# ---- mapper45_seq_flat ----
Fig. 1: mapper45_seq_flat, signal wires by layer
Two of the layers only.
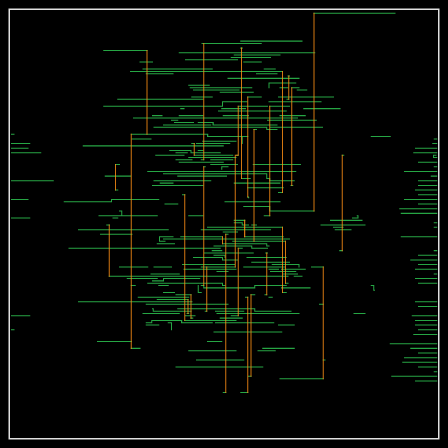

==> src/rtl/mapper45_if.sv <==
// Core/fabric-side signal bundle for the 45xx MAP unit.
// master = core/hypervisor side, slave = mapper45_seq.
interface mapper45_if #(
    parameter int PA_WIDTH = 20,
    parameter int SET_W    = 1
);
    logic                phi2;
    logic                sync;
    logic [7:0]          data_i;
    logic [7:0]          wr_data;
    logic                map_start;
    logic                map_byte_valid;
    logic [SET_W-1:0]    map_set_sel;
    logic [SET_W-1:0]    active_set;
    logic                hv_wr;
    logic [1:0]          hv_sel;
    logic [SET_W-1:0]    hv_set;
    logic [7:0]          hv_rd_data;
    logic                hv_wr_reject;
    logic [15:0]         core_address_next;
    logic [PA_WIDTH-1:0] address_next;
    logic [PA_WIDTH-1:0] address;
    logic                map_next;
    logic                map;
    logic                ext_irq;
    logic                ext_nmi;
    logic                cpu_irq;
    logic                cpu_nmi;
    logic                busy;

    modport master (
        output phi2, sync, data_i, wr_data, map_start, map_byte_valid,
        output map_set_sel, active_set, hv_wr, hv_sel, hv_set,
        output core_address_next, ext_irq, ext_nmi,
        input  hv_rd_data, hv_wr_reject, address_next, address,
        input  map_next, map, cpu_irq, cpu_nmi, busy
    );

    modport slave (
        input  phi2, sync, data_i, wr_data, map_start, map_byte_valid,
        input  map_set_sel, active_set, hv_wr, hv_sel, hv_set,
        input  core_address_next, ext_irq, ext_nmi,
        output hv_rd_data, hv_wr_reject, address_next, address,
        output map_next, map, cpu_irq, cpu_nmi, busy
    );
endinterface

==> src/rtl/mapper45_seq.sv <==
// 45xx MAP unit: address translation, MAP byte sequencer, EOM commit.
// Optional MAPPER_MB_SEL_EN: megabyte select via 8'h0F marker, NMI unmasked.
module mapper45_seq #(
    parameter int PA_WIDTH = 20,
    parameter int NSETS    = 2,
    parameter int SET_W    = 1
) (
    input  logic       clk,
    input  logic       reset,
    mapper45_if.slave  bus
);
    localparam int OW = PA_WIDTH - 8;
    localparam logic [OW-1:0] HI_RESET = OW'(12'hF00);

    typedef enum logic [2:0] {
        IDLE, LD_A, LD_X, LD_Y, LD_Z, PEND
    } state_t;

    state_t state, state_nx;

    logic [7:0] sh_a, sh_x, sh_y, sh_z;
    logic [OW-1:0] off [NSETS][2];
    logic [3:0]    en  [NSETS][2];

    logic int_enable;
    logic reject;
    logic [PA_WIDTH-1:0] addr_q;
    logic map_q;

    logic eom, load, commit, hv_ok;
    logic [OW-1:0] c_off0, c_off1;
    logic [3:0] c_en0, c_en1;
    logic [OW-1:0] t_off;
    logic t_hit;
    logic [PA_WIDTH-1:0] pa, t_addr;

    assign eom   = bus.sync & bus.phi2 & (bus.data_i == 8'hEA);
    assign load  = bus.map_byte_valid & bus.phi2;
    assign hv_ok = bus.hv_wr & (state == IDLE);

    always_ff @(posedge clk) begin
        if (reset) state <= IDLE;
        else       state <= state_nx;
    end

    always_comb begin
        state_nx = state;
        commit   = 1'b0;
        if (bus.map_start) begin
            state_nx = LD_A;
        end else begin
            unique case (state)
                IDLE: state_nx = IDLE;
                LD_A: if (load) state_nx = LD_X;
                LD_X: if (load) state_nx = LD_Y;
                LD_Y: if (load) state_nx = LD_Z;
                LD_Z: if (load) state_nx = PEND;
                PEND: if (eom) begin
                    state_nx = IDLE;
                    commit   = 1'b1;
                end
                default: state_nx = IDLE;
            endcase
        end
    end

    always_ff @(posedge clk) begin
        if (reset || bus.map_start) begin
            sh_a <= '0;
            sh_x <= '0;
            sh_y <= '0;
            sh_z <= '0;
        end else if (load) begin
            case (state)
                LD_A:    sh_a <= bus.wr_data;
                LD_X:    sh_x <= bus.wr_data;
                LD_Y:    sh_y <= bus.wr_data;
                LD_Z:    sh_z <= bus.wr_data;
                default: ;
            endcase
        end
    end

    // Values written to the live set when the pending MAP commits
    always_comb begin
`ifdef MAPPER_MB_SEL_EN
        c_off0 = off[bus.map_set_sel][0];
        c_off1 = off[bus.map_set_sel][1];
`else
        c_off0 = '0;
        c_off1 = '0;
`endif
        c_off0[11:0] = {sh_x[3:0], sh_a};
        c_off1[11:0] = {sh_z[3:0], sh_y};
        c_en0 = sh_x[7:4];
        c_en1 = sh_z[7:4];
`ifdef MAPPER_MB_SEL_EN
        if (sh_x == 8'h0F) begin
            c_off0 = off[bus.map_set_sel][0];
            c_off0[OW-1 -: 8] = sh_a;
            c_en0 = en[bus.map_set_sel][0];
        end
        if (sh_z == 8'h0F) begin
            c_off1 = off[bus.map_set_sel][1];
            c_off1[OW-1 -: 8] = sh_y;
            c_en1 = en[bus.map_set_sel][1];
        end
`endif
    end

    always_ff @(posedge clk) begin
        if (reset) begin
            for (int s = 0; s < NSETS; s++) begin
                for (int h = 0; h < 2; h++) begin
                    off[s][h] <= '0;
                    en[s][h]  <= '0;
                end
            end
            off[NSETS-1][1] <= HI_RESET;
            en[NSETS-1][1]  <= 4'b0011;
        end else if (commit) begin
            off[bus.map_set_sel][0] <= c_off0;
            off[bus.map_set_sel][1] <= c_off1;
            en[bus.map_set_sel][0]  <= c_en0;
            en[bus.map_set_sel][1]  <= c_en1;
        end else if (hv_ok) begin
            unique case (bus.hv_sel)
                2'd3: off[bus.hv_set][0][7:0] <= bus.wr_data;
                2'd2: {en[bus.hv_set][0], off[bus.hv_set][0][11:8]}
                          <= bus.wr_data;
                2'd1: off[bus.hv_set][1][7:0] <= bus.wr_data;
                2'd0: {en[bus.hv_set][1], off[bus.hv_set][1][11:8]}
                          <= bus.wr_data;
            endcase
        end
    end

    always_comb begin
        bus.hv_rd_data = '0;
        unique case (bus.hv_sel)
            2'd3: bus.hv_rd_data = off[bus.hv_set][0][7:0];
            2'd2: bus.hv_rd_data = {en[bus.hv_set][0],
                                    off[bus.hv_set][0][11:8]};
            2'd1: bus.hv_rd_data = off[bus.hv_set][1][7:0];
            2'd0: bus.hv_rd_data = {en[bus.hv_set][1],
                                    off[bus.hv_set][1][11:8]};
        endcase
    end

    // Translation wraps modulo 2^PA_WIDTH by truncation of the sum
    assign t_off  = off[bus.active_set][bus.core_address_next[15]];
    assign t_hit  = en[bus.active_set][bus.core_address_next[15]]
                      [bus.core_address_next[14:13]];
    assign pa     = {t_off, 8'h00} + PA_WIDTH'(bus.core_address_next);
    assign t_addr = t_hit ? pa : PA_WIDTH'(bus.core_address_next);

    always_ff @(posedge clk) begin
        if (reset) begin
            int_enable <= 1'b1;
            reject     <= 1'b0;
            addr_q     <= '0;
            map_q      <= 1'b0;
        end else begin
            reject <= bus.hv_wr & (state != IDLE);
            if (bus.map_start)  int_enable <= 1'b0;
            else if (eom)       int_enable <= 1'b1;
            if (bus.phi2) begin
                addr_q <= t_addr;
                map_q  <= t_hit;
            end
        end
    end

    assign bus.address_next = bus.phi2 ? t_addr : addr_q;
    assign bus.map_next     = bus.phi2 ? t_hit : map_q;
    assign bus.address      = addr_q;
    assign bus.map          = map_q;
    assign bus.hv_wr_reject = reject;
    assign bus.busy         = (state != IDLE);
    assign bus.cpu_irq      = bus.ext_irq & int_enable;
`ifdef MAPPER_MB_SEL_EN
    assign bus.cpu_nmi      = bus.ext_nmi;
`else
    assign bus.cpu_nmi      = bus.ext_nmi & int_enable;
`endif
endmodule

==> src/flat_wrapper.sv <==
// flat-port wrapper written by rule: the top's interface ports become plain ports
module mapper45_seq_flat 
#(
    parameter int PA_WIDTH = 20,
    parameter int NSETS    = 2,
    parameter int SET_W    = 1
)
  (clk, reset, bus_phi2, bus_sync, bus_data_i, bus_wr_data, bus_map_start, bus_map_byte_valid, bus_map_set_sel, bus_active_set, bus_hv_wr, bus_hv_sel, bus_hv_set, bus_core_address_next, bus_ext_irq, bus_ext_nmi, bus_hv_rd_data, bus_hv_wr_reject, bus_address_next, bus_address, bus_map_next, bus_map, bus_cpu_irq, bus_cpu_nmi, bus_busy);
  mapper45_if #(.PA_WIDTH(PA_WIDTH), .SET_W(SET_W)) bus_i ();
  input  logic clk;
  input  logic reset;
  input wire logic [$bits(bus_i.phi2)-1:0] bus_phi2;
  input wire logic [$bits(bus_i.sync)-1:0] bus_sync;
  input wire logic [$bits(bus_i.data_i)-1:0] bus_data_i;
  input wire logic [$bits(bus_i.wr_data)-1:0] bus_wr_data;
  input wire logic [$bits(bus_i.map_start)-1:0] bus_map_start;
  input wire logic [$bits(bus_i.map_byte_valid)-1:0] bus_map_byte_valid;
  input wire logic [$bits(bus_i.map_set_sel)-1:0] bus_map_set_sel;
  input wire logic [$bits(bus_i.active_set)-1:0] bus_active_set;
  input wire logic [$bits(bus_i.hv_wr)-1:0] bus_hv_wr;
  input wire logic [$bits(bus_i.hv_sel)-1:0] bus_hv_sel;
  input wire logic [$bits(bus_i.hv_set)-1:0] bus_hv_set;
  input wire logic [$bits(bus_i.core_address_next)-1:0] bus_core_address_next;
  input wire logic [$bits(bus_i.ext_irq)-1:0] bus_ext_irq;
  input wire logic [$bits(bus_i.ext_nmi)-1:0] bus_ext_nmi;
  output wire logic [$bits(bus_i.hv_rd_data)-1:0] bus_hv_rd_data;
  output wire logic [$bits(bus_i.hv_wr_reject)-1:0] bus_hv_wr_reject;
  output wire logic [$bits(bus_i.address_next)-1:0] bus_address_next;
  output wire logic [$bits(bus_i.address)-1:0] bus_address;
  output wire logic [$bits(bus_i.map_next)-1:0] bus_map_next;
  output wire logic [$bits(bus_i.map)-1:0] bus_map;
  output wire logic [$bits(bus_i.cpu_irq)-1:0] bus_cpu_irq;
  output wire logic [$bits(bus_i.cpu_nmi)-1:0] bus_cpu_nmi;
  output wire logic [$bits(bus_i.busy)-1:0] bus_busy;
  assign bus_i.phi2 = bus_phi2;
  assign bus_i.sync = bus_sync;
  assign bus_i.data_i = bus_data_i;
  assign bus_i.wr_data = bus_wr_data;
  assign bus_i.map_start = bus_map_start;
  assign bus_i.map_byte_valid = bus_map_byte_valid;
  assign bus_i.map_set_sel = bus_map_set_sel;
  assign bus_i.active_set = bus_active_set;
  assign bus_i.hv_wr = bus_hv_wr;
  assign bus_i.hv_sel = bus_hv_sel;
  assign bus_i.hv_set = bus_hv_set;
  assign bus_i.core_address_next = bus_core_address_next;
  assign bus_i.ext_irq = bus_ext_irq;
  assign bus_i.ext_nmi = bus_ext_nmi;
  assign bus_hv_rd_data = bus_i.hv_rd_data;
  assign bus_hv_wr_reject = bus_i.hv_wr_reject;
  assign bus_address_next = bus_i.address_next;
  assign bus_address = bus_i.address;
  assign bus_map_next = bus_i.map_next;
  assign bus_map = bus_i.map;
  assign bus_cpu_irq = bus_i.cpu_irq;
  assign bus_cpu_nmi = bus_i.cpu_nmi;
  assign bus_busy = bus_i.busy;
  mapper45_seq #(.PA_WIDTH(PA_WIDTH), .NSETS(NSETS), .SET_W(SET_W)) u_core (.clk(clk), .reset(reset), .bus(bus_i));
endmodule
==> config.mk <==
export PLATFORM = sky130hd
export DESIGN_NAME = mapper45_seq_flat
export DESIGN_NICKNAME = d
export VERILOG_FILES = /design/src/rtl/mapper45_if.sv /design/src/rtl/mapper45_seq.sv /design/src/flat_wrapper.sv
export SDC_FILE = /design/constraint.sdc
export NUM_CORES = 1
export LEC_CHECK = 0
export CORE_MARGIN = 5
export CORE_UTILIZATION = 55
export DETAILED_ROUTE_END_ITERATION = 8
export GPL_ROUTABILITY_DRIVEN = 0
export PLACE_DENSITY = 0.8
export SLEW_MARGIN = 20
export SYNTH_ARGS = -nofsm -noshare
export SYNTH_HDL_FRONTEND = slang
export SYNTH_SLANG_ARGS = --single-unit
==> constraint.sdc <==
create_clock -name clk -period 10 [get_ports clk]
set_input_delay 2 -clock clk [delete_from_list [all_inputs] [get_ports clk]]
set_output_delay 2 -clock clk [all_outputs]
set_load 0.01 [all_outputs]
# ---- trace_capture_unit_flat ----
==> config.mk <==
export PLATFORM = sky130hd
export DESIGN_NAME = trace_capture_unit_flat
export DESIGN_NICKNAME = d
export VERILOG_FILES = /design/src/rtl/trace_capture_unit_pkg.sv /design/src/rtl/trace_capture_unit_if.sv /design/src/rtl/trace_capture_unit_ram.sv /design/src/rtl/trace_capture_unit.sv /design/src/flat_wrapper.sv
export SDC_FILE = /design/constraint.sdc
export NUM_CORES = 1
export LEC_CHECK = 0
export ABC_AREA = 1
export CORE_ASPECT_RATIO = 2
export CORE_MARGIN = 1
export CORE_UTILIZATION = 48
export DETAILED_ROUTE_END_ITERATION = 10
export PLACE_DENSITY = 0.65
export SYNTH_ARGS = -nofsm -noshare
export SYNTH_HDL_FRONTEND = slang
export SYNTH_SLANG_ARGS = --single-unit
==> constraint.sdc <==
create_clock -name clock -period 6.1 [get_ports clock]
set_input_delay 0.915 -clock clock [delete_from_list [all_inputs] [get_ports clock]]
set_output_delay 0.915 -clock clock [all_outputs]
set_load 0.02 [all_outputs]
==> src/rtl/trace_capture_unit_pkg.sv <==
// trace_capture_unit_pkg
// Shared definitions for the trace capture unit: the capture state
// enumeration, the trigger mode encodings, the position of the opcode
// field inside a retired instruction word and the width of one packed
// trace entry.
package trace_capture_unit_pkg;

    typedef enum logic [1:0] {
        IDLE     = 2'd0,
        PRETRIG  = 2'd1,
        POSTTRIG = 2'd2,
        DONE     = 2'd3
    } state_t;

    localparam logic [1:0] TRIG_IMMEDIATE = 2'd0;
    localparam logic [1:0] TRIG_PC        = 2'd1;
    localparam logic [1:0] TRIG_OPCODE    = 2'd2;
    localparam logic [1:0] TRIG_NEVER     = 2'd3;

    localparam int OPC_HI = 31;
    localparam int OPC_LO = 26;

    // One entry is packed {pc, instr, wb_en, wb_reg, wb_data}.
    function automatic int entry_width(input int pc_w, input int reg_aw, input int data_w);
        return pc_w + 32 + 1 + reg_aw + data_w;
    endfunction

endpackage

==> src/rtl/trace_capture_unit_if.sv <==
// trace_capture_unit_if
// Bundles the retired-instruction capture record and the readout stream.
//   cap_valid/cap_pc/cap_instr/cap_wb_en/cap_wb_reg/cap_wb_data : capture record
//   rd_valid/rd_ready/rd_data                                  : readout stream
// master: the core / trace consumer side.  slave: the capture unit.
interface trace_capture_unit_if #(
    parameter int PC_W   = 10,
    parameter int DATA_W = 16,
    parameter int REG_AW = 4
);
    import trace_capture_unit_pkg::*;

    localparam int ENTRY_W = entry_width(PC_W, REG_AW, DATA_W);

    logic               cap_valid;
    logic [PC_W-1:0]    cap_pc;
    logic [31:0]        cap_instr;
    logic               cap_wb_en;
    logic [REG_AW-1:0]  cap_wb_reg;
    logic [DATA_W-1:0]  cap_wb_data;
    logic               rd_valid;
    logic               rd_ready;
    logic [ENTRY_W-1:0] rd_data;

    modport master (
        output cap_valid, cap_pc, cap_instr, cap_wb_en, cap_wb_reg, cap_wb_data, rd_ready,
        input  rd_valid, rd_data
    );

    modport slave (
        input  cap_valid, cap_pc, cap_instr, cap_wb_en, cap_wb_reg, cap_wb_data, rd_ready,
        output rd_valid, rd_data
    );

endinterface

==> src/rtl/trace_capture_unit_ram.sv <==
// trace_ram
// DEPTH x WIDTH trace storage with one synchronous write port and an
// asynchronous read port. Contents are deliberately not reset.
//   clock : write clock
//   we, waddr, wdata : write port
//   raddr, rdata     : combinational read port
module trace_ram #(
    parameter int DEPTH = 16,
    parameter int WIDTH = 63
) (
    input  logic                     clock,
    input  logic                     we,
    input  logic [$clog2(DEPTH)-1:0] waddr,
    input  logic [WIDTH-1:0]         wdata,
    input  logic [$clog2(DEPTH)-1:0] raddr,
    output logic [WIDTH-1:0]         rdata
);

    logic [WIDTH-1:0] mem [DEPTH];

    // Single write port; storage survives reset on purpose.
    always_ff @(posedge clock) begin
        if (we) begin
            mem[waddr] <= wdata;
        end
    end

    assign rdata = mem[raddr];

endmodule

==> src/rtl/trace_capture_unit.sv <==
// trace_capture_unit
// Circular trace buffer for retired instructions. After arm, every retired
// record is stored (oldest overwritten once full) until a trigger fires,
// then post_len further records are stored and the buffer is read out
// oldest-first through a valid/ready stream.
// Ports:
//   clock, reset_n     : clock, asynchronous active-low reset
//   bus (slave)        : capture record in, readout stream out
//   arm, abort         : start / cancel pulses (abort has priority)
//   trig_mode          : 0 immediate, 1 PC match, 2 opcode match, 3 never
//   trig_value         : trigger compare value
//   post_len           : entries stored after the trigger
//   state, triggered, entry_count : status
// Build option: TRACE_WB_FILTER_EN -- when defined only records with
// cap_wb_en=1 are stored or considered for trigger.
module trace_capture_unit
    import trace_capture_unit_pkg::*;
#(
    parameter int PC_W   = 10,
    parameter int DATA_W = 16,
    parameter int REG_AW = 4,
    parameter int DEPTH  = 16
) (
    input  logic                     clock,
    input  logic                     reset_n,
    trace_capture_unit_if.slave      bus,
    input  logic                     arm,
    input  logic                     abort,
    input  logic [1:0]               trig_mode,
    input  logic [PC_W-1:0]          trig_value,
    input  logic [$clog2(DEPTH)-1:0] post_len,
    output logic [1:0]               state,
    output logic                     triggered,
    output logic [$clog2(DEPTH):0]   entry_count
);

    localparam int AW      = $clog2(DEPTH);
    localparam int ENTRY_W = entry_width(PC_W, REG_AW, DATA_W);

    state_t             cur_state;
    state_t             next_state;
    logic [AW-1:0]      wr_ptr;
    logic [AW-1:0]      rd_ptr;
    logic [AW-1:0]      post_cnt;
    logic [AW:0]        count;
    logic               trig_flag;
    logic               rec_ok;
    logic               match;
    logic               store;
    logic               trig_hit;
    logic               pop;
    logic               start;
    logic [ENTRY_W-1:0] wr_entry;
    logic [ENTRY_W-1:0] rd_entry;

`ifdef TRACE_WB_FILTER_EN
    assign rec_ok = bus.cap_valid & bus.cap_wb_en;
`else
    assign rec_ok = bus.cap_valid;
`endif

    // Trigger condition for the record presented this cycle.
    always_comb begin
        match = 1'b0;
        case (trig_mode)
            TRIG_IMMEDIATE: match = 1'b1;
            TRIG_PC:        match = (bus.cap_pc == trig_value);
            TRIG_OPCODE:    match = (bus.cap_instr[OPC_HI:OPC_LO] == trig_value[5:0]);
            default:        match = 1'b0;
        endcase
    end

    // Next-state logic and the datapath strobes it implies; abort overrides all.
    always_comb begin
        next_state = cur_state;
        store      = 1'b0;
        trig_hit   = 1'b0;
        pop        = 1'b0;
        start      = 1'b0;
        if (abort) begin
            next_state = IDLE;
        end else begin
            case (cur_state)
                IDLE: begin
                    if (arm) begin
                        start      = 1'b1;
                        next_state = PRETRIG;
                    end
                end
                PRETRIG: begin
                    if (rec_ok) begin
                        store = 1'b1;
                        if (match) begin
                            trig_hit   = 1'b1;
                            next_state = (post_len == '0) ? DONE : POSTTRIG;
                        end
                    end
                end
                POSTTRIG: begin
                    if (rec_ok) begin
                        store = 1'b1;
                        if (post_cnt == AW'(1)) begin
                            next_state = DONE;
                        end
                    end
                end
                default: begin
                    if (count != '0 && bus.rd_ready) begin
                        pop = 1'b1;
                        if (count == (AW+1)'(1)) begin
                            next_state = IDLE;
                        end
                    end
                end
            endcase
        end
    end

    // State register.
    always_ff @(posedge clock or negedge reset_n) begin
        if (!reset_n) begin
            cur_state <= IDLE;
        end else begin
            cur_state <= next_state;
        end
    end

    // Pointers and counters. rd_ptr always tracks the oldest entry, so it
    // advances with wr_ptr once the buffer is full and old data is overwritten.
    // post_len needs no clipping: its port width already bounds it to DEPTH-1.
    always_ff @(posedge clock or negedge reset_n) begin
        if (!reset_n) begin
            wr_ptr    <= '0;
            rd_ptr    <= '0;
            count     <= '0;
            trig_flag <= 1'b0;
            post_cnt  <= '0;
        end else if (abort) begin
            count     <= '0;
            trig_flag <= 1'b0;
        end else begin
            if (start) begin
                wr_ptr    <= '0;
                rd_ptr    <= '0;
                count     <= '0;
                trig_flag <= 1'b0;
            end
            if (store) begin
                wr_ptr <= wr_ptr + 1'b1;
                if (count == (AW+1)'(DEPTH)) begin
                    rd_ptr <= rd_ptr + 1'b1;
                end else begin
                    count <= count + 1'b1;
                end
            end
            if (trig_hit) begin
                trig_flag <= 1'b1;
                post_cnt  <= post_len;
            end else if (store && cur_state == POSTTRIG) begin
                post_cnt <= post_cnt - 1'b1;
            end
            if (pop) begin
                rd_ptr <= rd_ptr + 1'b1;
                count  <= count - 1'b1;
            end
        end
    end

    assign wr_entry = {bus.cap_pc, bus.cap_instr, bus.cap_wb_en, bus.cap_wb_reg, bus.cap_wb_data};

    trace_ram #(
        .DEPTH (DEPTH),
        .WIDTH (ENTRY_W)
    ) u_trace_ram (
        .clock (clock),
        .we    (store),
        .waddr (wr_ptr),
        .wdata (wr_entry),
        .raddr (rd_ptr),
        .rdata (rd_entry)
    );

    // Readout data is forced to zero whenever nothing valid is offered, so
    // unreset storage never leaks onto the stream.
    assign bus.rd_valid = (cur_state == DONE) && (count != '0);
    assign bus.rd_data  = bus.rd_valid ? rd_entry : '0;
    assign state        = cur_state;
    assign triggered    = trig_flag;
    assign entry_count  = count;

endmodule

==> src/flat_wrapper.sv <==
// flat-port wrapper written by rule: the top's interface ports become plain ports
module trace_capture_unit_flat import trace_capture_unit_pkg::*;
#(
    parameter int PC_W   = 10,
    parameter int DATA_W = 16,
    parameter int REG_AW = 4,
    parameter int DEPTH  = 16
)
  (clock, reset_n, arm, abort, trig_mode, trig_value, post_len, state, triggered, entry_count, bus_cap_valid, bus_cap_pc, bus_cap_instr, bus_cap_wb_en, bus_cap_wb_reg, bus_cap_wb_data, bus_rd_ready, bus_rd_valid, bus_rd_data);
  trace_capture_unit_if #(.PC_W(PC_W), .DATA_W(DATA_W), .REG_AW(REG_AW)) bus_i ();
  input  logic clock;
  input  logic reset_n;
  input  logic arm;
  input  logic abort;
  input  logic [1:0] trig_mode;
  input  logic [PC_W-1:0] trig_value;
  input  logic [$clog2(DEPTH)-1:0] post_len;
  output logic [1:0] state;
  output logic triggered;
  output logic [$clog2(DEPTH):0] entry_count;
  input wire logic [$bits(bus_i.cap_valid)-1:0] bus_cap_valid;
  input wire logic [$bits(bus_i.cap_pc)-1:0] bus_cap_pc;
  input wire logic [$bits(bus_i.cap_instr)-1:0] bus_cap_instr;
  input wire logic [$bits(bus_i.cap_wb_en)-1:0] bus_cap_wb_en;
  input wire logic [$bits(bus_i.cap_wb_reg)-1:0] bus_cap_wb_reg;
  input wire logic [$bits(bus_i.cap_wb_data)-1:0] bus_cap_wb_data;
  input wire logic [$bits(bus_i.rd_ready)-1:0] bus_rd_ready;
  output wire logic [$bits(bus_i.rd_valid)-1:0] bus_rd_valid;
  output wire logic [$bits(bus_i.rd_data)-1:0] bus_rd_data;
  assign bus_i.cap_valid = bus_cap_valid;
  assign bus_i.cap_pc = bus_cap_pc;
  assign bus_i.cap_instr = bus_cap_instr;
  assign bus_i.cap_wb_en = bus_cap_wb_en;
  assign bus_i.cap_wb_reg = bus_cap_wb_reg;
  assign bus_i.cap_wb_data = bus_cap_wb_data;
  assign bus_i.rd_ready = bus_rd_ready;
  assign bus_rd_valid = bus_i.rd_valid;
  assign bus_rd_data = bus_i.rd_data;
  trace_capture_unit #(.PC_W(PC_W), .DATA_W(DATA_W), .REG_AW(REG_AW), .DEPTH(DEPTH)) u_core (.clock(clock), .reset_n(reset_n), .bus(bus_i), .arm(arm), .abort(abort), .trig_mode(trig_mode), .trig_value(trig_value), .post_len(post_len), .state(state), .triggered(triggered), .entry_count(entry_count));
endmodule
Fig. 2: mapper45_seq_flat, selected gate families
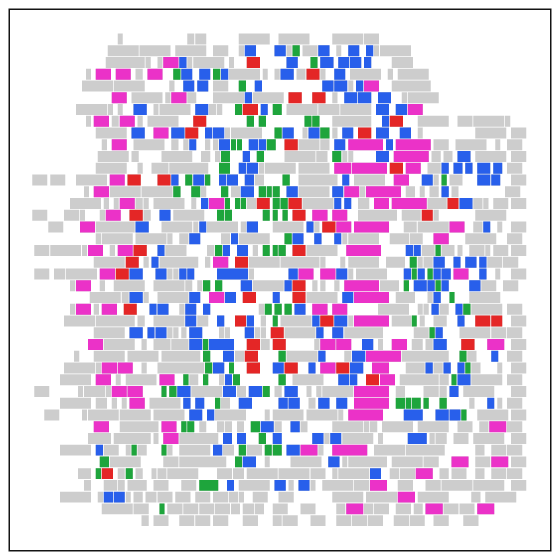
| color | family | cells |
|---|---|---|
| green | nand cells | 98 |
| blue | aoi and oai cells | 196 |
| magenta | mux cells | 85 |
| red | non-inverting ao/oa cells | 43 |

Fig. 3: mapper45_seq_flat, the metal 4 layer
The bar under the picture is 50 um long.
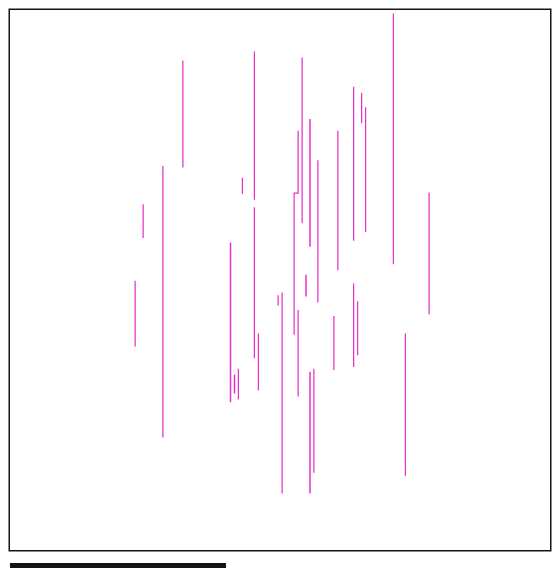
longest straight run: 62.6 um
share of all routed wire: 3.5%
wire length on this layer: 779 um
nets with wire on the layer: 26
main direction: vertical
via count: 7098
final WL: 22290 um

About Fig. 1:
| color | layer | wire length |
|---|---|---|
| orange | metal 4 | 779 um |
| green | metal 3 | 2430 um |

==> flow_summary.yaml, mapper45_seq_flat <==
# synthesis and place-and-route metrics
run_status:
  status: "completed"
sta:
  slew_violations: 0
  hold_violations: 0
  relSlewSlack: 0.3183
grt:
  met1_usage: 0.3953
finish:
  dominant_cells: "logic gates"
  lay_top_count: "dfxtp_1"
  diodes: 0
  flop-count: 122
clocking:
  h-tree-depth: 4
  cts_tree: "yes"
  insertion_delay_ns: 0.43
  cts_setup_buffers: 0
synth:
  ff_type: "dfxtp_1"
  synth.avg_cell_area_um2: 8.563
floorplan:
  row_count: 42
detailed_routing:
  viasPerCell: 6.506
  drcViolationCount: 0
  met3_length_um: 2434
critical_path:
  startpoint: "bus_active_set"
  cp_num_buf_inv: 2
power:
  internal_power_mw: 1.029
Fig. 4: trace_capture_unit_flat, signal wires by layer
Two of the layers only.
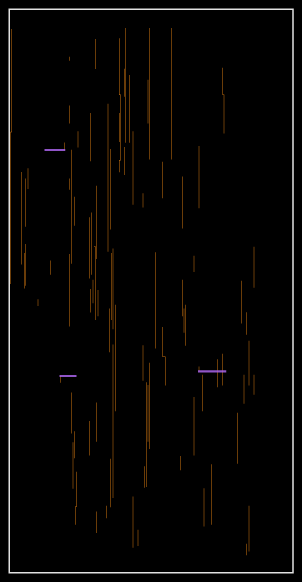
| color | layer | wire length |
|---|---|---|
| purple | metal 5 | 44.2 um |
| orange | metal 4 | 3270 um |
total track usage: 0.2427
final WL: 105600 um
per-cell routed wire length: 25.35 um
via count: 25858

==> flow_summary.yaml, trace_capture_unit_flat <==
# synthesis and place-and-route metrics
run_status:
  status: "completed"
detailed_routing:
  dr.pass1.iters: 5
  drcViolationCount: 0
  dr_wl_met2_um: 53570
grt:
  grtUsageMet3: 0.04218
power:
  power_mw: 14.80
  p_comb_frac: 0.090
  pwr_density_cell_nw_per_um2: 320.5
  powerSeq_mw: 8.00
critical_path:
  cp.arrival_ns: 4.11
  crit_family: "buffers and inverters"
  r2r_slack_ns: 2.55
  critPathCaptureType: "primary output"
  r2r_end: "u_core.u_trace_ram.mem[12][27]"
synth:
  logic_family: "AND-OR/OR-AND gates"
  ff_type: "edfxtp_1"
  synth_seq_share: 0.7541
  synth-edff-count: 1008
  ys.flops: 1028
  synth_nets: 3051
  synth_cell_types: 35
finish:
  largest_reg_flops: 1008
placement:
  gp_congestion: 0.8027
  portBuffers: 156

# ---- mux_4x1_32bit ----
Fig. 5: mux_4x1_32bit, pin map
The bar under the picture is 20 um long. Pins as bars across the die edge, other pins in gray.
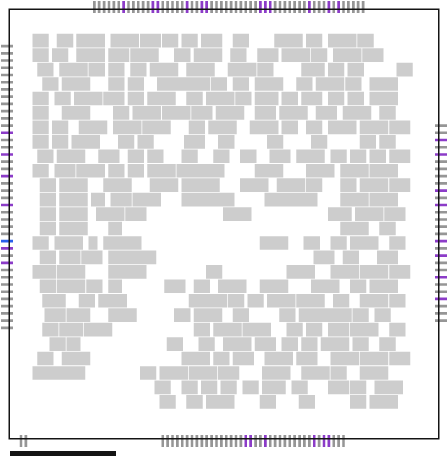

[config.mk]
export PLATFORM = sky130hd
export DESIGN_NAME = mux_4x1_32bit
export DESIGN_NICKNAME = d
export VERILOG_FILES = /design/src/rtl/mux_pkg.sv /design/src/rtl/mux_2x1_32bit.sv /design/src/rtl/mux_4x1_32bit.sv
export SDC_FILE = /design/constraint.sdc
export NUM_CORES = 1
export LEC_CHECK = 0
export CORE_MARGIN = 4
export CORE_UTILIZATION = 31
export DETAILED_ROUTE_END_ITERATION = 6
export PLACE_DENSITY = 0.94
export SLEW_MARGIN = 0
export SYNTH_ARGS = -nofsm -noshare
export SYNTH_HDL_FRONTEND = slang
export SYNTH_HIERARCHICAL = 1
export SYNTH_SLANG_ARGS = --single-unit
[constraint.sdc]
create_clock -name vclk -period 1.9
set_clock_uncertainty 0.1 [all_clocks]
set_input_delay 0.38 -clock vclk [all_inputs]
set_output_delay 0.38 -clock vclk [all_outputs]
set_load 0.02 [all_outputs]
[src/rtl/mux_pkg.sv]
// -----------------------------------------------------------------------------
// mux_pkg
// Shared constants for the 4:1 data multiplexer.
//   WIDTH_DEFAULT : default data width of every mux input and output
//   SEL_INP1..4   : {sel1,sel0} codes selecting inp1..inp4
//   RST_VAL       : value loaded into the optional output register on reset
// -----------------------------------------------------------------------------
package mux_pkg;

    localparam int WIDTH_DEFAULT = 32;

    localparam logic [1:0] SEL_INP1 = 2'b00;
    localparam logic [1:0] SEL_INP2 = 2'b01;
    localparam logic [1:0] SEL_INP3 = 2'b10;
    localparam logic [1:0] SEL_INP4 = 2'b11;

    localparam logic [WIDTH_DEFAULT-1:0] RST_VAL = '0;

endpackage : mux_pkg

[src/rtl/mux_2x1_32bit.sv]
// -----------------------------------------------------------------------------
// mux_2x1_32bit
// WIDTH-bit 2:1 multiplexer, y = sel ? b : a.
// Ports:
//   a   : input  [WIDTH-1:0]  selected when sel = 0
//   b   : input  [WIDTH-1:0]  selected when sel = 1
//   sel : input               select
//   y   : output [WIDTH-1:0]  selected data
// -----------------------------------------------------------------------------
module mux_2x1_32bit
    import mux_pkg::*;
#(
    parameter int WIDTH = WIDTH_DEFAULT
) (
    input  logic [WIDTH-1:0] a,
    input  logic [WIDTH-1:0] b,
    input  logic             sel,
    output logic [WIDTH-1:0] y
);

    // An unknown select drives all-X in simulation rather than the bitwise
    // merge a plain ternary would give; in hardware the last branch is a
    // don't-care and collapses to a normal 2:1 mux.
    always_comb begin
        y = 'x;
        if (sel == 1'b1) begin
            y = b;
        end else if (sel == 1'b0) begin
            y = a;
        end else begin
            y = 'x;
        end
    end

endmodule : mux_2x1_32bit

[src/rtl/mux_4x1_32bit.sv]
// -----------------------------------------------------------------------------
// mux_4x1_32bit
// WIDTH-bit 4:1 multiplexer built as a two-level tree of 2:1 muxes.
// Select code {sel1,sel0}: 00 -> inp1, 01 -> inp2, 10 -> inp3, 11 -> inp4.
// Optional feature macro: MUX_OUT_REG_EN
//   undefined : out2 is purely combinational, clk/rst_n have no effect
//   defined   : out2 is registered on rising clk (1-cycle latency),
//               cleared asynchronously while rst_n is low
// Ports:
//   clk   : input               clock (used only with MUX_OUT_REG_EN)
//   rst_n : input               async active-low reset (MUX_OUT_REG_EN only)
//   inp1  : input  [WIDTH-1:0]  data for code 00
//   inp2  : input  [WIDTH-1:0]  data for code 01
//   inp3  : input  [WIDTH-1:0]  data for code 10
//   inp4  : input  [WIDTH-1:0]  data for code 11
//   sel0  : input               select LSB
//   sel1  : input               select MSB
//   out2  : output [WIDTH-1:0]  selected data
// -----------------------------------------------------------------------------
module mux_4x1_32bit
    import mux_pkg::*;
#(
    parameter int WIDTH = WIDTH_DEFAULT
) (
    input  logic             clk,
    input  logic             rst_n,
    input  logic [WIDTH-1:0] inp1,
    input  logic [WIDTH-1:0] inp2,
    input  logic [WIDTH-1:0] inp3,
    input  logic [WIDTH-1:0] inp4,
    input  logic             sel0,
    input  logic             sel1,
    output logic [WIDTH-1:0] out2
);

    logic [WIDTH-1:0] lvl1_lo;
    logic [WIDTH-1:0] lvl1_hi;
    logic [WIDTH-1:0] mux_out;

    mux_2x1_32bit #(.WIDTH(WIDTH)) u_mux_lo (
        .a   (inp1),
        .b   (inp2),
        .sel (sel0),
        .y   (lvl1_lo)
    );

    mux_2x1_32bit #(.WIDTH(WIDTH)) u_mux_hi (
        .a   (inp3),
        .b   (inp4),
        .sel (sel0),
        .y   (lvl1_hi)
    );

    mux_2x1_32bit #(.WIDTH(WIDTH)) u_mux_out (
        .a   (lvl1_lo),
        .b   (lvl1_hi),
        .sel (sel1),
        .y   (mux_out)
    );

`ifdef MUX_OUT_REG_EN
    always_ff @(posedge clk or negedge rst_n) begin
        if (!rst_n) begin
            out2 <= WIDTH'(RST_VAL);
        end else begin
            out2 <= mux_out;
        end
    end
`else
    // No state in this build: clk and rst_n are intentionally left unused.
    logic unused_ok;
    assign unused_ok = &{1'b0, clk, rst_n};

    assign out2 = mux_out;
`endif

endmodule : mux_4x1_32bit

# ---- benes_cfg_loader ----
$ cat config.mk
export PLATFORM = sky130hd
export DESIGN_NAME = benes_cfg_loader
export DESIGN_NICKNAME = d
export VERILOG_FILES = /design/src/rtl/benes_cfg_loader_pkg.sv /design/src/rtl/benes_cfg_loader_mem.sv /design/src/rtl/benes_cfg_loader.sv
export SDC_FILE = /design/constraint.sdc
export NUM_CORES = 1
export LEC_CHECK = 0
export CAP_MARGIN = 20
export CORE_ASPECT_RATIO = 0.7
export CORE_UTILIZATION = 51
export CTS_BUF_LIST = sky130_fd_sc_hd__clkbuf_4 sky130_fd_sc_hd__clkbuf_8
export DETAILED_ROUTE_END_ITERATION = 7
export GPL_TIMING_DRIVEN = 0
export PLACE_DENSITY = 0.78
export REMOVE_ABC_BUFFERS = 1
export SLEW_MARGIN = 20
export SYNTH_ARGS = -nofsm -noshare
export SYNTH_HDL_FRONTEND = slang
export SYNTH_HIERARCHICAL = 1
export SYNTH_SLANG_ARGS = --single-unit
export TNS_END_PERCENT = 20
$ cat constraint.sdc
create_clock -name clk -period 7.3 [get_ports clk]
set_input_delay 0.73 -clock clk [delete_from_list [all_inputs] [get_ports clk]]
set_output_delay 0.73 -clock clk [all_outputs]
set_load 0.005 [all_outputs]
$ cat src/rtl/benes_cfg_loader_pkg.sv
// Shared constants and types for the Benes switch configuration loader.
package benes_cfg_loader_pkg;

    localparam int SIZE        = 32;
    localparam int SWITCH_NUM  = SIZE / 2;
    localparam int STAGE_NUM   = 2 * $clog2(SIZE) - 1;
    localparam int CFG_DEPTH   = 4;
    localparam int CFG_IDX_W   = $clog2(CFG_DEPTH);
    localparam int STAGE_IDX_W = 4;

    typedef logic [SWITCH_NUM-1:0]  switch_word_t;
    typedef logic [CFG_IDX_W-1:0]   cfg_idx_t;
    typedef logic [STAGE_IDX_W-1:0] stage_idx_t;

    typedef enum logic [1:0] {
        IDLE,
        LOAD,
        COMMIT
    } cfg_state_e;

    // Highest legal stage index, sized to the stage index field.
    localparam stage_idx_t LAST_STAGE = stage_idx_t'(STAGE_NUM - 1);

    // True when a stage index addresses a real Benes stage.
    function automatic logic stage_in_range(input stage_idx_t stage);
        return stage <= LAST_STAGE;
    endfunction

endpackage

$ cat src/rtl/benes_cfg_loader_mem.sv
// Configuration store: CFG_DEPTH slots of STAGE_NUM switch words, one write
// port and one combinational read port. Out-of-range stage writes match no
// word and are therefore silently dropped.
module benes_cfg_mem
    import benes_cfg_loader_pkg::*;
(
    input  logic         clk,
    input  logic         rst_n,
    input  logic         we,
    input  cfg_idx_t     wr_cfg,
    input  stage_idx_t   wr_stage,
    input  switch_word_t wr_data,
    input  cfg_idx_t     rd_cfg,
    input  stage_idx_t   rd_stage,
    output switch_word_t rd_data
);

    switch_word_t mem [CFG_DEPTH][STAGE_NUM];

    // Word storage: cleared on reset, one word updated per accepted write.
    always_ff @(posedge clk or negedge rst_n) begin
        if (!rst_n) begin
            for (int c = 0; c < CFG_DEPTH; c++) begin
                for (int s = 0; s < STAGE_NUM; s++) begin
                    mem[c][s] <= '0;
                end
            end
        end else if (we) begin
            for (int c = 0; c < CFG_DEPTH; c++) begin
                for (int s = 0; s < STAGE_NUM; s++) begin
                    if (wr_cfg == cfg_idx_t'(c) && wr_stage == stage_idx_t'(s)) begin
                        mem[c][s] <= wr_data;
                    end
                end
            end
        end
    end

    // Read mux; an unmatched stage index reads as zero rather than X.
    always_comb begin
        rd_data = '0;
        for (int c = 0; c < CFG_DEPTH; c++) begin
            for (int s = 0; s < STAGE_NUM; s++) begin
                if (rd_cfg == cfg_idx_t'(c) && rd_stage == stage_idx_t'(s)) begin
                    rd_data = mem[c][s];
                end
            end
        end
    end

endmodule

$ cat src/rtl/benes_cfg_loader.sv
// Benes switch configuration loader: stores configurations written one stage
// word at a time, replays a chosen slot into a shadow bank and commits the
// whole bank to switch_set on a single edge.
module benes_cfg_loader
    import benes_cfg_loader_pkg::*;
(
    input  logic                   clk,
    input  logic                   rst_n,
    input  logic                   wr_valid,
    output logic                   wr_ready,
    input  logic [CFG_IDX_W-1:0]   wr_cfg,
    input  logic [STAGE_IDX_W-1:0] wr_stage,
    input  logic [SWITCH_NUM-1:0]  wr_data,
    input  logic                   apply_valid,
    output logic                   apply_ready,
    input  logic [CFG_IDX_W-1:0]   apply_cfg,
    output logic [SWITCH_NUM-1:0]  switch_set [0:STAGE_NUM-1],
    output logic [CFG_IDX_W-1:0]   cfg_active,
    output logic                   cfg_loaded,
    output logic                   switch_update,
    output logic                   wr_err
);

    cfg_state_e   state;
    cfg_state_e   state_next;
    cfg_idx_t     ld_cfg;
    stage_idx_t   cnt;
    switch_word_t shadow [STAGE_NUM];
    switch_word_t rd_data;
    logic         wr_fire;
    logic         apply_fire;

    benes_cfg_mem u_mem (
        .clk      (clk),
        .rst_n    (rst_n),
        .we       (wr_fire),
        .wr_cfg   (wr_cfg),
        .wr_stage (wr_stage),
        .wr_data  (wr_data),
        .rd_cfg   (ld_cfg),
        .rd_stage (cnt),
        .rd_data  (rd_data)
    );

    // Handshakes; writes to the slot being replayed are held off so the
    // committed configuration is never a blend of old and new words.
    always_comb begin
        apply_ready = 1'b0;
        wr_ready    = 1'b1;
        if (state == IDLE) begin
            apply_ready = 1'b1;
        end
        if (state != IDLE && wr_cfg == ld_cfg) begin
            wr_ready = 1'b0;
        end
        wr_fire    = wr_valid && wr_ready;
        apply_fire = apply_valid && apply_ready;
    end

    // Next-state logic: IDLE -> LOAD for STAGE_NUM cycles -> COMMIT -> IDLE.
    always_comb begin
        state_next = state;
        case (state)
            IDLE: begin
                if (apply_fire) begin
                    state_next = LOAD;
                end
            end
            LOAD: begin
                if (cnt == LAST_STAGE) begin
                    state_next = COMMIT;
                end
            end
            COMMIT: begin
                state_next = IDLE;
            end
            default: begin
                state_next = IDLE;
            end
        endcase
    end

    // State register.
    always_ff @(posedge clk or negedge rst_n) begin
        if (!rst_n) begin
            state <= IDLE;
        end else begin
            state <= state_next;
        end
    end

    // Latch the requested slot and walk the stage counter through the load.
    always_ff @(posedge clk or negedge rst_n) begin
        if (!rst_n) begin
            ld_cfg <= '0;
            cnt    <= '0;
        end else if (state == IDLE && apply_fire) begin
            ld_cfg <= apply_cfg;
            cnt    <= '0;
        end else if (state == LOAD && cnt != LAST_STAGE) begin
            cnt <= cnt + stage_idx_t'(1);
        end
    end

    // Shadow bank fills one stage per LOAD cycle, invisible to the network.
    always_ff @(posedge clk or negedge rst_n) begin
        if (!rst_n) begin
            for (int s = 0; s < STAGE_NUM; s++) begin
                shadow[s] <= '0;
            end
        end else if (state == LOAD) begin
            for (int s = 0; s < STAGE_NUM; s++) begin
                if (cnt == stage_idx_t'(s)) begin
                    shadow[s] <= rd_data;
                end
            end
        end
    end

    // Atomic commit of the full shadow bank plus the status that goes with it.
    always_ff @(posedge clk or negedge rst_n) begin
        if (!rst_n) begin
            for (int s = 0; s < STAGE_NUM; s++) begin
                switch_set[s] <= '0;
            end
            cfg_active    <= '0;
            cfg_loaded    <= 1'b0;
            switch_update <= 1'b0;
        end else begin
            switch_update <= (state == COMMIT);
            if (state == COMMIT) begin
                for (int s = 0; s < STAGE_NUM; s++) begin
                    switch_set[s] <= shadow[s];
                end
                cfg_active <= ld_cfg;
                cfg_loaded <= 1'b1;
            end
        end
    end

    // Sticky flag for accepted writes that address a nonexistent stage.
    always_ff @(posedge clk or negedge rst_n) begin
        if (!rst_n) begin
            wr_err <= 1'b0;
        end else if (wr_fire && !stage_in_range(wr_stage)) begin
            wr_err <= 1'b1;
        end
    end

    // Simulation-only sanity: the counter stays in range and the update pulse
    // only ever appears once the FSM is back in IDLE.
    assert property (@(posedge clk) disable iff (!rst_n) cnt <= LAST_STAGE);
    assert property (@(posedge clk) disable iff (!rst_n) switch_update |-> state == IDLE);

endmodule

# ---- pipe_hazard_ctrl ----
$ cat config.mk
export PLATFORM = sky130hd
export DESIGN_NAME = pipe_hazard_ctrl
export DESIGN_NICKNAME = d
export VERILOG_FILES = /design/src/rtl/pipe_ctrl_pkg.sv /design/src/rtl/pipe_hazard_ctrl_hazard_detect.sv /design/src/rtl/pipe_hazard_ctrl.sv
export SDC_FILE = /design/constraint.sdc
export NUM_CORES = 1
export LEC_CHECK = 0
export ABC_AREA = 1
export ABC_CLOCK_PERIOD_IN_PS = 1400
export CORE_MARGIN = 1
export CORE_UTILIZATION = 41
export CTS_BUF_LIST = sky130_fd_sc_hd__clkbuf_8
export CTS_CLUSTER_SIZE = 12
export DETAILED_ROUTE_END_ITERATION = 8
export GPL_TIMING_DRIVEN = 0
export PLACE_DENSITY = 0.81
export SETUP_SLACK_MARGIN = 0.4
export SYNTH_ARGS = -nofsm -noshare
export SYNTH_HDL_FRONTEND = slang
export SYNTH_SLANG_ARGS = --single-unit
$ cat constraint.sdc
create_clock -name clk -period 1.4 [get_ports clk]
set_input_delay 0.28 -clock clk [delete_from_list [all_inputs] [get_ports clk]]
set_output_delay 0.28 -clock clk [all_outputs]
set_load 0.02 [all_outputs]
$ cat src/rtl/pipe_ctrl_pkg.sv
// Shared types for the pipeline hazard controller: memory FSM states,
// the bundle of stall/flush controls and the hard-wired zero register index.
package pipe_ctrl_pkg;

    typedef enum logic {
        RUN      = 1'b0,
        MEM_WAIT = 1'b1
    } mem_state_t;

    typedef struct packed {
        logic stall_if;
        logic stall_id;
        logic stall_exe;
        logic stall_mem;
        logic flush_id;
        logic flush_exe;
        logic flush_wb;
    } pipe_ctl_t;

    localparam logic [4:0] REG_X0 = 5'd0;

endpackage

$ cat src/rtl/pipe_hazard_ctrl_hazard_detect.sv
// Purely combinational load-use and EXE redirect detection.
module hazard_detect
    import pipe_ctrl_pkg::*;
(
    input  logic [4:0] rs1_id_i,
    input  logic [4:0] rs2_id_i,
    input  logic [4:0] rd_exe_i,
    input  logic       mem_read_exe_i,
    input  logic       branch_taken_exe_i,
    input  logic       jump_exe_i,
    output logic       loaduse_o,
    output logic       redirect_o
);

    // x0 is never a real producer, so a load targeting it cannot cause a hazard.
    assign loaduse_o  = mem_read_exe_i && (rd_exe_i != REG_X0) &&
                        ((rd_exe_i == rs1_id_i) || (rd_exe_i == rs2_id_i));
    assign redirect_o = branch_taken_exe_i | jump_exe_i;

endmodule

$ cat src/rtl/pipe_hazard_ctrl.sv
// Stall/flush scheduler with a data-memory request/ack FSM and timeout.
// Optional perf counters are enabled by defining HAZ_PERF_CNT_EN.
module pipe_hazard_ctrl
    import pipe_ctrl_pkg::*;
#(
    parameter int TIMEOUT = 16,
    parameter int CNT_W   = 32
) (
    input  logic        clk,
    input  logic        rst,
    input  logic [4:0]  rs1_id,
    input  logic [4:0]  rs2_id,
    input  logic [4:0]  rd_exe,
    input  logic        MemRead_exe,
    input  logic        branch_taken_exe,
    input  logic        jump_exe,
    input  logic        mem_req_mem,
    input  logic        dmem_ack,
    input  logic [31:0] dmem_rdata,
    output logic        dmem_req,
    output logic [31:0] load_data,
    output logic        stall_if,
    output logic        stall_id,
    output logic        stall_exe,
    output logic        stall_mem,
    output logic        flush_id,
    output logic        flush_exe,
    output logic        flush_wb,
    output logic        mem_err
`ifdef HAZ_PERF_CNT_EN
    ,
    output logic [CNT_W-1:0] cnt_mem_stall,
    output logic [CNT_W-1:0] cnt_loaduse,
    output logic [CNT_W-1:0] cnt_redirect
`endif
);

    localparam int TW = $clog2(TIMEOUT);
    localparam logic [TW-1:0] TMO_LAST = TW'(TIMEOUT - 1);

    if (TIMEOUT < 2) begin : g_bad_timeout
        $error("TIMEOUT must be at least 2");
    end
    if (CNT_W < 1) begin : g_bad_cnt_w
        $error("CNT_W must be at least 1");
    end

    mem_state_t    state_q;
    logic          dmem_req_q;
    logic          served_q;
    logic [TW-1:0] tmo_cnt_q;
    logic [31:0]   load_data_q;
    logic          mem_err_q;

    logic          mem_busy;
    logic          loaduse;
    logic          redirect;
    pipe_ctl_t     ctl;

    hazard_detect u_hazard_detect (
        .rs1_id_i           (rs1_id),
        .rs2_id_i           (rs2_id),
        .rd_exe_i           (rd_exe),
        .mem_read_exe_i     (MemRead_exe),
        .branch_taken_exe_i (branch_taken_exe),
        .jump_exe_i         (jump_exe),
        .loaduse_o          (loaduse),
        .redirect_o         (redirect)
    );

    // served masks the still-asserted mem_req_mem during the release cycle.
    assign mem_busy = ((state_q == RUN) && mem_req_mem && !served_q) ||
                      (state_q == MEM_WAIT);

    always_comb begin
        ctl = '0;
        if (rst) begin
            ctl = '0;
        end else if (mem_busy) begin
            ctl.stall_if  = 1'b1;
            ctl.stall_id  = 1'b1;
            ctl.stall_exe = 1'b1;
            ctl.stall_mem = 1'b1;
            ctl.flush_wb  = 1'b1;
        end else if (redirect) begin
            ctl.flush_id  = 1'b1;
            ctl.flush_exe = 1'b1;
        end else if (loaduse) begin
            ctl.stall_if  = 1'b1;
            ctl.stall_id  = 1'b1;
            ctl.flush_exe = 1'b1;
        end
    end

    assign stall_if  = ctl.stall_if;
    assign stall_id  = ctl.stall_id;
    assign stall_exe = ctl.stall_exe;
    assign stall_mem = ctl.stall_mem;
    assign flush_id  = ctl.flush_id;
    assign flush_exe = ctl.flush_exe;
    assign flush_wb  = ctl.flush_wb;

    always_ff @(posedge clk or posedge rst) begin
        if (rst) begin
            state_q     <= RUN;
            dmem_req_q  <= 1'b0;
            served_q    <= 1'b0;
            tmo_cnt_q   <= '0;
            load_data_q <= '0;
            mem_err_q   <= 1'b0;
        end else begin
            case (state_q)
                RUN: begin
                    served_q <= 1'b0;
                    if (mem_busy) begin
                        state_q    <= MEM_WAIT;
                        dmem_req_q <= 1'b1;
                        tmo_cnt_q  <= '0;
                    end
                end
                MEM_WAIT: begin
                    tmo_cnt_q <= tmo_cnt_q + 1'b1;
                    // A late ack on the final cycle still counts as success.
                    if (dmem_ack) begin
                        load_data_q <= dmem_rdata;
                        dmem_req_q  <= 1'b0;
                        served_q    <= 1'b1;
                        state_q     <= RUN;
                    end else if (tmo_cnt_q == TMO_LAST) begin
                        mem_err_q   <= 1'b1;
                        load_data_q <= '0;
                        dmem_req_q  <= 1'b0;
                        served_q    <= 1'b1;
                        state_q     <= RUN;
                    end
                end
                default: begin
                    state_q    <= RUN;
                    dmem_req_q <= 1'b0;
                    served_q   <= 1'b0;
                end
            endcase
        end
    end

    assign dmem_req  = dmem_req_q;
    assign load_data = load_data_q;
    assign mem_err   = mem_err_q;

`ifdef HAZ_PERF_CNT_EN
    logic [CNT_W-1:0] cnt_mem_stall_q;
    logic [CNT_W-1:0] cnt_loaduse_q;
    logic [CNT_W-1:0] cnt_redirect_q;

    function automatic logic [CNT_W-1:0] sat_inc(input logic [CNT_W-1:0] v);
        return (&v) ? v : v + 1'b1;
    endfunction

    // Each counter only advances when its condition actually wins priority.
    always_ff @(posedge clk or posedge rst) begin
        if (rst) begin
            cnt_mem_stall_q <= '0;
            cnt_loaduse_q   <= '0;
            cnt_redirect_q  <= '0;
        end else if (mem_busy) begin
            cnt_mem_stall_q <= sat_inc(cnt_mem_stall_q);
        end else if (redirect) begin
            cnt_redirect_q  <= sat_inc(cnt_redirect_q);
        end else if (loaduse) begin
            cnt_loaduse_q   <= sat_inc(cnt_loaduse_q);
        end
    end

    assign cnt_mem_stall = cnt_mem_stall_q;
    assign cnt_loaduse   = cnt_loaduse_q;
    assign cnt_redirect  = cnt_redirect_q;
`endif

endmodule
Fig. 6: mux_4x1_32bit, drive-strength map
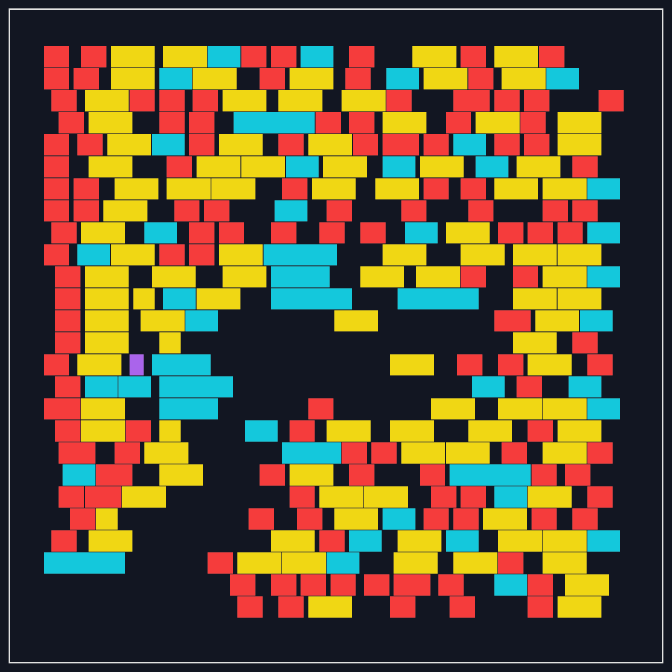
| color | size | cells | share |
|---|---|---|---|
| yellow | _3 and _4 cells | 100 | 36% |
| cyan | _6 and larger | 45 | 16% |
| red | _0 and _1 cells | 128 | 47% |
| purple | _2 cells | 1 | 0.36% |
synthesis-to-layout area growth: 106.1%
final setup margin: 0.01917 ns
fin area: 3366 um^2

About Fig. 5:
| color | port | pins | direction | edge |
|---|---|---|---|---|
| blue | `sel1` | 1 | input | left |
| purple | `out2` | 32 | output | 12 top, 8 right, 6 bottom, 6 left |
all pins by edge: 56 top, 40 bottom, 40 left, 28 right

==> flow_summary.yaml, mux_4x1_32bit <==
# synthesis and place-and-route metrics
run_status:
  status: "completed"
floorplan:
  die_w_um: 80.58
  n_tap_cell: 70
power:
  p_comb_frac: 1.000
  internal_power_mw: 0.5894
worst_hold_path:
  hold-path-endpoint: "out2[10]"
sta:
  finalCritPeriodShare: 0.9899
  relSlewSlack: 0.8779
  setup_viol: 0
finish:
  logic_gate_count: 96
  n_all_buffers: 178
  layoutNonFillerInstCount: 344
  clk_share: 0
placement:
  dp.cells: 335
critical_path:
  crit_path_end: "out2[28]"
  cp_num_buf_inv: 3
  slowest_delay_ns: 0.30
  crit_required_ns: 1.42
  startpoint: "sel0"
synth:
  netlist_instances: 108
  logic_family: "multiplexers"
  top_area_cell: "mux2_4"
clocking:
  post_cts_resized: 325
detailed_routing:
  drtIter0Drc: 17
grt:
  grtUsageMet3: 0.02354
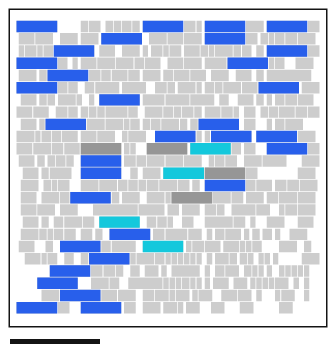
Fig. 7. Where the registers sit (pipe_hazard_ctrl).
The bar under the picture is 20 um long. Other sequential cells in the stronger gray, the rest of the logic in the fainter gray.
| color | signal | flops | where |
|---|---|---|---|
| cyan | `tmo_cnt_q` | 4 | middle |
| blue | `load_data` | 32 | spread over the die |
not colored: 4

Fig. 8: pipe_hazard_ctrl, the metal 4 layer
The bar under the picture is 20 um long.
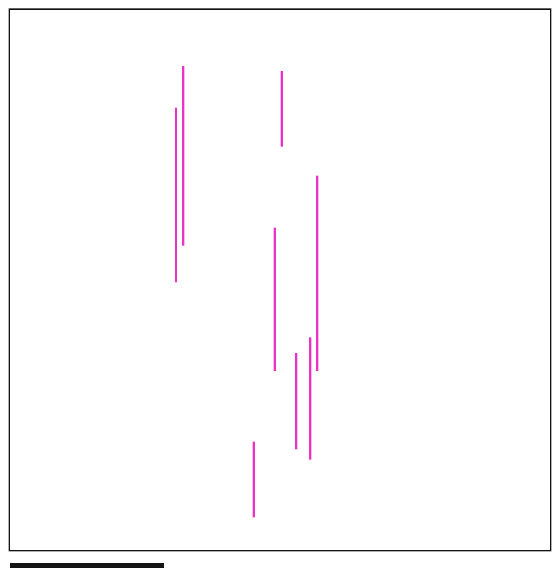
nets with wire on the layer: 7
wire length on this layer: 136 um
main direction: vertical
longest straight run: 25.2 um

==> flow_summary.yaml, pipe_hazard_ctrl <==
# synthesis and place-and-route metrics
sta:
  fin_ws_ns: -0.3752
  setup_viol: 41
  worst_slew_pin_slew_ns: 0.8715
finish:
  n_all_buffers: 163
  syn2layout_area_growth_pct: 98.24
detailed_routing:
  drcViolationCount: 0
  drtAntennaViolNets: 0
  routedWlPerCell_um: 16.55
  drt-total-wl_um: 7399
run_status:
  status: "finished with violations"
  violations: "negative setup slack"
clocking:
  cts_tree: "yes"
floorplan:
  core_um2: 4414
critical_path:
  startpoint_type: "register"
synth:
  synth_seq_share: 0.5229
Fig. 9: benes_cfg_loader, selected gate families
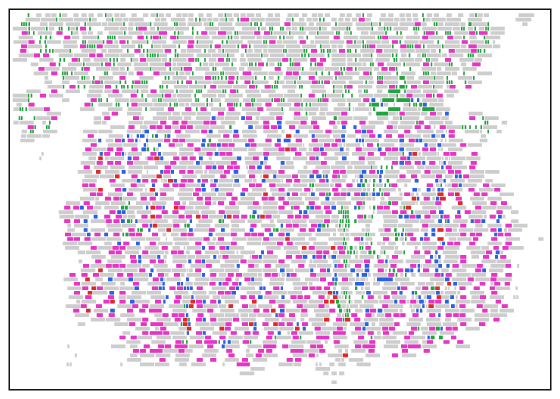
| color | family | cells |
|---|---|---|
| green | nand cells | 601 |
| magenta | mux cells | 766 |
| blue | aoi and oai cells | 302 |
| red | non-inverting ao/oa cells | 61 |

==> flow_summary.yaml, benes_cfg_loader <==
# synthesis and place-and-route metrics
critical_path:
  crit_family: "simple AND/OR/NAND/NOR gates"
  r2r_end: "shadow[77]"
  worstPathMaxFanout: 33
finish:
  nFillCells: 5705
  largest_reg_flops: 576
  clk_share: 0.06427
  comb_share: 0.3492
  fin_util: 0.5894
  final-seq-area_um2: 21960
synth:
  netlist_instances: 3017
  yosys.area.top_type_share: 0.5783
power:
  power_mw: 15.84
placement:
  dp.cells: 3982
  dpl_cell_area_um2: 40460
sta:
  relSlewSlack: 0.1883
  rsz0062_at_grt: "no"
  setup_viol: 0
floorplan:
  die_w_um: 328.0
clocking:
  cts_buffers: 136
  insertion_delay_ns: 0.80
  clock_sinks: 877
  cts_tree: "yes"
grt:
  grt_max_degree: 150
  antenna_found_initial: 4
  track_usage: 0.2606
run_status:
  status: "completed"
detailed_routing:
  drtIter0Drc: 2368
run:
  warnings: 49

## Gallery

Routing congestion.
picture 1
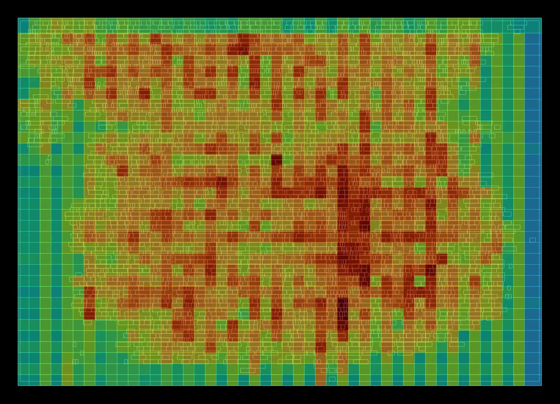
picture 2
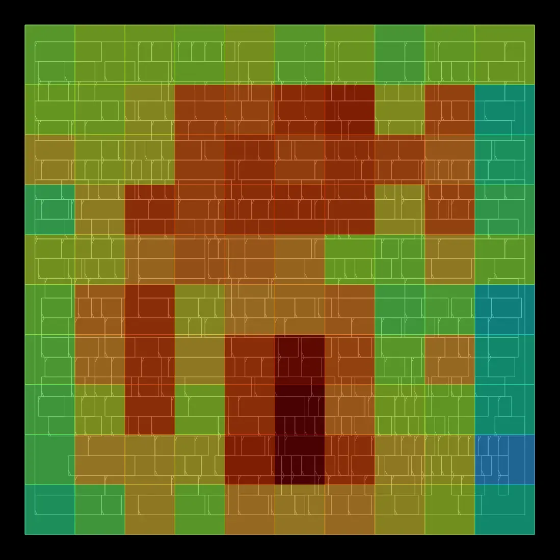
picture 3
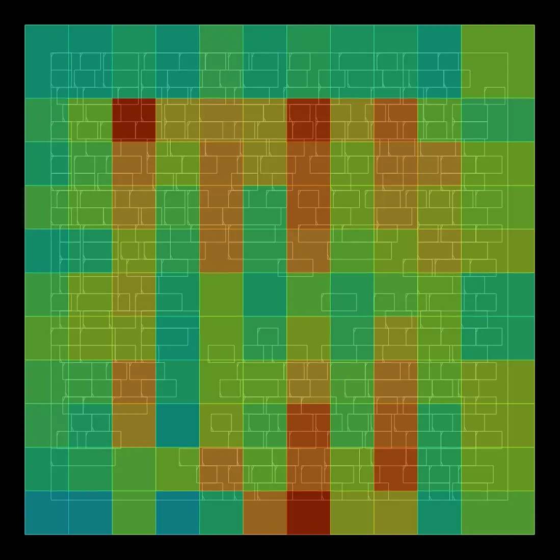
- highest utilization: picture 2
- lowest track usage: picture 3
Picture 2 is pipe_hazard_ctrl.
Picture 1 is benes_cfg_loader.
Picture 3 is mux_4x1_32bit.


# ---- alu_mc ----
Fig. 10: alu_mc, routing congestion
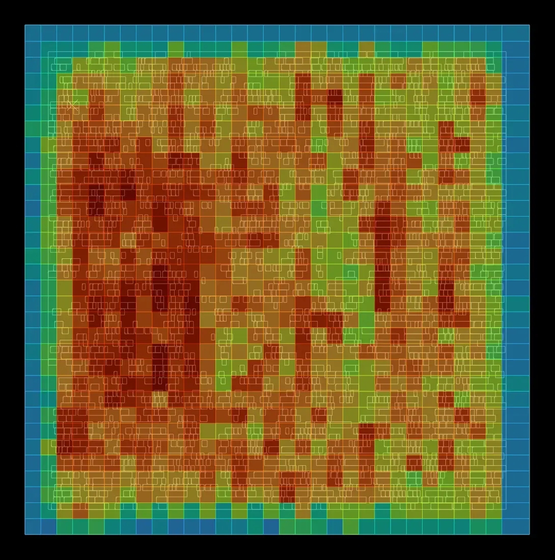

## config.mk

```make
export PLATFORM = sky130hd
export DESIGN_NAME = alu_mc
export DESIGN_NICKNAME = d
export VERILOG_FILES = /design/src/rtl/alu_mc.sv
export SDC_FILE = /design/constraint.sdc
export NUM_CORES = 1
export LEC_CHECK = 0
export CAP_MARGIN = 5
export CELL_PAD_IN_SITES_DETAIL_PLACEMENT = 0
export CELL_PAD_IN_SITES_GLOBAL_PLACEMENT = 1
export CORE_AREA = 10 10 209 211
export CTS_CLUSTER_SIZE = 30
export DETAILED_ROUTE_END_ITERATION = 7
export DIE_AREA = 0 0 219 221
export HOLD_SLACK_MARGIN = 0.12
export PLACE_DENSITY_LB_ADDON = 0.1
export RECOVER_POWER = 100
export REMOVE_ABC_BUFFERS = 1
export SLEW_MARGIN = 20
export SYNTH_ARGS = -nofsm -noshare
export SYNTH_HDL_FRONTEND = slang
export SYNTH_SLANG_ARGS = --single-unit
```

## constraint.sdc

```tcl
create_clock -name clk -period 9.3 [get_ports clk]
set_clock_uncertainty 0.05 [all_clocks]
set_input_delay 2.325 -clock clk [delete_from_list [all_inputs] [get_ports clk]]
set_output_delay 2.325 -clock clk [all_outputs]
set_load 0.005 [all_outputs]
```

## src/rtl/alu_mc.sv

```systemverilog
// Multi-cycle ALU: registered operands behind a valid/ready handshake, latency-1 logic/arith ops,
// and a WIDTH-cycle radix-2 Booth signed multiplier producing the full double-width product.
module alu_mc #(
    parameter  int WIDTH = 32,
    localparam int SHW   = $clog2(WIDTH)
) (
    input  logic             clk,
    input  logic             rstn,
    input  logic             in_valid,
    output logic             in_ready,
    input  logic [WIDTH-1:0] a,
    input  logic [WIDTH-1:0] b,
    input  logic [4:0]       alu_op,
    output logic             out_valid,
    input  logic             out_ready,
    output logic [WIDTH-1:0] c,
    output logic [WIDTH-1:0] c_hi,
    output logic             zero,
    output logic             ovf,
    output logic             err
);

    typedef enum logic [1:0] {S_IDLE, S_MUL, S_DONE} state_e;

    typedef enum logic [4:0] {
        OP_SUB  = 5'd0,
        OP_ADD  = 5'd1,
        OP_MUL  = 5'd2,
        OP_OR   = 5'd3,
        OP_AND  = 5'd4,
        OP_XOR  = 5'd5,
        OP_SLT  = 5'd6,
        OP_SLTU = 5'd7,
        OP_SLL  = 5'd8,
        OP_SRL  = 5'd9,
        OP_SRA  = 5'd10
    } op_e;

    localparam logic [SHW:0] CNT_DONE = (SHW+1)'(WIDTH);

    state_e           state_q, state_d;
    logic [WIDTH-1:0] c_q, c_d, c_hi_q, c_hi_d;
    logic             zero_q, zero_d, ovf_q, ovf_d, err_q, err_d;
    logic [WIDTH-1:0] m_q, m_d;
    logic [WIDTH:0]   acc_q, acc_d;
    logic [WIDTH-1:0] lo_q, lo_d;
    logic             qm1_q, qm1_d;
    logic [SHW:0]     cnt_q, cnt_d;

    logic [WIDTH-1:0] alu_res, sum, diff;
    logic             alu_ovf, alu_err;
    logic [SHW-1:0]   shamt;
    logic [WIDTH:0]   m_ext, booth_sum;

    assign sum   = a + b;
    assign diff  = a - b;
    assign shamt = b[SHW-1:0];

    // NOTE: every output of a combinational block gets a default first, so no path infers a latch.
    always_comb begin
        alu_res = '0;
        alu_ovf = 1'b0;
        alu_err = 1'b0;
        unique case (alu_op)
            OP_SUB: begin
                alu_res = diff;
                alu_ovf = (a[WIDTH-1] != b[WIDTH-1]) && (diff[WIDTH-1] != a[WIDTH-1]);
            end
            OP_ADD: begin
                alu_res = sum;
                alu_ovf = (a[WIDTH-1] == b[WIDTH-1]) && (sum[WIDTH-1] != a[WIDTH-1]);
            end
            OP_OR:   alu_res = a | b;
            OP_AND:  alu_res = a & b;
            OP_XOR:  alu_res = a ^ b;
            OP_SLT:  alu_res = {{(WIDTH-1){1'b0}}, ($signed(a) < $signed(b))};
            OP_SLTU: alu_res = {{(WIDTH-1){1'b0}}, (a < b)};
            OP_SLL:  alu_res = a << shamt;
            OP_SRL:  alu_res = a >> shamt;
            OP_SRA:  alu_res = $signed(a) >>> shamt;
            default: alu_err = 1'b1;
        endcase
    end

    // Accumulator is one bit wider than the operand so subtracting the most negative value cannot wrap.
    assign m_ext = {m_q[WIDTH-1], m_q};

    always_comb begin
        unique case ({lo_q[0], qm1_q})
            2'b01:   booth_sum = acc_q + m_ext;
            2'b10:   booth_sum = acc_q - m_ext;
            default: booth_sum = acc_q;
        endcase
    end

    always_comb begin
        state_d = state_q;
        c_d     = c_q;
        c_hi_d  = c_hi_q;
        zero_d  = zero_q;
        ovf_d   = ovf_q;
        err_d   = err_q;
        m_d     = m_q;
        acc_d   = acc_q;
        lo_d    = lo_q;
        qm1_d   = qm1_q;
        cnt_d   = cnt_q;
        unique case (state_q)
            S_IDLE: begin
                if (in_valid) begin
                    if (alu_op == OP_MUL) begin
                        m_d     = a;
                        acc_d   = '0;
                        lo_d    = b;
                        qm1_d   = 1'b0;
                        cnt_d   = '0;
                        state_d = S_MUL;
                    end else begin
                        c_d     = alu_res;
                        c_hi_d  = '0;
                        zero_d  = (alu_res == '0);
                        ovf_d   = alu_ovf;
                        err_d   = alu_err;
                        state_d = S_DONE;
                    end
                end
            end
            S_MUL: begin
                if (cnt_q == CNT_DONE) begin
                    c_d     = lo_q;
                    c_hi_d  = acc_q[WIDTH-1:0];
                    zero_d  = (lo_q == '0);
                    ovf_d   = 1'b0;
                    err_d   = 1'b0;
                    state_d = S_DONE;
                end else begin
                    acc_d = {booth_sum[WIDTH], booth_sum[WIDTH:1]};
                    lo_d  = {booth_sum[0], lo_q[WIDTH-1:1]};
                    qm1_d = lo_q[0];
                    cnt_d = cnt_q + (SHW+1)'(1);
                end
            end
            S_DONE: begin
                if (out_ready) state_d = S_IDLE;
            end
            default: state_d = S_IDLE;
        endcase
    end

    // NOTE: sequential state uses non-blocking assignments so all registers update from pre-edge values.
    always_ff @(posedge clk or negedge rstn) begin
        if (!rstn) begin
            state_q <= S_IDLE;
            c_q     <= '0;
            c_hi_q  <= '0;
            zero_q  <= 1'b0;
            ovf_q   <= 1'b0;
            err_q   <= 1'b0;
            m_q     <= '0;
            acc_q   <= '0;
            lo_q    <= '0;
            qm1_q   <= 1'b0;
            cnt_q   <= '0;
        end else begin
            state_q <= state_d;
            c_q     <= c_d;
            c_hi_q  <= c_hi_d;
            zero_q  <= zero_d;
            ovf_q   <= ovf_d;
            err_q   <= err_d;
            m_q     <= m_d;
            acc_q   <= acc_d;
            lo_q    <= lo_d;
            qm1_q   <= qm1_d;
            cnt_q   <= cnt_d;
        end
    end

    // Ready is gated by reset directly so it drops the moment rstn asserts.
    assign in_ready  = (state_q == S_IDLE) && rstn;
    assign out_valid = (state_q == S_DONE);
    assign c         = c_q;
    assign c_hi      = c_hi_q;
    assign zero      = zero_q;
    assign ovf       = ovf_q;
    assign err       = err_q;

endmodule

```

# ---- mic_sample_arbiter ----
File: src/rtl/mic_sample_arbiter.sv
// rtl/mic_sample_arbiter.sv - round-robin arbiter merging per-channel mic samples into one stream
//
// Purpose:
//   Each microphone channel owns a one-entry buffer (sample + pending bit).
//   A single output register is refilled from the first pending buffer in
//   round-robin order whenever it is empty or being drained. New strobes on
//   a full, non-draining buffer are dropped and flagged in a sticky overflow bit.
//
// Ports:
//   clock      in   system clock, rising edge
//   reset      in   synchronous, active-high
//   ch_data    in   NUM_CH*DW  per-channel sample, channel i at [i*DW +: DW]
//   ch_rdy     in   NUM_CH     per-channel sample strobe
//   out_data   out  DW         granted sample
//   out_ch     out  clog2      channel index of out_data
//   out_valid  out  1          out_data/out_ch valid
//   out_ready  in   1          downstream accept
//   overflow   out  NUM_CH     sticky dropped-sample flags
//   clear_ovf  in   NUM_CH     per-channel overflow clear strobe

module mic_sample_arbiter #(
  parameter int NUM_CH = 4,
  parameter int DW     = 18
) (
  input  logic                       clock,
  input  logic                       reset,
  input  logic [NUM_CH*DW-1:0]       ch_data,
  input  logic [NUM_CH-1:0]          ch_rdy,
  output logic [DW-1:0]              out_data,
  output logic [$clog2(NUM_CH)-1:0]  out_ch,
  output logic                       out_valid,
  input  logic                       out_ready,
  output logic [NUM_CH-1:0]          overflow,
  input  logic [NUM_CH-1:0]          clear_ovf
);

  localparam int CW = $clog2(NUM_CH);

  logic [NUM_CH-1:0][DW-1:0] r_buf;
  logic [NUM_CH-1:0]         r_pending;
  logic [NUM_CH-1:0]         r_ovf;
  logic [CW-1:0]             r_last_grant;
  logic [DW-1:0]             r_out_data;
  logic [CW-1:0]             r_out_ch;
  logic                      r_out_valid;

  logic [CW-1:0]             w_grant;
  logic                      w_load;
  logic [NUM_CH-1:0]         w_unload;

  // Scan from the farthest offset down to the nearest so the first pending
  // channel after last_grant is the one left in w_grant.
  always_comb begin
    w_grant = '0;
    for (int k = NUM_CH; k >= 1; k--) begin
      if (r_pending[(int'(r_last_grant) + k) % NUM_CH]) begin
        w_grant = CW'((int'(r_last_grant) + k) % NUM_CH);
      end
    end
  end

  assign w_load = (!r_out_valid || out_ready) && (|r_pending);

  always_comb begin
    w_unload = '0;
    if (w_load) begin
      w_unload[w_grant] = 1'b1;
    end
  end

  always_ff @(posedge clock) begin
    if (reset) begin
      r_buf        <= '0;
      r_pending    <= '0;
      r_ovf        <= '0;
      r_last_grant <= CW'(NUM_CH - 1);
      r_out_data   <= '0;
      r_out_ch     <= '0;
      r_out_valid  <= 1'b0;
    end else begin
      for (int i = 0; i < NUM_CH; i++) begin
        // A buffer being unloaded this edge is free again, so a coincident
        // strobe refills it instead of overflowing.
        if (w_unload[i]) begin
          r_pending[i] <= ch_rdy[i];
          if (ch_rdy[i]) begin
            r_buf[i] <= ch_data[i*DW +: DW];
          end
        end else if (ch_rdy[i] && !r_pending[i]) begin
          r_pending[i] <= 1'b1;
          r_buf[i]     <= ch_data[i*DW +: DW];
        end

        // Set has priority over clear.
        if (ch_rdy[i] && r_pending[i] && !w_unload[i]) begin
          r_ovf[i] <= 1'b1;
        end else if (clear_ovf[i]) begin
          r_ovf[i] <= 1'b0;
        end
      end

      if (w_load) begin
        r_out_data   <= r_buf[w_grant];
        r_out_ch     <= w_grant;
        r_out_valid  <= 1'b1;
        r_last_grant <= w_grant;
      end else if (r_out_valid && out_ready) begin
        r_out_valid  <= 1'b0;
      end
    end
  end

  assign out_data  = r_out_data;
  assign out_ch    = r_out_ch;
  assign out_valid = r_out_valid;
  assign overflow  = r_ovf;

endmodule
File: config.mk
export PLATFORM = sky130hd
export DESIGN_NAME = mic_sample_arbiter
export DESIGN_NICKNAME = d
export VERILOG_FILES = /design/src/rtl/mic_sample_arbiter.sv
export SDC_FILE = /design/constraint.sdc
export NUM_CORES = 1
export LEC_CHECK = 0
export ABC_CLOCK_PERIOD_IN_PS = 1650
export CORE_AREA = 8 8 114 116
export CTS_BUF_LIST = sky130_fd_sc_hd__clkbuf_8 sky130_fd_sc_hd__clkbuf_16
export DETAILED_ROUTE_END_ITERATION = 10
export DIE_AREA = 0 0 122 124
export PLACE_DENSITY = 0.85
export SLEW_MARGIN = 10
export SYNTH_ARGS = -nofsm -noshare
export SYNTH_HDL_FRONTEND = slang
export SYNTH_SLANG_ARGS = --single-unit
File: constraint.sdc
create_clock -name clock -period 1.65 [get_ports clock]
set_input_delay 0.33 -clock clock [delete_from_list [all_inputs] [get_ports clock]]
set_output_delay 0.33 -clock clock [all_outputs]
set_load 0.03 [all_outputs]
Fig. 11: mic_sample_arbiter, selected gate families
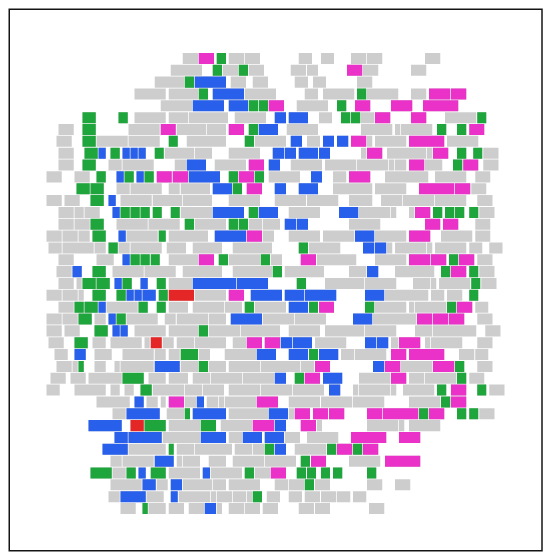
| color | family | cells |
|---|---|---|
| red | non-inverting ao/oa cells | 3 |
| blue | aoi and oai cells | 95 |
| magenta | mux cells | 73 |
| green | nand cells | 123 |
non-filler instance count after layout: 789
Comb area share: 0.4156
most frequently placed logic cell in the final layout: dfxtp_1

==> flow_summary.yaml, mic_sample_arbiter <==
# synthesis and place-and-route metrics
run_status:
  status: "finished with violations"
  violations: "negative setup slack"
grt:
  grt_pass1_vias: 4528
finish:
  nFillCells: 756
  diodes: 0
  logic_gate_count: 349
sta:
  setup_viol: 98
  worst_slew_pin_slew_ns: 0.4086
  whs_ns: 0.3899
  fin_ws_ns: -0.3258
synth:
  ys_cells: 497
power:
  internal_power_mw: 5.272
  top_power_group: "sequential cells"
clocking:
  post_cts_resized: 101
run:
  max_cap_violations: 0
Fig. 12: alu_mc, selected gate families
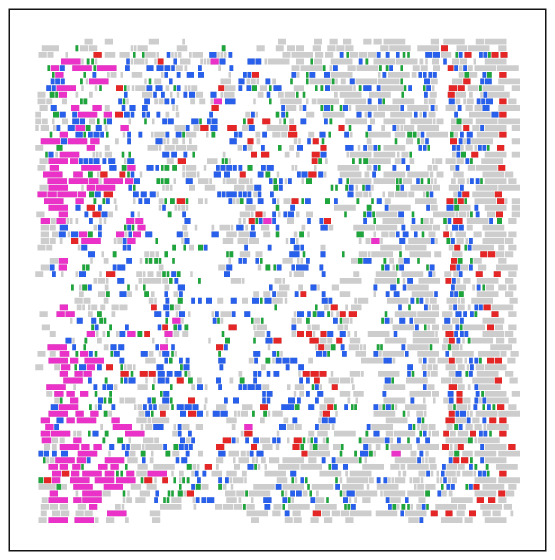
| color | family | cells | where |
|---|---|---|---|
| red | non-inverting ao/oa cells | 149 | spread over the die |
| magenta | mux cells | 134 | a vertical strip on the left |
| green | nand cells | 371 | spread over the die |
| blue | aoi and oai cells | 656 | spread over the die |

About Fig. 10:
GRT met1 Usage: 0.4438
post-layout util: 0.5399
GRT met2 Usage: 0.5164
met3 Use GR: 0.06767

==> flow_summary.yaml, alu_mc <==
# synthesis and place-and-route metrics
floorplan:
  io-pin-count: 142
  initCoreUtil: 0.4836
finish:
  lay_top_cells: "nand2_1 (266), nor2_1 (222), o21ai_0 (200), a21oi_1 (174), dfrtp_1 (172)"
  clk_share: 0.02690
  sh_seq_area: 0.2021
  lay_top_count: "nand2_1"
  drive_gt1_frac: 0.07863
synth:
  ys.flops: 172
  logic_family: "AND-OR/OR-AND gates"
  yosys.area.top_type_share: 0.2255
power:
  p_comb_mw: 2.93
  power_mw: 4.913
sta:
  slew_violations: 349
detailed_routing:
  drcViolationCount: 1
  drtAntennaViolNets: 0
  dr.pass1.iters: 8
placement:
  dpl_cell_area_um2: 20760
run_status:
  violations: "design-rule violations, max-capacitance violations, max-slew violations"
  status: "finished with violations"
run:
  warnings: 91
  max_cap_violations: 6

# ---- lc3_mem_arbiter ----
Fig. 13: lc3_mem_arbiter, signal wires by layer
Two of the layers only.
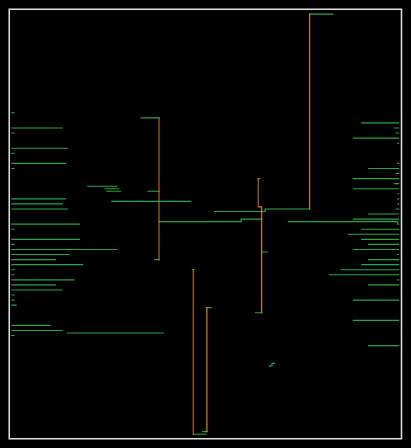

--- config.mk ---
export PLATFORM = sky130hd
export DESIGN_NAME = lc3_mem_arbiter
export DESIGN_NICKNAME = d
export VERILOG_FILES = /design/src/rtl/lc3_mem_arbiter_pkg.sv /design/src/rtl/lc3_mem_prio_pick.sv /design/src/rtl/lc3_mem_arbiter.sv
export SDC_FILE = /design/constraint.sdc
export NUM_CORES = 1
export LEC_CHECK = 0
export CORE_AREA = 10 10 95 105
export DETAILED_ROUTE_END_ITERATION = 10
export DIE_AREA = 0 0 105 115
export PLACE_DENSITY_LB_ADDON = 0.15
export SLEW_MARGIN = 20
export SYNTH_ARGS = -nofsm -noshare
export SYNTH_HDL_FRONTEND = slang
export SYNTH_SLANG_ARGS = --single-unit
--- constraint.sdc ---
create_clock -name clk -period 4 [get_ports clk]
set_input_delay 1.2 -clock clk [delete_from_list [all_inputs] [get_ports clk]]
set_output_delay 1.2 -clock clk [all_outputs]
set_load 0.01 [all_outputs]
--- src/rtl/lc3_mem_arbiter_pkg.sv ---
// Shared types and constants for the LC-3 memory-port arbiter.
package lc3_mem_arbiter_pkg;

    typedef enum logic {
        ST_IDLE   = 1'b0,
        ST_ACCESS = 1'b1
    } state_e;

    typedef enum logic {
        OWN_IF = 1'b0,
        OWN_DM = 1'b1
    } owner_e;

    // Width of the fetch-starvation counter; STARVE_MAX must fit in it.
    localparam int unsigned STARVE_W = 3;

endpackage

--- src/rtl/lc3_mem_prio_pick.sv ---
// Combinational winner select between fetch and data requesters.
module lc3_mem_prio_pick
    import lc3_mem_arbiter_pkg::*;
(
    input  logic   if_elig_i,
    input  logic   dm_elig_i,
    input  logic   fetch_due_i,
    output logic   grant_o,
    output owner_e owner_o,
    output logic   contested_o
);

    // Data wins ties unless fetch has been passed over too often.
    always_comb begin
        grant_o     = if_elig_i | dm_elig_i;
        contested_o = if_elig_i & dm_elig_i;
        owner_o     = OWN_IF;
        if (dm_elig_i && !(if_elig_i && fetch_due_i)) begin
            owner_o = OWN_DM;
        end
    end

endmodule

--- src/rtl/lc3_mem_arbiter.sv ---
// Shares the single LC-3 memory port between instruction fetch and data
// access, one transaction at a time, with data priority and a starvation
// guard for fetch.
module lc3_mem_arbiter
    import lc3_mem_arbiter_pkg::*;
#(
    parameter int unsigned STARVE_MAX = 4
)(
    input  logic        clk,
    input  logic        reset,
    input  logic        if_req,
    input  logic [15:0] if_addr,
    output logic        if_valid,
    output logic [15:0] if_rdata,
    input  logic        dm_req,
    input  logic        dm_we,
    input  logic [15:0] dm_addr,
    input  logic [15:0] dm_wdata,
    output logic        dm_valid,
    output logic [15:0] dm_rdata,
    output logic        mem_en,
    output logic        mem_we,
    output logic [15:0] mem_addr,
    output logic [15:0] mem_wdata,
    input  logic [15:0] mem_rdata,
    input  logic        mem_ready,
    output logic        stall
);

    localparam logic [STARVE_W-1:0] STARVE_LIM = STARVE_W'(STARVE_MAX);

    state_e              state_q, state_d;
    owner_e              owner_q, owner_d;
    logic [15:0]         addr_q, addr_d;
    logic                we_q, we_d;
    logic [15:0]         wdata_q, wdata_d;
    logic [STARVE_W-1:0] starve_q, starve_d;
    logic [15:0]         if_rdata_q, if_rdata_d;
    logic [15:0]         dm_rdata_q, dm_rdata_d;
    logic                if_valid_q, if_valid_d;
    logic                dm_valid_q, dm_valid_d;

    logic   if_elig, dm_elig;
    logic   grant, contested;
    owner_e pick_owner;

    // A requester being acknowledged this cycle is not eligible again yet.
    always_comb begin
        if_elig = if_req & ~if_valid_q;
        dm_elig = dm_req & ~dm_valid_q;
    end

    lc3_mem_prio_pick u_pick (
        .if_elig_i   (if_elig),
        .dm_elig_i   (dm_elig),
        .fetch_due_i (starve_q == STARVE_LIM),
        .grant_o     (grant),
        .owner_o     (pick_owner),
        .contested_o (contested)
    );

    // Next-state: grant and latch in IDLE, complete on mem_ready in ACCESS.
    always_comb begin
        state_d    = state_q;
        owner_d    = owner_q;
        addr_d     = addr_q;
        we_d       = we_q;
        wdata_d    = wdata_q;
        starve_d   = starve_q;
        if_rdata_d = if_rdata_q;
        dm_rdata_d = dm_rdata_q;
        if_valid_d = 1'b0;
        dm_valid_d = 1'b0;
        case (state_q)
            ST_IDLE: begin
                if (grant) begin
                    state_d = ST_ACCESS;
                    owner_d = pick_owner;
                    if (pick_owner == OWN_DM) begin
                        addr_d  = dm_addr;
                        we_d    = dm_we;
                        wdata_d = dm_wdata;
                        if (contested && (starve_q != STARVE_LIM)) begin
                            starve_d = starve_q + STARVE_W'(1);
                        end
                    end else begin
                        addr_d   = if_addr;
                        we_d     = 1'b0;
                        starve_d = '0;
                    end
                end
            end
            ST_ACCESS: begin
                if (mem_ready) begin
                    state_d = ST_IDLE;
                    if (owner_q == OWN_IF) begin
                        if_valid_d = 1'b1;
                        if_rdata_d = mem_rdata;
                    end else begin
                        dm_valid_d = 1'b1;
                        if (!we_q) begin
                            dm_rdata_d = mem_rdata;
                        end
                    end
                end
            end
            default: state_d = ST_IDLE;
        endcase
    end

    // State and datapath registers; reset abandons any access in flight.
    always_ff @(posedge clk) begin
        if (reset) begin
            state_q    <= ST_IDLE;
            owner_q    <= OWN_IF;
            addr_q     <= '0;
            we_q       <= 1'b0;
            wdata_q    <= '0;
            starve_q   <= '0;
            if_rdata_q <= '0;
            dm_rdata_q <= '0;
            if_valid_q <= 1'b0;
            dm_valid_q <= 1'b0;
        end else begin
            state_q    <= state_d;
            owner_q    <= owner_d;
            addr_q     <= addr_d;
            we_q       <= we_d;
            wdata_q    <= wdata_d;
            starve_q   <= starve_d;
            if_rdata_q <= if_rdata_d;
            dm_rdata_q <= dm_rdata_d;
            if_valid_q <= if_valid_d;
            dm_valid_q <= dm_valid_d;
        end
    end

    // Memory-side outputs come only from registered state.
    always_comb begin
        mem_en    = (state_q == ST_ACCESS);
        mem_we    = mem_en & we_q & (owner_q == OWN_DM);
        mem_addr  = addr_q;
        mem_wdata = wdata_q;
        if_valid  = if_valid_q;
        dm_valid  = dm_valid_q;
        if_rdata  = if_rdata_q;
        dm_rdata  = dm_rdata_q;
        stall     = (if_req & ~if_valid_q) | (dm_req & ~dm_valid_q);
    end

endmodule

# ---- okand_host_link ----
[src/rtl/okand_host_link.sv]
// Host link to the serial AND engine: buffers operand pairs, shifts 32 bits out, and collects the 16-bit result.
// A pair is popped one edge after it is pushed; in_ready = !full; HOLD waits on res_ready. OKAND_HOST_LINK_TIMEOUT_EN adds a WAIT watchdog.
module okand_host_link #(
  parameter int WIDTH          = 16,
  parameter int FIFO_DEPTH     = 4,
  parameter int TIMEOUT_CYCLES = 64
) (
  input  logic             pc_clk,
  input  logic             pc_rst,
  input  logic             in_valid,
  output logic             in_ready,
  input  logic [WIDTH-1:0] in_op_1,
  input  logic [WIDTH-1:0] in_op_2,
  output logic             pc_data,
  output logic             pc_valid,
  input  logic             fpga_data,
  input  logic             fpga_valid,
  output logic             res_valid,
  input  logic             res_ready,
  output logic [WIDTH-1:0] res_data,
  output logic             busy,
  output logic             err
);
  localparam int          FW       = 2 * WIDTH;
  localparam int          AW       = $clog2(FIFO_DEPTH);
  localparam logic [AW:0] DEPTH    = (AW + 1)'(FIFO_DEPTH);
  localparam logic [4:0]  LAST_BIT = 5'(FW - 1);
  localparam logic [3:0]  LAST_RES = 4'(WIDTH - 1);

  if (WIDTH != 16 || FIFO_DEPTH < 2 || (FIFO_DEPTH & (FIFO_DEPTH - 1)) != 0 || TIMEOUT_CYCLES < 1)
    begin : g_bad_cfg
      $error("okand_host_link: unsupported parameter set");
    end

  typedef enum logic [1:0] {S_IDLE, S_SEND, S_WAIT, S_HOLD} state_t;

  state_t        state;
  logic [FW-1:0] shift;
  logic [4:0]    bit_cnt;
  logic [3:0]    res_cnt;

  logic [FW-1:0] mem [FIFO_DEPTH];
  logic [AW-1:0] wr_ptr;
  logic [AW-1:0] rd_ptr;
  logic [AW:0]   count;
  logic          push;
  logic          pop;
  logic          empty;

  assign in_ready = (count != DEPTH);
  assign empty    = (count == '0);
  assign push     = in_valid && in_ready;
  assign pop      = (state == S_IDLE) && !empty;
  assign busy     = (state != S_IDLE) || !empty;

  // Storage has no reset: emptiness is carried entirely by the pointers and count.
  always_ff @(posedge pc_clk) begin
    if (push) mem[wr_ptr] <= {in_op_2, in_op_1};
  end

  always_ff @(posedge pc_clk or posedge pc_rst) begin
    if (pc_rst) begin
      wr_ptr <= '0;
      rd_ptr <= '0;
      count  <= '0;
    end else begin
      if (push) wr_ptr <= wr_ptr + 1'b1;
      if (pop)  rd_ptr <= rd_ptr + 1'b1;
      case ({push, pop})
        2'b10:   count <= count + 1'b1;
        2'b01:   count <= count - 1'b1;
        default: ;
      endcase
    end
  end

`ifdef OKAND_HOST_LINK_TIMEOUT_EN
  localparam logic [15:0] TO_LAST = 16'(TIMEOUT_CYCLES - 1);
  logic [15:0] wdog;
`else
  assign err = 1'b0;
`endif

  always_ff @(posedge pc_clk or posedge pc_rst) begin
    if (pc_rst) begin
      state     <= S_IDLE;
      shift     <= '0;
      bit_cnt   <= '0;
      res_cnt   <= '0;
      pc_data   <= 1'b0;
      pc_valid  <= 1'b0;
      res_valid <= 1'b0;
      res_data  <= '0;
`ifdef OKAND_HOST_LINK_TIMEOUT_EN
      wdog      <= '0;
      err       <= 1'b0;
`endif
    end else begin
      case (state)
        S_IDLE: begin
          if (pop) begin
            // Bit 0 goes straight onto the wire; the register holds what is still to send.
            shift    <= {1'b0, mem[rd_ptr][FW-1:1]};
            pc_data  <= mem[rd_ptr][0];
            pc_valid <= 1'b1;
            bit_cnt  <= '0;
            state    <= S_SEND;
          end
        end
        S_SEND: begin
          if (bit_cnt == LAST_BIT) begin
            pc_valid <= 1'b0;
            pc_data  <= 1'b0;
            res_cnt  <= '0;
`ifdef OKAND_HOST_LINK_TIMEOUT_EN
            wdog     <= '0;
`endif
            state    <= S_WAIT;
          end else begin
            pc_data <= shift[0];
            shift   <= shift >> 1;
            bit_cnt <= bit_cnt + 5'd1;
          end
        end
        S_WAIT: begin
          if (fpga_valid) begin
            res_data[res_cnt] <= fpga_data;
            res_cnt           <= res_cnt + 4'd1;
            if (res_cnt == LAST_RES) begin
              res_valid <= 1'b1;
              state     <= S_HOLD;
            end
          end
`ifdef OKAND_HOST_LINK_TIMEOUT_EN
          wdog <= wdog + 16'd1;
          // Completing the final bit on the deadline cycle wins over the timeout.
          if (wdog == TO_LAST && !(fpga_valid && res_cnt == LAST_RES)) begin
            err     <= 1'b1;
            res_cnt <= '0;
            state   <= S_IDLE;
          end
`endif
        end
        S_HOLD: begin
          if (res_ready) begin
            res_valid <= 1'b0;
            state     <= S_IDLE;
          end
        end
        default: state <= S_IDLE;
      endcase
    end
  end
endmodule

[config.mk]
export PLATFORM = sky130hd
export DESIGN_NAME = okand_host_link
export DESIGN_NICKNAME = d
export VERILOG_FILES = /design/src/rtl/okand_host_link.sv
export SDC_FILE = /design/constraint.sdc
export NUM_CORES = 1
export LEC_CHECK = 0
export CAP_MARGIN = 10
export CORE_MARGIN = 3
export CORE_UTILIZATION = 60
export CTS_BUF_LIST = sky130_fd_sc_hd__clkbuf_16
export CTS_CLUSTER_DIAMETER = 150
export CTS_CLUSTER_SIZE = 10
export DETAILED_ROUTE_END_ITERATION = 10
export PLACE_DENSITY = 0.81
export SYNTH_ARGS = -nofsm -noshare
export SYNTH_HDL_FRONTEND = slang
export SYNTH_SLANG_ARGS = --single-unit
[constraint.sdc]
create_clock -name pc_clk -period 4.7 [get_ports pc_clk]
set_input_delay 0.94 -clock pc_clk [delete_from_list [all_inputs] [get_ports pc_clk]]
set_output_delay 0.94 -clock pc_clk [all_outputs]
set_load 0.02 [all_outputs]
# ---- mdu_ctrl ----
===== src/rtl/mdu_ctrl.sv =====
// Iterative 32x32 multiply / divide unit: a three-state controller with
// a shift-add multiplier and a restoring divider on one operand datapath.
module mdu_ctrl (
  input  logic        clk,
  input  logic        reset,
  input  logic        start,
  input  logic [1:0]  op,
  input  logic [31:0] a,
  input  logic [31:0] b,
  output logic        busy,
  output logic        done,
  output logic [31:0] hi,
  output logic [31:0] lo,
  output logic        dbz
);

  typedef enum logic [1:0] {
    IDLE = 2'd0,
    RUN  = 2'd1,
    DONE = 2'd2
  } state_t;

  state_t      state_q, state_d;

  logic [1:0]  op_q;      // op[1]: divide, op[0]: signed
  logic        sa_q;      // sign of a (signed ops only)
  logic        sb_q;      // sign of b (signed ops only)
  logic [31:0] a_q;       // |a|: multiplicand, or dividend shifting into quotient
  logic [31:0] b_q;       // |b|: multiplier shifting right, or divisor
  logic [31:0] araw_q;    // a exactly as captured, returned on divide-by-zero
  logic [63:0] acc_q;     // product accumulator
  logic [32:0] rem_q;     // partial remainder
  logic [4:0]  cnt_q;     // iteration index
  logic        fin_q;     // all 32 iterations are complete
  logic [31:0] hi_q, lo_q;
  logic        dbz_q;

  logic [32:0] mul_sum;
  logic [33:0] div_diff;
  logic [31:0] res_hi, res_lo;
  logic        res_dbz;

  function automatic logic [31:0] neg32(input logic [31:0] v);
    logic signed [31:0] s;
    s = -$signed(v);
    return $unsigned(s);
  endfunction

  function automatic logic [63:0] neg64(input logic [63:0] v);
    logic signed [63:0] s;
    s = -$signed(v);
    return $unsigned(s);
  endfunction

  // State register.
  always_ff @(posedge clk) begin
    if (reset) state_q <= IDLE;
    else       state_q <= state_d;
  end

  // Next-state: start only matters in IDLE; the finishing RUN cycle after
  // the 32nd iteration applies sign fix-up and enters DONE.
  always_comb begin
    state_d = state_q;
    case (state_q)
      IDLE:    if (start) state_d = RUN;
      RUN:     if (fin_q) state_d = DONE;
      DONE:    state_d = IDLE;
      default: state_d = IDLE;
    endcase
  end

  // One iteration step of each algorithm. The shifted partial remainder is
  // below 2^33, so bit 33 of the difference is the borrow.
  always_comb begin
    mul_sum  = {1'b0, acc_q[63:32]} + {1'b0, (b_q[0] ? a_q : 32'd0)};
    div_diff = {rem_q, a_q[31]} - {2'b00, b_q};
  end

  // Final result with sign correction; a zero divisor returns the dividend
  // untouched and an all-ones quotient.
  always_comb begin
    res_hi  = acc_q[63:32];
    res_lo  = acc_q[31:0];
    res_dbz = 1'b0;
    if (!op_q[1]) begin
      if (op_q[0] && (sa_q ^ sb_q)) {res_hi, res_lo} = neg64(acc_q);
    end else if (b_q == 32'd0) begin
      res_hi  = araw_q;
      res_lo  = 32'hFFFF_FFFF;
      res_dbz = 1'b1;
    end else begin
      res_lo = (op_q[0] && (sa_q ^ sb_q)) ? neg32(a_q) : a_q;
      res_hi = (op_q[0] && sa_q) ? neg32(rem_q[31:0]) : rem_q[31:0];
    end
  end

  // Operand capture, iteration and result registers.
  always_ff @(posedge clk) begin
    if (reset) begin
      op_q   <= 2'b00;
      sa_q   <= 1'b0;
      sb_q   <= 1'b0;
      a_q    <= 32'd0;
      b_q    <= 32'd0;
      araw_q <= 32'd0;
      acc_q  <= 64'd0;
      rem_q  <= 33'd0;
      cnt_q  <= 5'd0;
      fin_q  <= 1'b0;
      hi_q   <= 32'd0;
      lo_q   <= 32'd0;
      dbz_q  <= 1'b0;
    end else begin
      case (state_q)
        IDLE: begin
          if (start) begin
            op_q   <= op;
            sa_q   <= op[0] & a[31];
            sb_q   <= op[0] & b[31];
            a_q    <= (op[0] & a[31]) ? neg32(a) : a;
            b_q    <= (op[0] & b[31]) ? neg32(b) : b;
            araw_q <= a;
            acc_q  <= 64'd0;
            rem_q  <= 33'd0;
            cnt_q  <= 5'd0;
            fin_q  <= 1'b0;
          end
        end
        RUN: begin
          if (!fin_q) begin
            if (op_q[1]) begin
              if (div_diff[33]) begin
                rem_q <= {rem_q[31:0], a_q[31]};
                a_q   <= {a_q[30:0], 1'b0};
              end else begin
                rem_q <= div_diff[32:0];
                a_q   <= {a_q[30:0], 1'b1};
              end
            end else begin
              acc_q <= {mul_sum, acc_q[31:1]};
              b_q   <= {1'b0, b_q[31:1]};
            end
            cnt_q <= cnt_q + 5'd1;
            if (cnt_q == 5'd31) fin_q <= 1'b1;
          end else begin
            hi_q  <= res_hi;
            lo_q  <= res_lo;
            dbz_q <= res_dbz;
          end
        end
        DONE: dbz_q <= 1'b0;
        default: ;
      endcase
    end
  end

  assign busy = (state_q != IDLE);
  assign done = (state_q == DONE);
  assign dbz  = done & dbz_q;
  assign hi   = hi_q;
  assign lo   = lo_q;

endmodule


===== config.mk =====
export PLATFORM = sky130hd
export DESIGN_NAME = mdu_ctrl
export DESIGN_NICKNAME = d
export VERILOG_FILES = /design/src/rtl/mdu_ctrl.sv
export SDC_FILE = /design/constraint.sdc
export NUM_CORES = 1
export LEC_CHECK = 0
export CORE_MARGIN = 4
export CORE_UTILIZATION = 47
export DETAILED_ROUTE_END_ITERATION = 6
export PLACE_DENSITY_LB_ADDON = 0.15
export REMOVE_ABC_BUFFERS = 1
export SLEW_MARGIN = 5
export SYNTH_ARGS = -nofsm -noshare
export SYNTH_HDL_FRONTEND = slang
export SYNTH_SLANG_ARGS = --single-unit

===== constraint.sdc =====
create_clock -name clk -period 3.5 [get_ports clk]
set_clock_uncertainty 0.05 [all_clocks]
set_input_delay 0.875 -clock clk [delete_from_list [all_inputs] [get_ports clk]]
set_output_delay 0.875 -clock clk [all_outputs]
set_load 0.01 [all_outputs]

Fig. 14: lc3_mem_arbiter, where the registers sit
The bar under the picture is 20 um long. Other sequential cells in the stronger gray, the rest of the logic in the fainter gray.
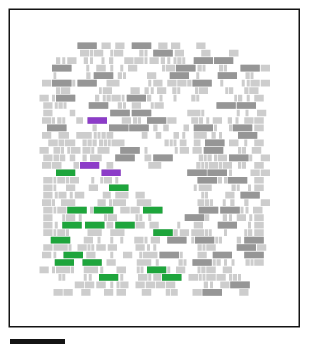
| color | signal | flops |
|---|---|---|
| green | `mem_addr` | 16 |
| purple | `starve_q` | 3 |
not colored: 53

Fig. 15: lc3_mem_arbiter, the metal 4 layer
The bar under the picture is 20 um long.
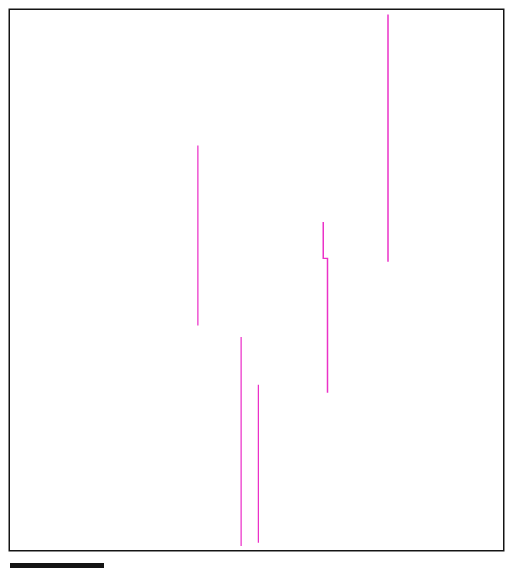
longest straight run: 52.4 um
main direction: vertical
via count: 2740
final WL: 8835 um

Notes on Fig. 13 above:
| color | layer | wire length |
|---|---|---|
| orange | metal 4 | 205 um |
| green | metal 3 | 672 um |

==> flow_summary.yaml, lc3_mem_arbiter <==
# synthesis and place-and-route metrics
finish:
  comb_share: 0.2786
  n_all_buffers: 144
  mi_logic_area_um2: 1227
  n_clock_buffer: 9
  nFillCells: 762
detailed_routing:
  dr_wl_met2_um: 4279
  drtIter0Drc: 113
power:
  pwr_density_cell_nw_per_um2: 358.9
run_status:
  status: "completed"
synth:
  ys_sh_aoi: 0.1744
  synth_cell_types: 26
  async_flop_share: 0
  logic_family: "simple AND/OR/NAND/NOR gates"
placement:
  portBuffers: 138
grt:
  grt_max_degree: 73
floorplan:
  die_w_um: 105
critical_path:
  startpoint_type: "input pin"
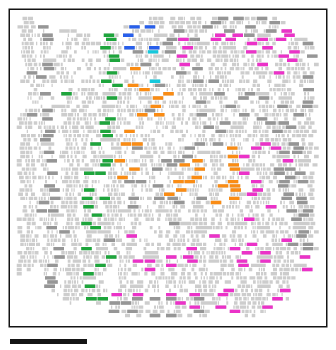
Fig. 16. Where the registers sit (mdu_ctrl).
The bar under the picture is 50 um long. Other sequential cells in the stronger gray, the rest of the logic in the fainter gray.
| color | signal | flops |
|---|---|---|
| orange | `araw_q` | 32 |
| green | `rem_q` | 33 |
| cyan | `state_q` | 2 |
| magenta | `acc_q` | 64 |
| blue | `cnt_q` | 5 |
not colored: 134
reported sequential group power: 3.33 mW
post-layout util: 0.5919
fraction of area in registers: 0.2369
sequential cell area: 5408 um^2

==> flow_summary.yaml, mdu_ctrl <==
# synthesis and place-and-route metrics
synth:
  netlist_instances: 2482
  ys.flops: 270
  synth.avg_cell_area_um2: 7.380
  ys_cells: 2482
  mux_share: 0.01038
power:
  pg_clk_mw: 4.00
detailed_routing:
  top_layer_used: "met4"
  dr_wl_met2_um: 30660
finish:
  reg_top3: "acc_q (64), rem_q (33)"
  drive_gt1_frac: 0.1157
  lay_top_cells: "nor2_1 (309), nand2_1 (296), dfxtp_1 (268), a21oi_1 (255), buf_4 (204)"
  nFillCells: 3656
  dominant_cells: "logic gates"
placement:
  dp_slack_ns: -0.3611
  dp_hpwl_um: 48840
sta:
  setup_viol: 0
  hold_violations: 0
run_status:
  status: "completed"
critical_path:
  slowest_delay_ns: 0.55
  critPathKind: "reg -> reg"
  reg2reg_depth: 10
Fig. 17: okand_host_link, the metal 4 layer
The bar under the picture is 20 um long.
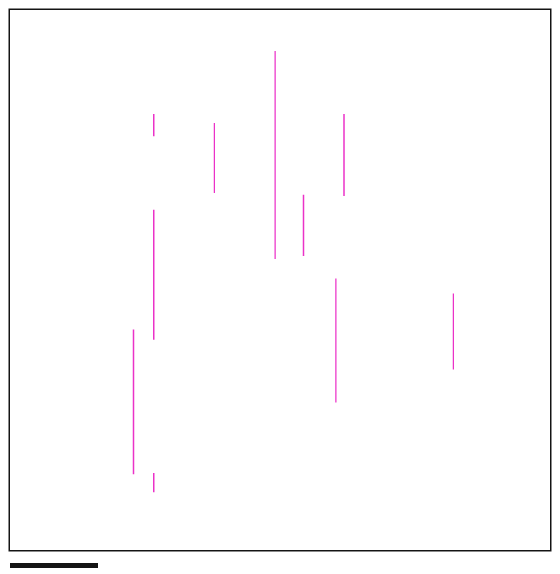
nets with wire on the layer: 4
main direction: vertical
longest straight run: 46.9 um
final WL: 14890 um
via count: 4720

==> flow_summary.yaml, okand_host_link <==
# synthesis and place-and-route metrics
power:
  top_power_group: "sequential cells"
  p_sw_frac: 0.3420
finish:
  mi_logic_area_um2: 2400
clocking:
  insertion_delay_ns: 0.43
  post_cts_resized: 0
critical_path:
  critPathCaptureType: "primary output"
  worstPathMaxFanout: 7
detailed_routing:
  routedWlPerCell_um: 18.58
grt:
  met1_usage: 0.2664
sta:
  fin_crit_ns: 3.367
  setup_viol: 0
run_status:
  status: "completed"
placement:
  portBuffers: 58
  dp_slack_ns: 1.794
synth:
  ys.flops: 196
  area_leaders: "edfxtp_1 (47%), dfrtp_1 (21%), mux2_2 (6.9%)"

## Gallery

Selected gate families.
image #1
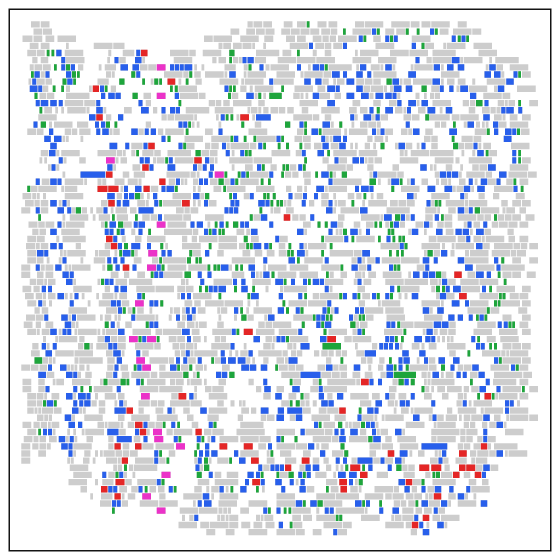
image #2
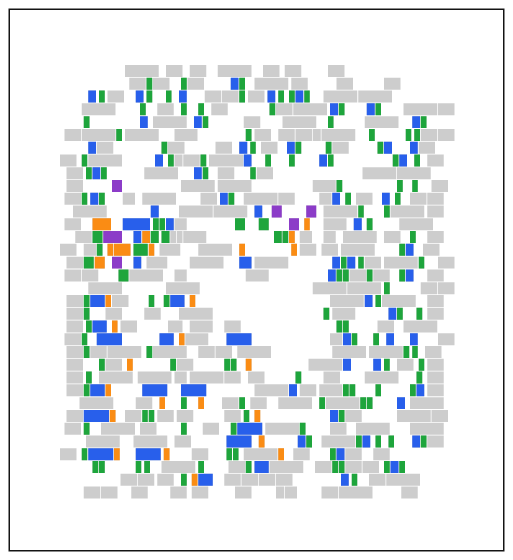
image #3
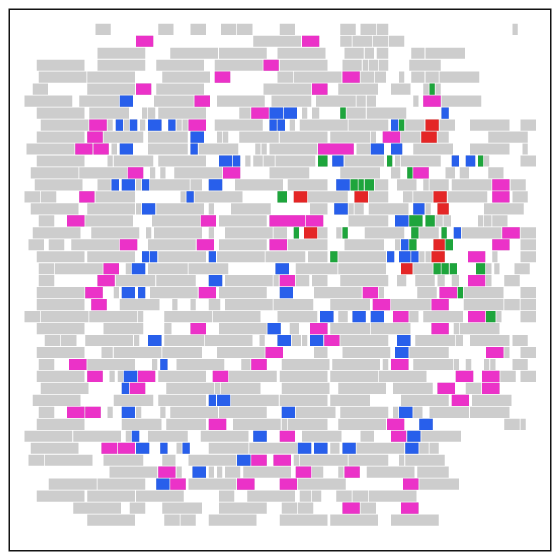
For okand_host_link, see image #3.
For mdu_ctrl, see image #1.
For lc3_mem_arbiter, see image #2.
Of these, fewest cells: image #2
Of these, most cells: image #1


# ---- tcspc_histogram_mem ----
Fig. 18: tcspc_histogram_mem, where the registers sit
The bar under the picture is 100 um long. Other sequential cells in the stronger gray, the rest of the logic in the fainter gray.
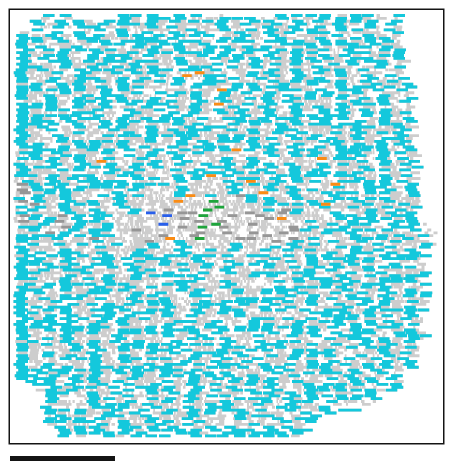
Fig. 19: tcspc_histogram_mem, routing congestion
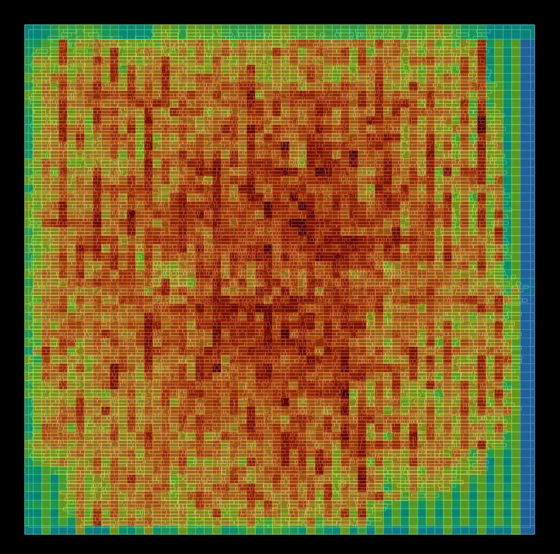
`src/rtl/tcspc_pkg.sv`:
```
// rtl/tcspc_pkg.sv - shared states, command codes and saturating increment for the histogram memory
package tcspc_pkg;

  // Command encodings driven by the host side
  localparam logic [1:0] CMD_NOP   = 2'b00;
  localparam logic [1:0] CMD_CLEAR = 2'b01;
  localparam logic [1:0] CMD_ACCUM = 2'b10;
  localparam logic [1:0] CMD_READ  = 2'b11;

  // Controller states; DRAIN lets in-flight increments land before CLEAR/READ
  typedef logic [2:0] state_t;
  localparam state_t ST_IDLE  = 3'd0;
  localparam state_t ST_ACCUM = 3'd1;
  localparam state_t ST_DRAIN = 3'd2;
  localparam state_t ST_CLEAR = 3'd3;
  localparam state_t ST_READ  = 3'd4;

  // Increment that sticks at max_value instead of wrapping
  function automatic logic [31:0] sat_inc(input logic [31:0] value, input logic [31:0] max_value);
    return (value >= max_value) ? max_value : value + 32'd1;
  endfunction

endpackage

```
`src/rtl/tcspc_bin_ram.sv`:
```
// rtl/tcspc_bin_ram.sv - bin counter array with one write port, async increment read and registered read-out port
module tcspc_bin_ram #(
  parameter int DEPTH = 128,
  parameter int AW    = $clog2(DEPTH),
  parameter int DW    = 16
) (
  input  logic          clk,
  input  logic          rst,
  input  logic          we,
  input  logic [AW-1:0] waddr,
  input  logic [DW-1:0] wdata,
  input  logic [AW-1:0] inc_addr,
  output logic [DW-1:0] inc_data,
  input  logic          rd_en,
  input  logic [AW-1:0] rd_addr,
  output logic [DW-1:0] rd_data
);

  logic [DW-1:0] mem [DEPTH];

  // Combinational read feeding the increment stage
  assign inc_data = mem[inc_addr];

  // Single write port shared by the increment pipeline and the clear sweep
  always_ff @(posedge clk) begin
    if (we) mem[waddr] <= wdata;
  end

  // Read-out port holds its word until the consumer asks for the next one
  always_ff @(posedge clk or posedge rst) begin
    if (rst)        rd_data <= '0;
    else if (rd_en) rd_data <= mem[rd_addr];
  end

endmodule

```
`src/rtl/tcspc_histogram_mem.sv`:
```
// rtl/tcspc_histogram_mem.sv - photon time-correlation histogram with pipelined saturating increments, swept clear and streamed read-out
module tcspc_histogram_mem
  import tcspc_pkg::*;
#(
  parameter int NUM_BINS    = 128,
  parameter int BIN_AW      = $clog2(NUM_BINS),
  parameter int COUNT_WIDTH = 16
) (
  input  logic                   clk,
  input  logic                   rst,
  input  logic [1:0]             Command,
  input  logic                   hit_valid,
  input  logic [BIN_AW-1:0]      hit_bin,
  output logic [COUNT_WIDTH-1:0] rd_data,
  output logic [BIN_AW-1:0]      rd_bin,
  output logic                   rd_valid,
  input  logic                   rd_ready,
  output logic                   rd_last,
  output logic                   busy,
  output logic                   overflow,
  output logic                   dropped
);

  localparam logic [BIN_AW-1:0]      LAST_BIN  = BIN_AW'(NUM_BINS - 1);
  localparam logic [31:0]            MAX_WIDE  = 32'((64'd1 << COUNT_WIDTH) - 64'd1);
  localparam logic [COUNT_WIDTH-1:0] MAX_COUNT = '1;

  state_t                   state;
  logic                     drain_to_read;
  logic [BIN_AW-1:0]        clr_idx;

  logic                     s1_valid;
  logic [BIN_AW-1:0]        s1_bin;
  logic                     s2_valid;
  logic [BIN_AW-1:0]        s2_bin;
  logic [COUNT_WIDTH-1:0]   s2_data;

  logic                     ram_we;
  logic [BIN_AW-1:0]        ram_waddr;
  logic [COUNT_WIDTH-1:0]   ram_wdata;
  logic [COUNT_WIDTH-1:0]   ram_inc_data;
  logic                     ram_rd_en;
  logic [BIN_AW-1:0]        ram_rd_addr;

  logic [COUNT_WIDTH-1:0]   fwd_count;
  logic                     xfer;
  logic                     clear_entry;

  tcspc_bin_ram #(
    .DEPTH (NUM_BINS),
    .AW    (BIN_AW),
    .DW    (COUNT_WIDTH)
  ) u_ram (
    .clk      (clk),
    .rst      (rst),
    .we       (ram_we),
    .waddr    (ram_waddr),
    .wdata    (ram_wdata),
    .inc_addr (s1_bin),
    .inc_data (ram_inc_data),
    .rd_en    (ram_rd_en),
    .rd_addr  (ram_rd_addr),
    .rd_data  (rd_data)
  );

  assign xfer     = rd_valid && rd_ready;
  assign rd_last  = rd_valid && (rd_bin == LAST_BIN);
  assign busy     = (state == ST_DRAIN) || (state == ST_CLEAR) || (state == ST_READ);

  // S2 writes at the end of this cycle, so a matching S1 must take S2's value rather than the stale array word
  assign fwd_count = (s2_valid && (s2_bin == s1_bin)) ? s2_data : ram_inc_data;

  // Sticky flags reset on every path into CLEAR
  assign clear_entry = ((state == ST_IDLE) && (Command == CMD_CLEAR)) ||
                       ((state == ST_DRAIN) && !s1_valid && !drain_to_read);

  // Write port owner: the clear sweep while clearing, otherwise the increment pipeline
  always_comb begin
    ram_we    = s2_valid;
    ram_waddr = s2_bin;
    ram_wdata = s2_data;
    if (state == ST_CLEAR) begin
      ram_we    = 1'b1;
      ram_waddr = clr_idx;
      ram_wdata = '0;
    end
  end

  // Fetch bin 0 on entry, then prefetch the next bin on each accepted word for zero-bubble streaming
  always_comb begin
    ram_rd_en   = 1'b0;
    ram_rd_addr = '0;
    if (state == ST_READ) begin
      if (!rd_valid) begin
        ram_rd_en   = 1'b1;
        ram_rd_addr = '0;
      end else if (xfer && !rd_last) begin
        ram_rd_en   = 1'b1;
        ram_rd_addr = rd_bin + BIN_AW'(1);
      end
    end
  end

  // Two-stage increment: S1 captures accepted hits, S2 holds the saturated value being written
  always_ff @(posedge clk or posedge rst) begin
    if (rst) begin
      s1_valid <= 1'b0;
      s1_bin   <= '0;
      s2_valid <= 1'b0;
      s2_bin   <= '0;
      s2_data  <= '0;
    end else begin
      s1_valid <= hit_valid && (state == ST_ACCUM);
      s1_bin   <= hit_bin;
      s2_valid <= s1_valid;
      s2_bin   <= s1_bin;
      s2_data  <= COUNT_WIDTH'(sat_inc(32'(fwd_count), MAX_WIDE));
    end
  end

  // Sticky overflow/dropped status
  always_ff @(posedge clk or posedge rst) begin
    if (rst) begin
      overflow <= 1'b0;
      dropped  <= 1'b0;
    end else if (clear_entry) begin
      overflow <= 1'b0;
      dropped  <= 1'b0;
    end else begin
      if (s1_valid && (fwd_count == MAX_COUNT)) overflow <= 1'b1;
      if (hit_valid && (state != ST_ACCUM))     dropped  <= 1'b1;
    end
  end

  // Controller: command decode, drain, clear sweep and read-out sequencing
  always_ff @(posedge clk or posedge rst) begin
    if (rst) begin
      state         <= ST_IDLE;
      drain_to_read <= 1'b0;
      clr_idx       <= '0;
      rd_valid      <= 1'b0;
      rd_bin        <= '0;
    end else begin
      case (state)
        ST_IDLE: begin
          case (Command)
            CMD_CLEAR: begin
              state   <= ST_CLEAR;
              clr_idx <= '0;
            end
            CMD_ACCUM: state <= ST_ACCUM;
            CMD_READ:  state <= ST_READ;
            default:   state <= ST_IDLE;
          endcase
        end
        ST_ACCUM: begin
          if ((Command == CMD_READ) || (Command == CMD_CLEAR)) begin
            state         <= ST_DRAIN;
            drain_to_read <= (Command == CMD_READ);
          end
        end
        ST_DRAIN: begin
          // S2 (if any) commits on this edge; only S1 still needs a cycle
          if (!s1_valid) begin
            if (drain_to_read) begin
              state <= ST_READ;
            end else begin
              state   <= ST_CLEAR;
              clr_idx <= '0;
            end
          end
        end
        ST_CLEAR: begin
          clr_idx <= clr_idx + BIN_AW'(1);
          if (clr_idx == LAST_BIN) state <= ST_IDLE;
        end
        ST_READ: begin
          if (!rd_valid) begin
            rd_valid <= 1'b1;
            rd_bin   <= '0;
          end else if (xfer) begin
            if (rd_bin == LAST_BIN) begin
              rd_valid <= 1'b0;
              state    <= ST_IDLE;
            end else begin
              rd_bin <= rd_bin + BIN_AW'(1);
            end
          end
        end
        default: state <= ST_IDLE;
      endcase
    end
  end

endmodule
```
`config.mk`:
```
export PLATFORM = sky130hd
export DESIGN_NAME = tcspc_histogram_mem
export DESIGN_NICKNAME = d
export VERILOG_FILES = /design/src/rtl/tcspc_pkg.sv /design/src/rtl/tcspc_bin_ram.sv /design/src/rtl/tcspc_histogram_mem.sv
export SDC_FILE = /design/constraint.sdc
export NUM_CORES = 2
export LEC_CHECK = 0
export CAP_MARGIN = 25
export CORE_MARGIN = 3
export CORE_UTILIZATION = 60
export DETAILED_ROUTE_END_ITERATION = 10
export PLACE_DENSITY_LB_ADDON = 0.15
export SLEW_MARGIN = 5
export SYNTH_ARGS = -nofsm -noshare
export SYNTH_HDL_FRONTEND = slang
export SYNTH_SLANG_ARGS = --single-unit
```
`constraint.sdc`:
```
create_clock -name clk -period 6.37 [get_ports clk]
set_clock_uncertainty 0.15 [all_clocks]
set_input_delay 1.5925 -clock clk [delete_from_list [all_inputs] [get_ports clk]]
set_output_delay 1.5925 -clock clk [all_outputs]
set_load 0.1 [all_outputs]
```
==> flow_summary.yaml <==
# synthesis and place-and-route metrics
detailed_routing:
  dr.pass1.iters: 9
finish:
  diodes: 8
  fin_util: 0.6764
  nFillCells: 10608
  clk_share: 0.06189
  largest_reg_flops: 2048
  comb_share: 0.3002
critical_path:
  worstPathMaxFanout: 25
  worstReg2RegStart: "s1_bin[0]"
  crit_path_end: "u_ram.rd_data[12]"
  path_depth: 13
floorplan:
  core_um2: 163100
grt:
  antenna_found_initial: 18
synth:
  logic_family: "multiplexers"
  ys.flops: 2117
sta:
  rsz0062_at_grt: "no"
run_status:
  status: "completed"
## Picture notes: Fig. 18
| color | signal | flops |
|---|---|---|
| blue | `state` | 3 |
| orange | `u_ram.rd_data` | 16 |
| green | `s2_bin` | 7 |
| cyan | `u_ram.mem` | 2048 |

## Picture notes: Fig. 19
busiest grt layer: met2
GRT met2 Usage: 0.5435
GRT met1 Usage: 0.5411
total track usage: 0.3914
met3 Use GR: 0.1717



==> gallery <==
The metal 4 layer.
Plate I
The bar under the picture is 50 um long.
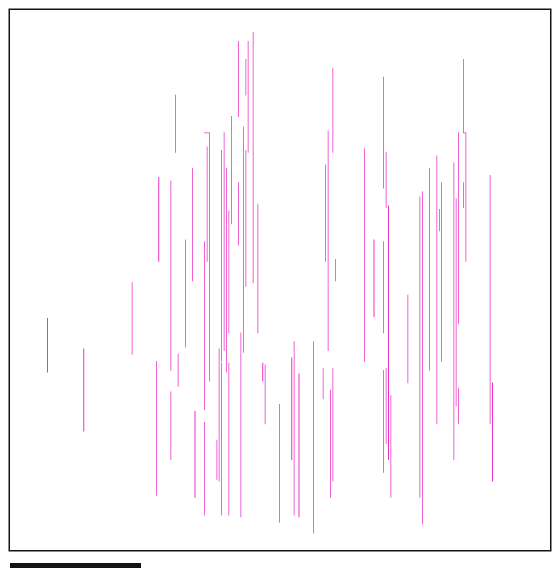
Plate II
The bar under the picture is 100 um long.
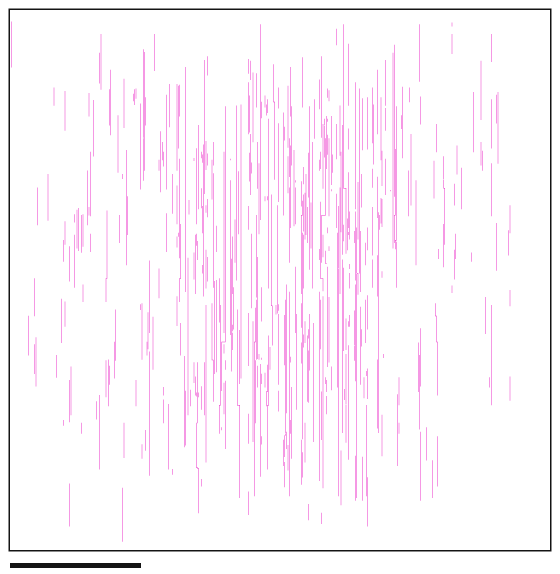
Plate III
The bar under the picture is 50 um long.
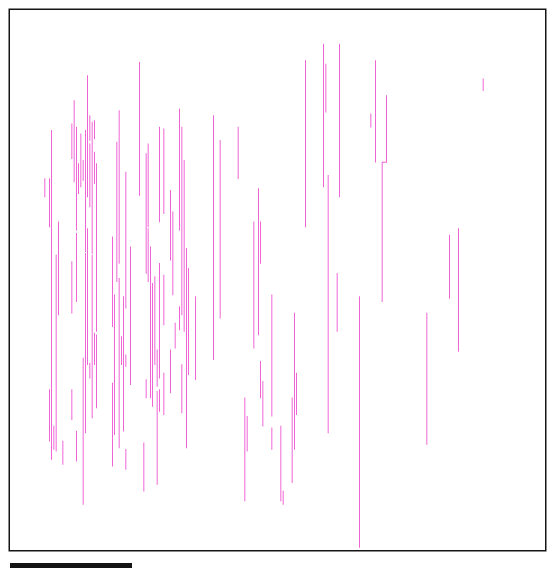
Plate IV
The bar under the picture is 100 um long.
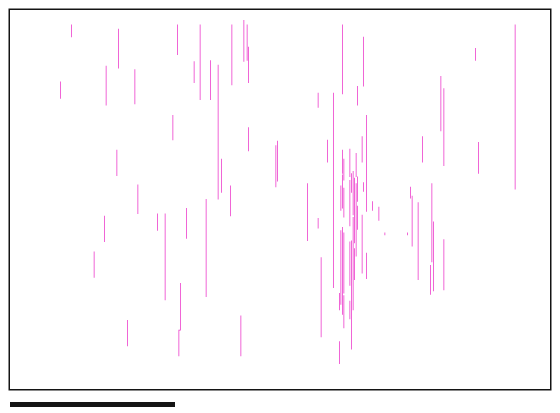
Plate V
The bar under the picture is 50 um long.
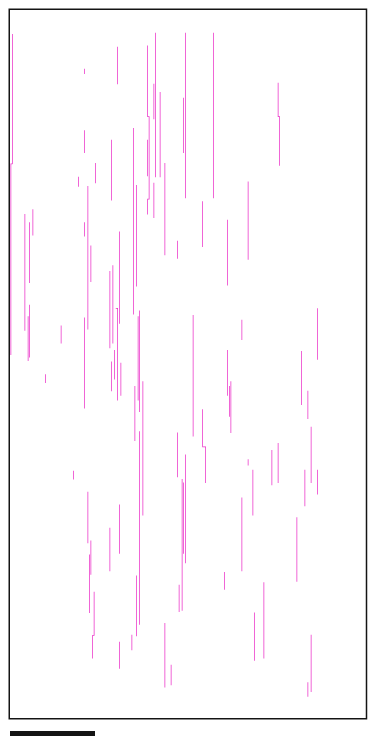
Plate VI
The bar under the picture is 20 um long.
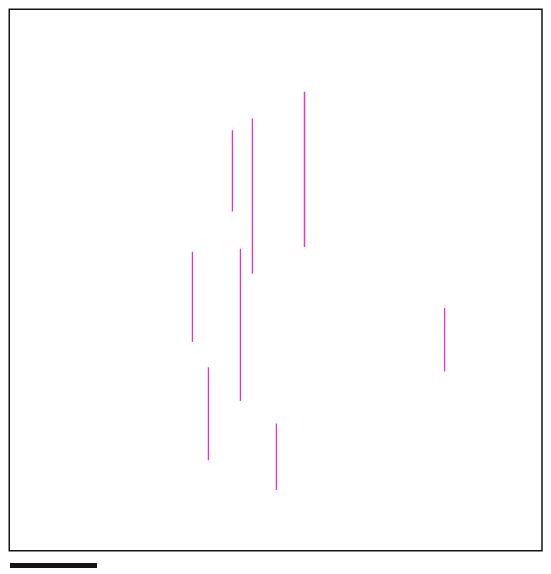
Of these, largest die: Plate II
Of these, smallest die: Plate VI
alu_mc -> Plate III
benes_cfg_loader -> Plate IV
trace_capture_unit_flat -> Plate V
mdu_ctrl -> Plate I
tcspc_histogram_mem -> Plate II
mic_sample_arbiter -> Plate VI


## Gallery

Routing congestion.
shot_01.png
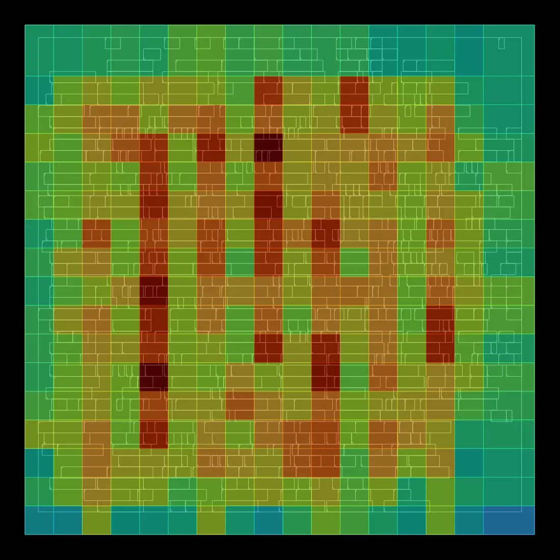
shot_02.png
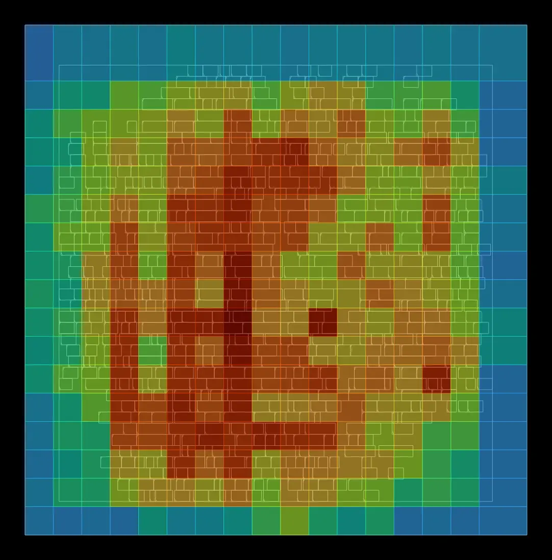
shot_03.png
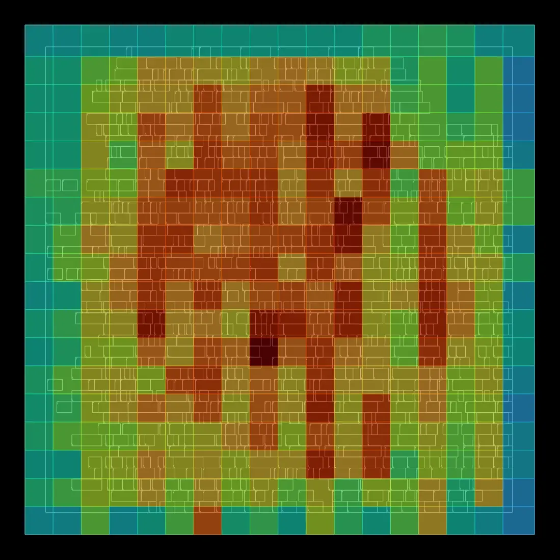
shot_04.png
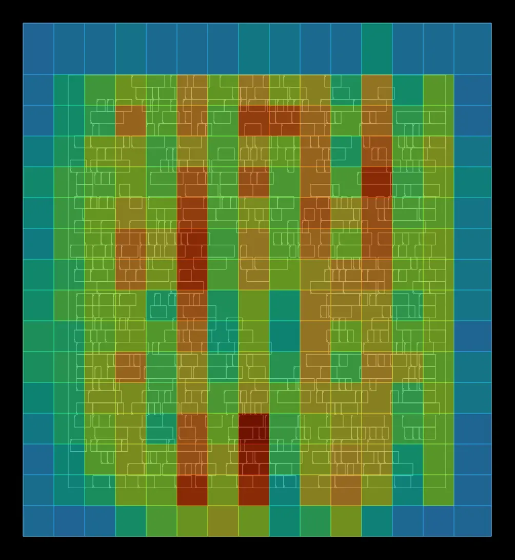
shot_05.png
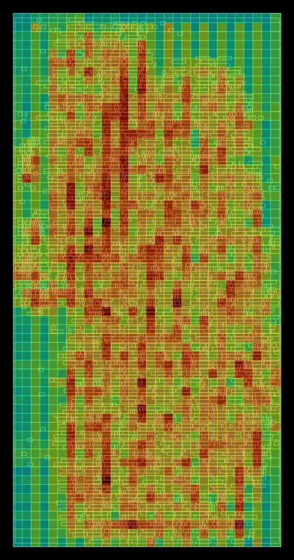
shot_06.png
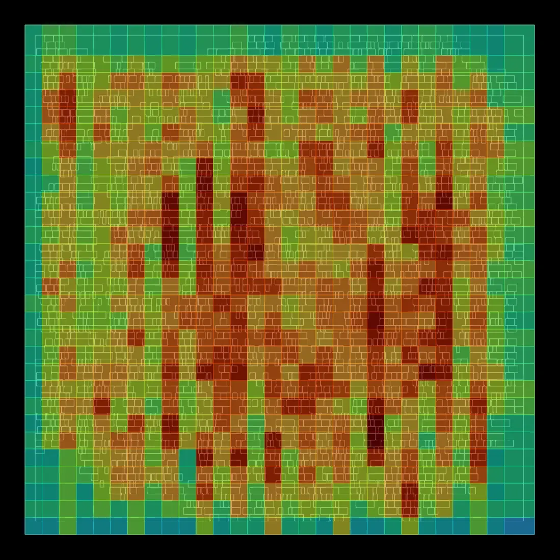
Of these, lowest track usage: shot_04.png
Of these, least wire per cell: shot_04.png
shot_01.png -> okand_host_link
shot_02.png -> mic_sample_arbiter
shot_03.png -> mapper45_seq_flat
shot_06.png -> mdu_ctrl
shot_04.png -> lc3_mem_arbiter
shot_05.png -> trace_capture_unit_flat

No activity file was given, so power comes from the tool's default toggle rates.
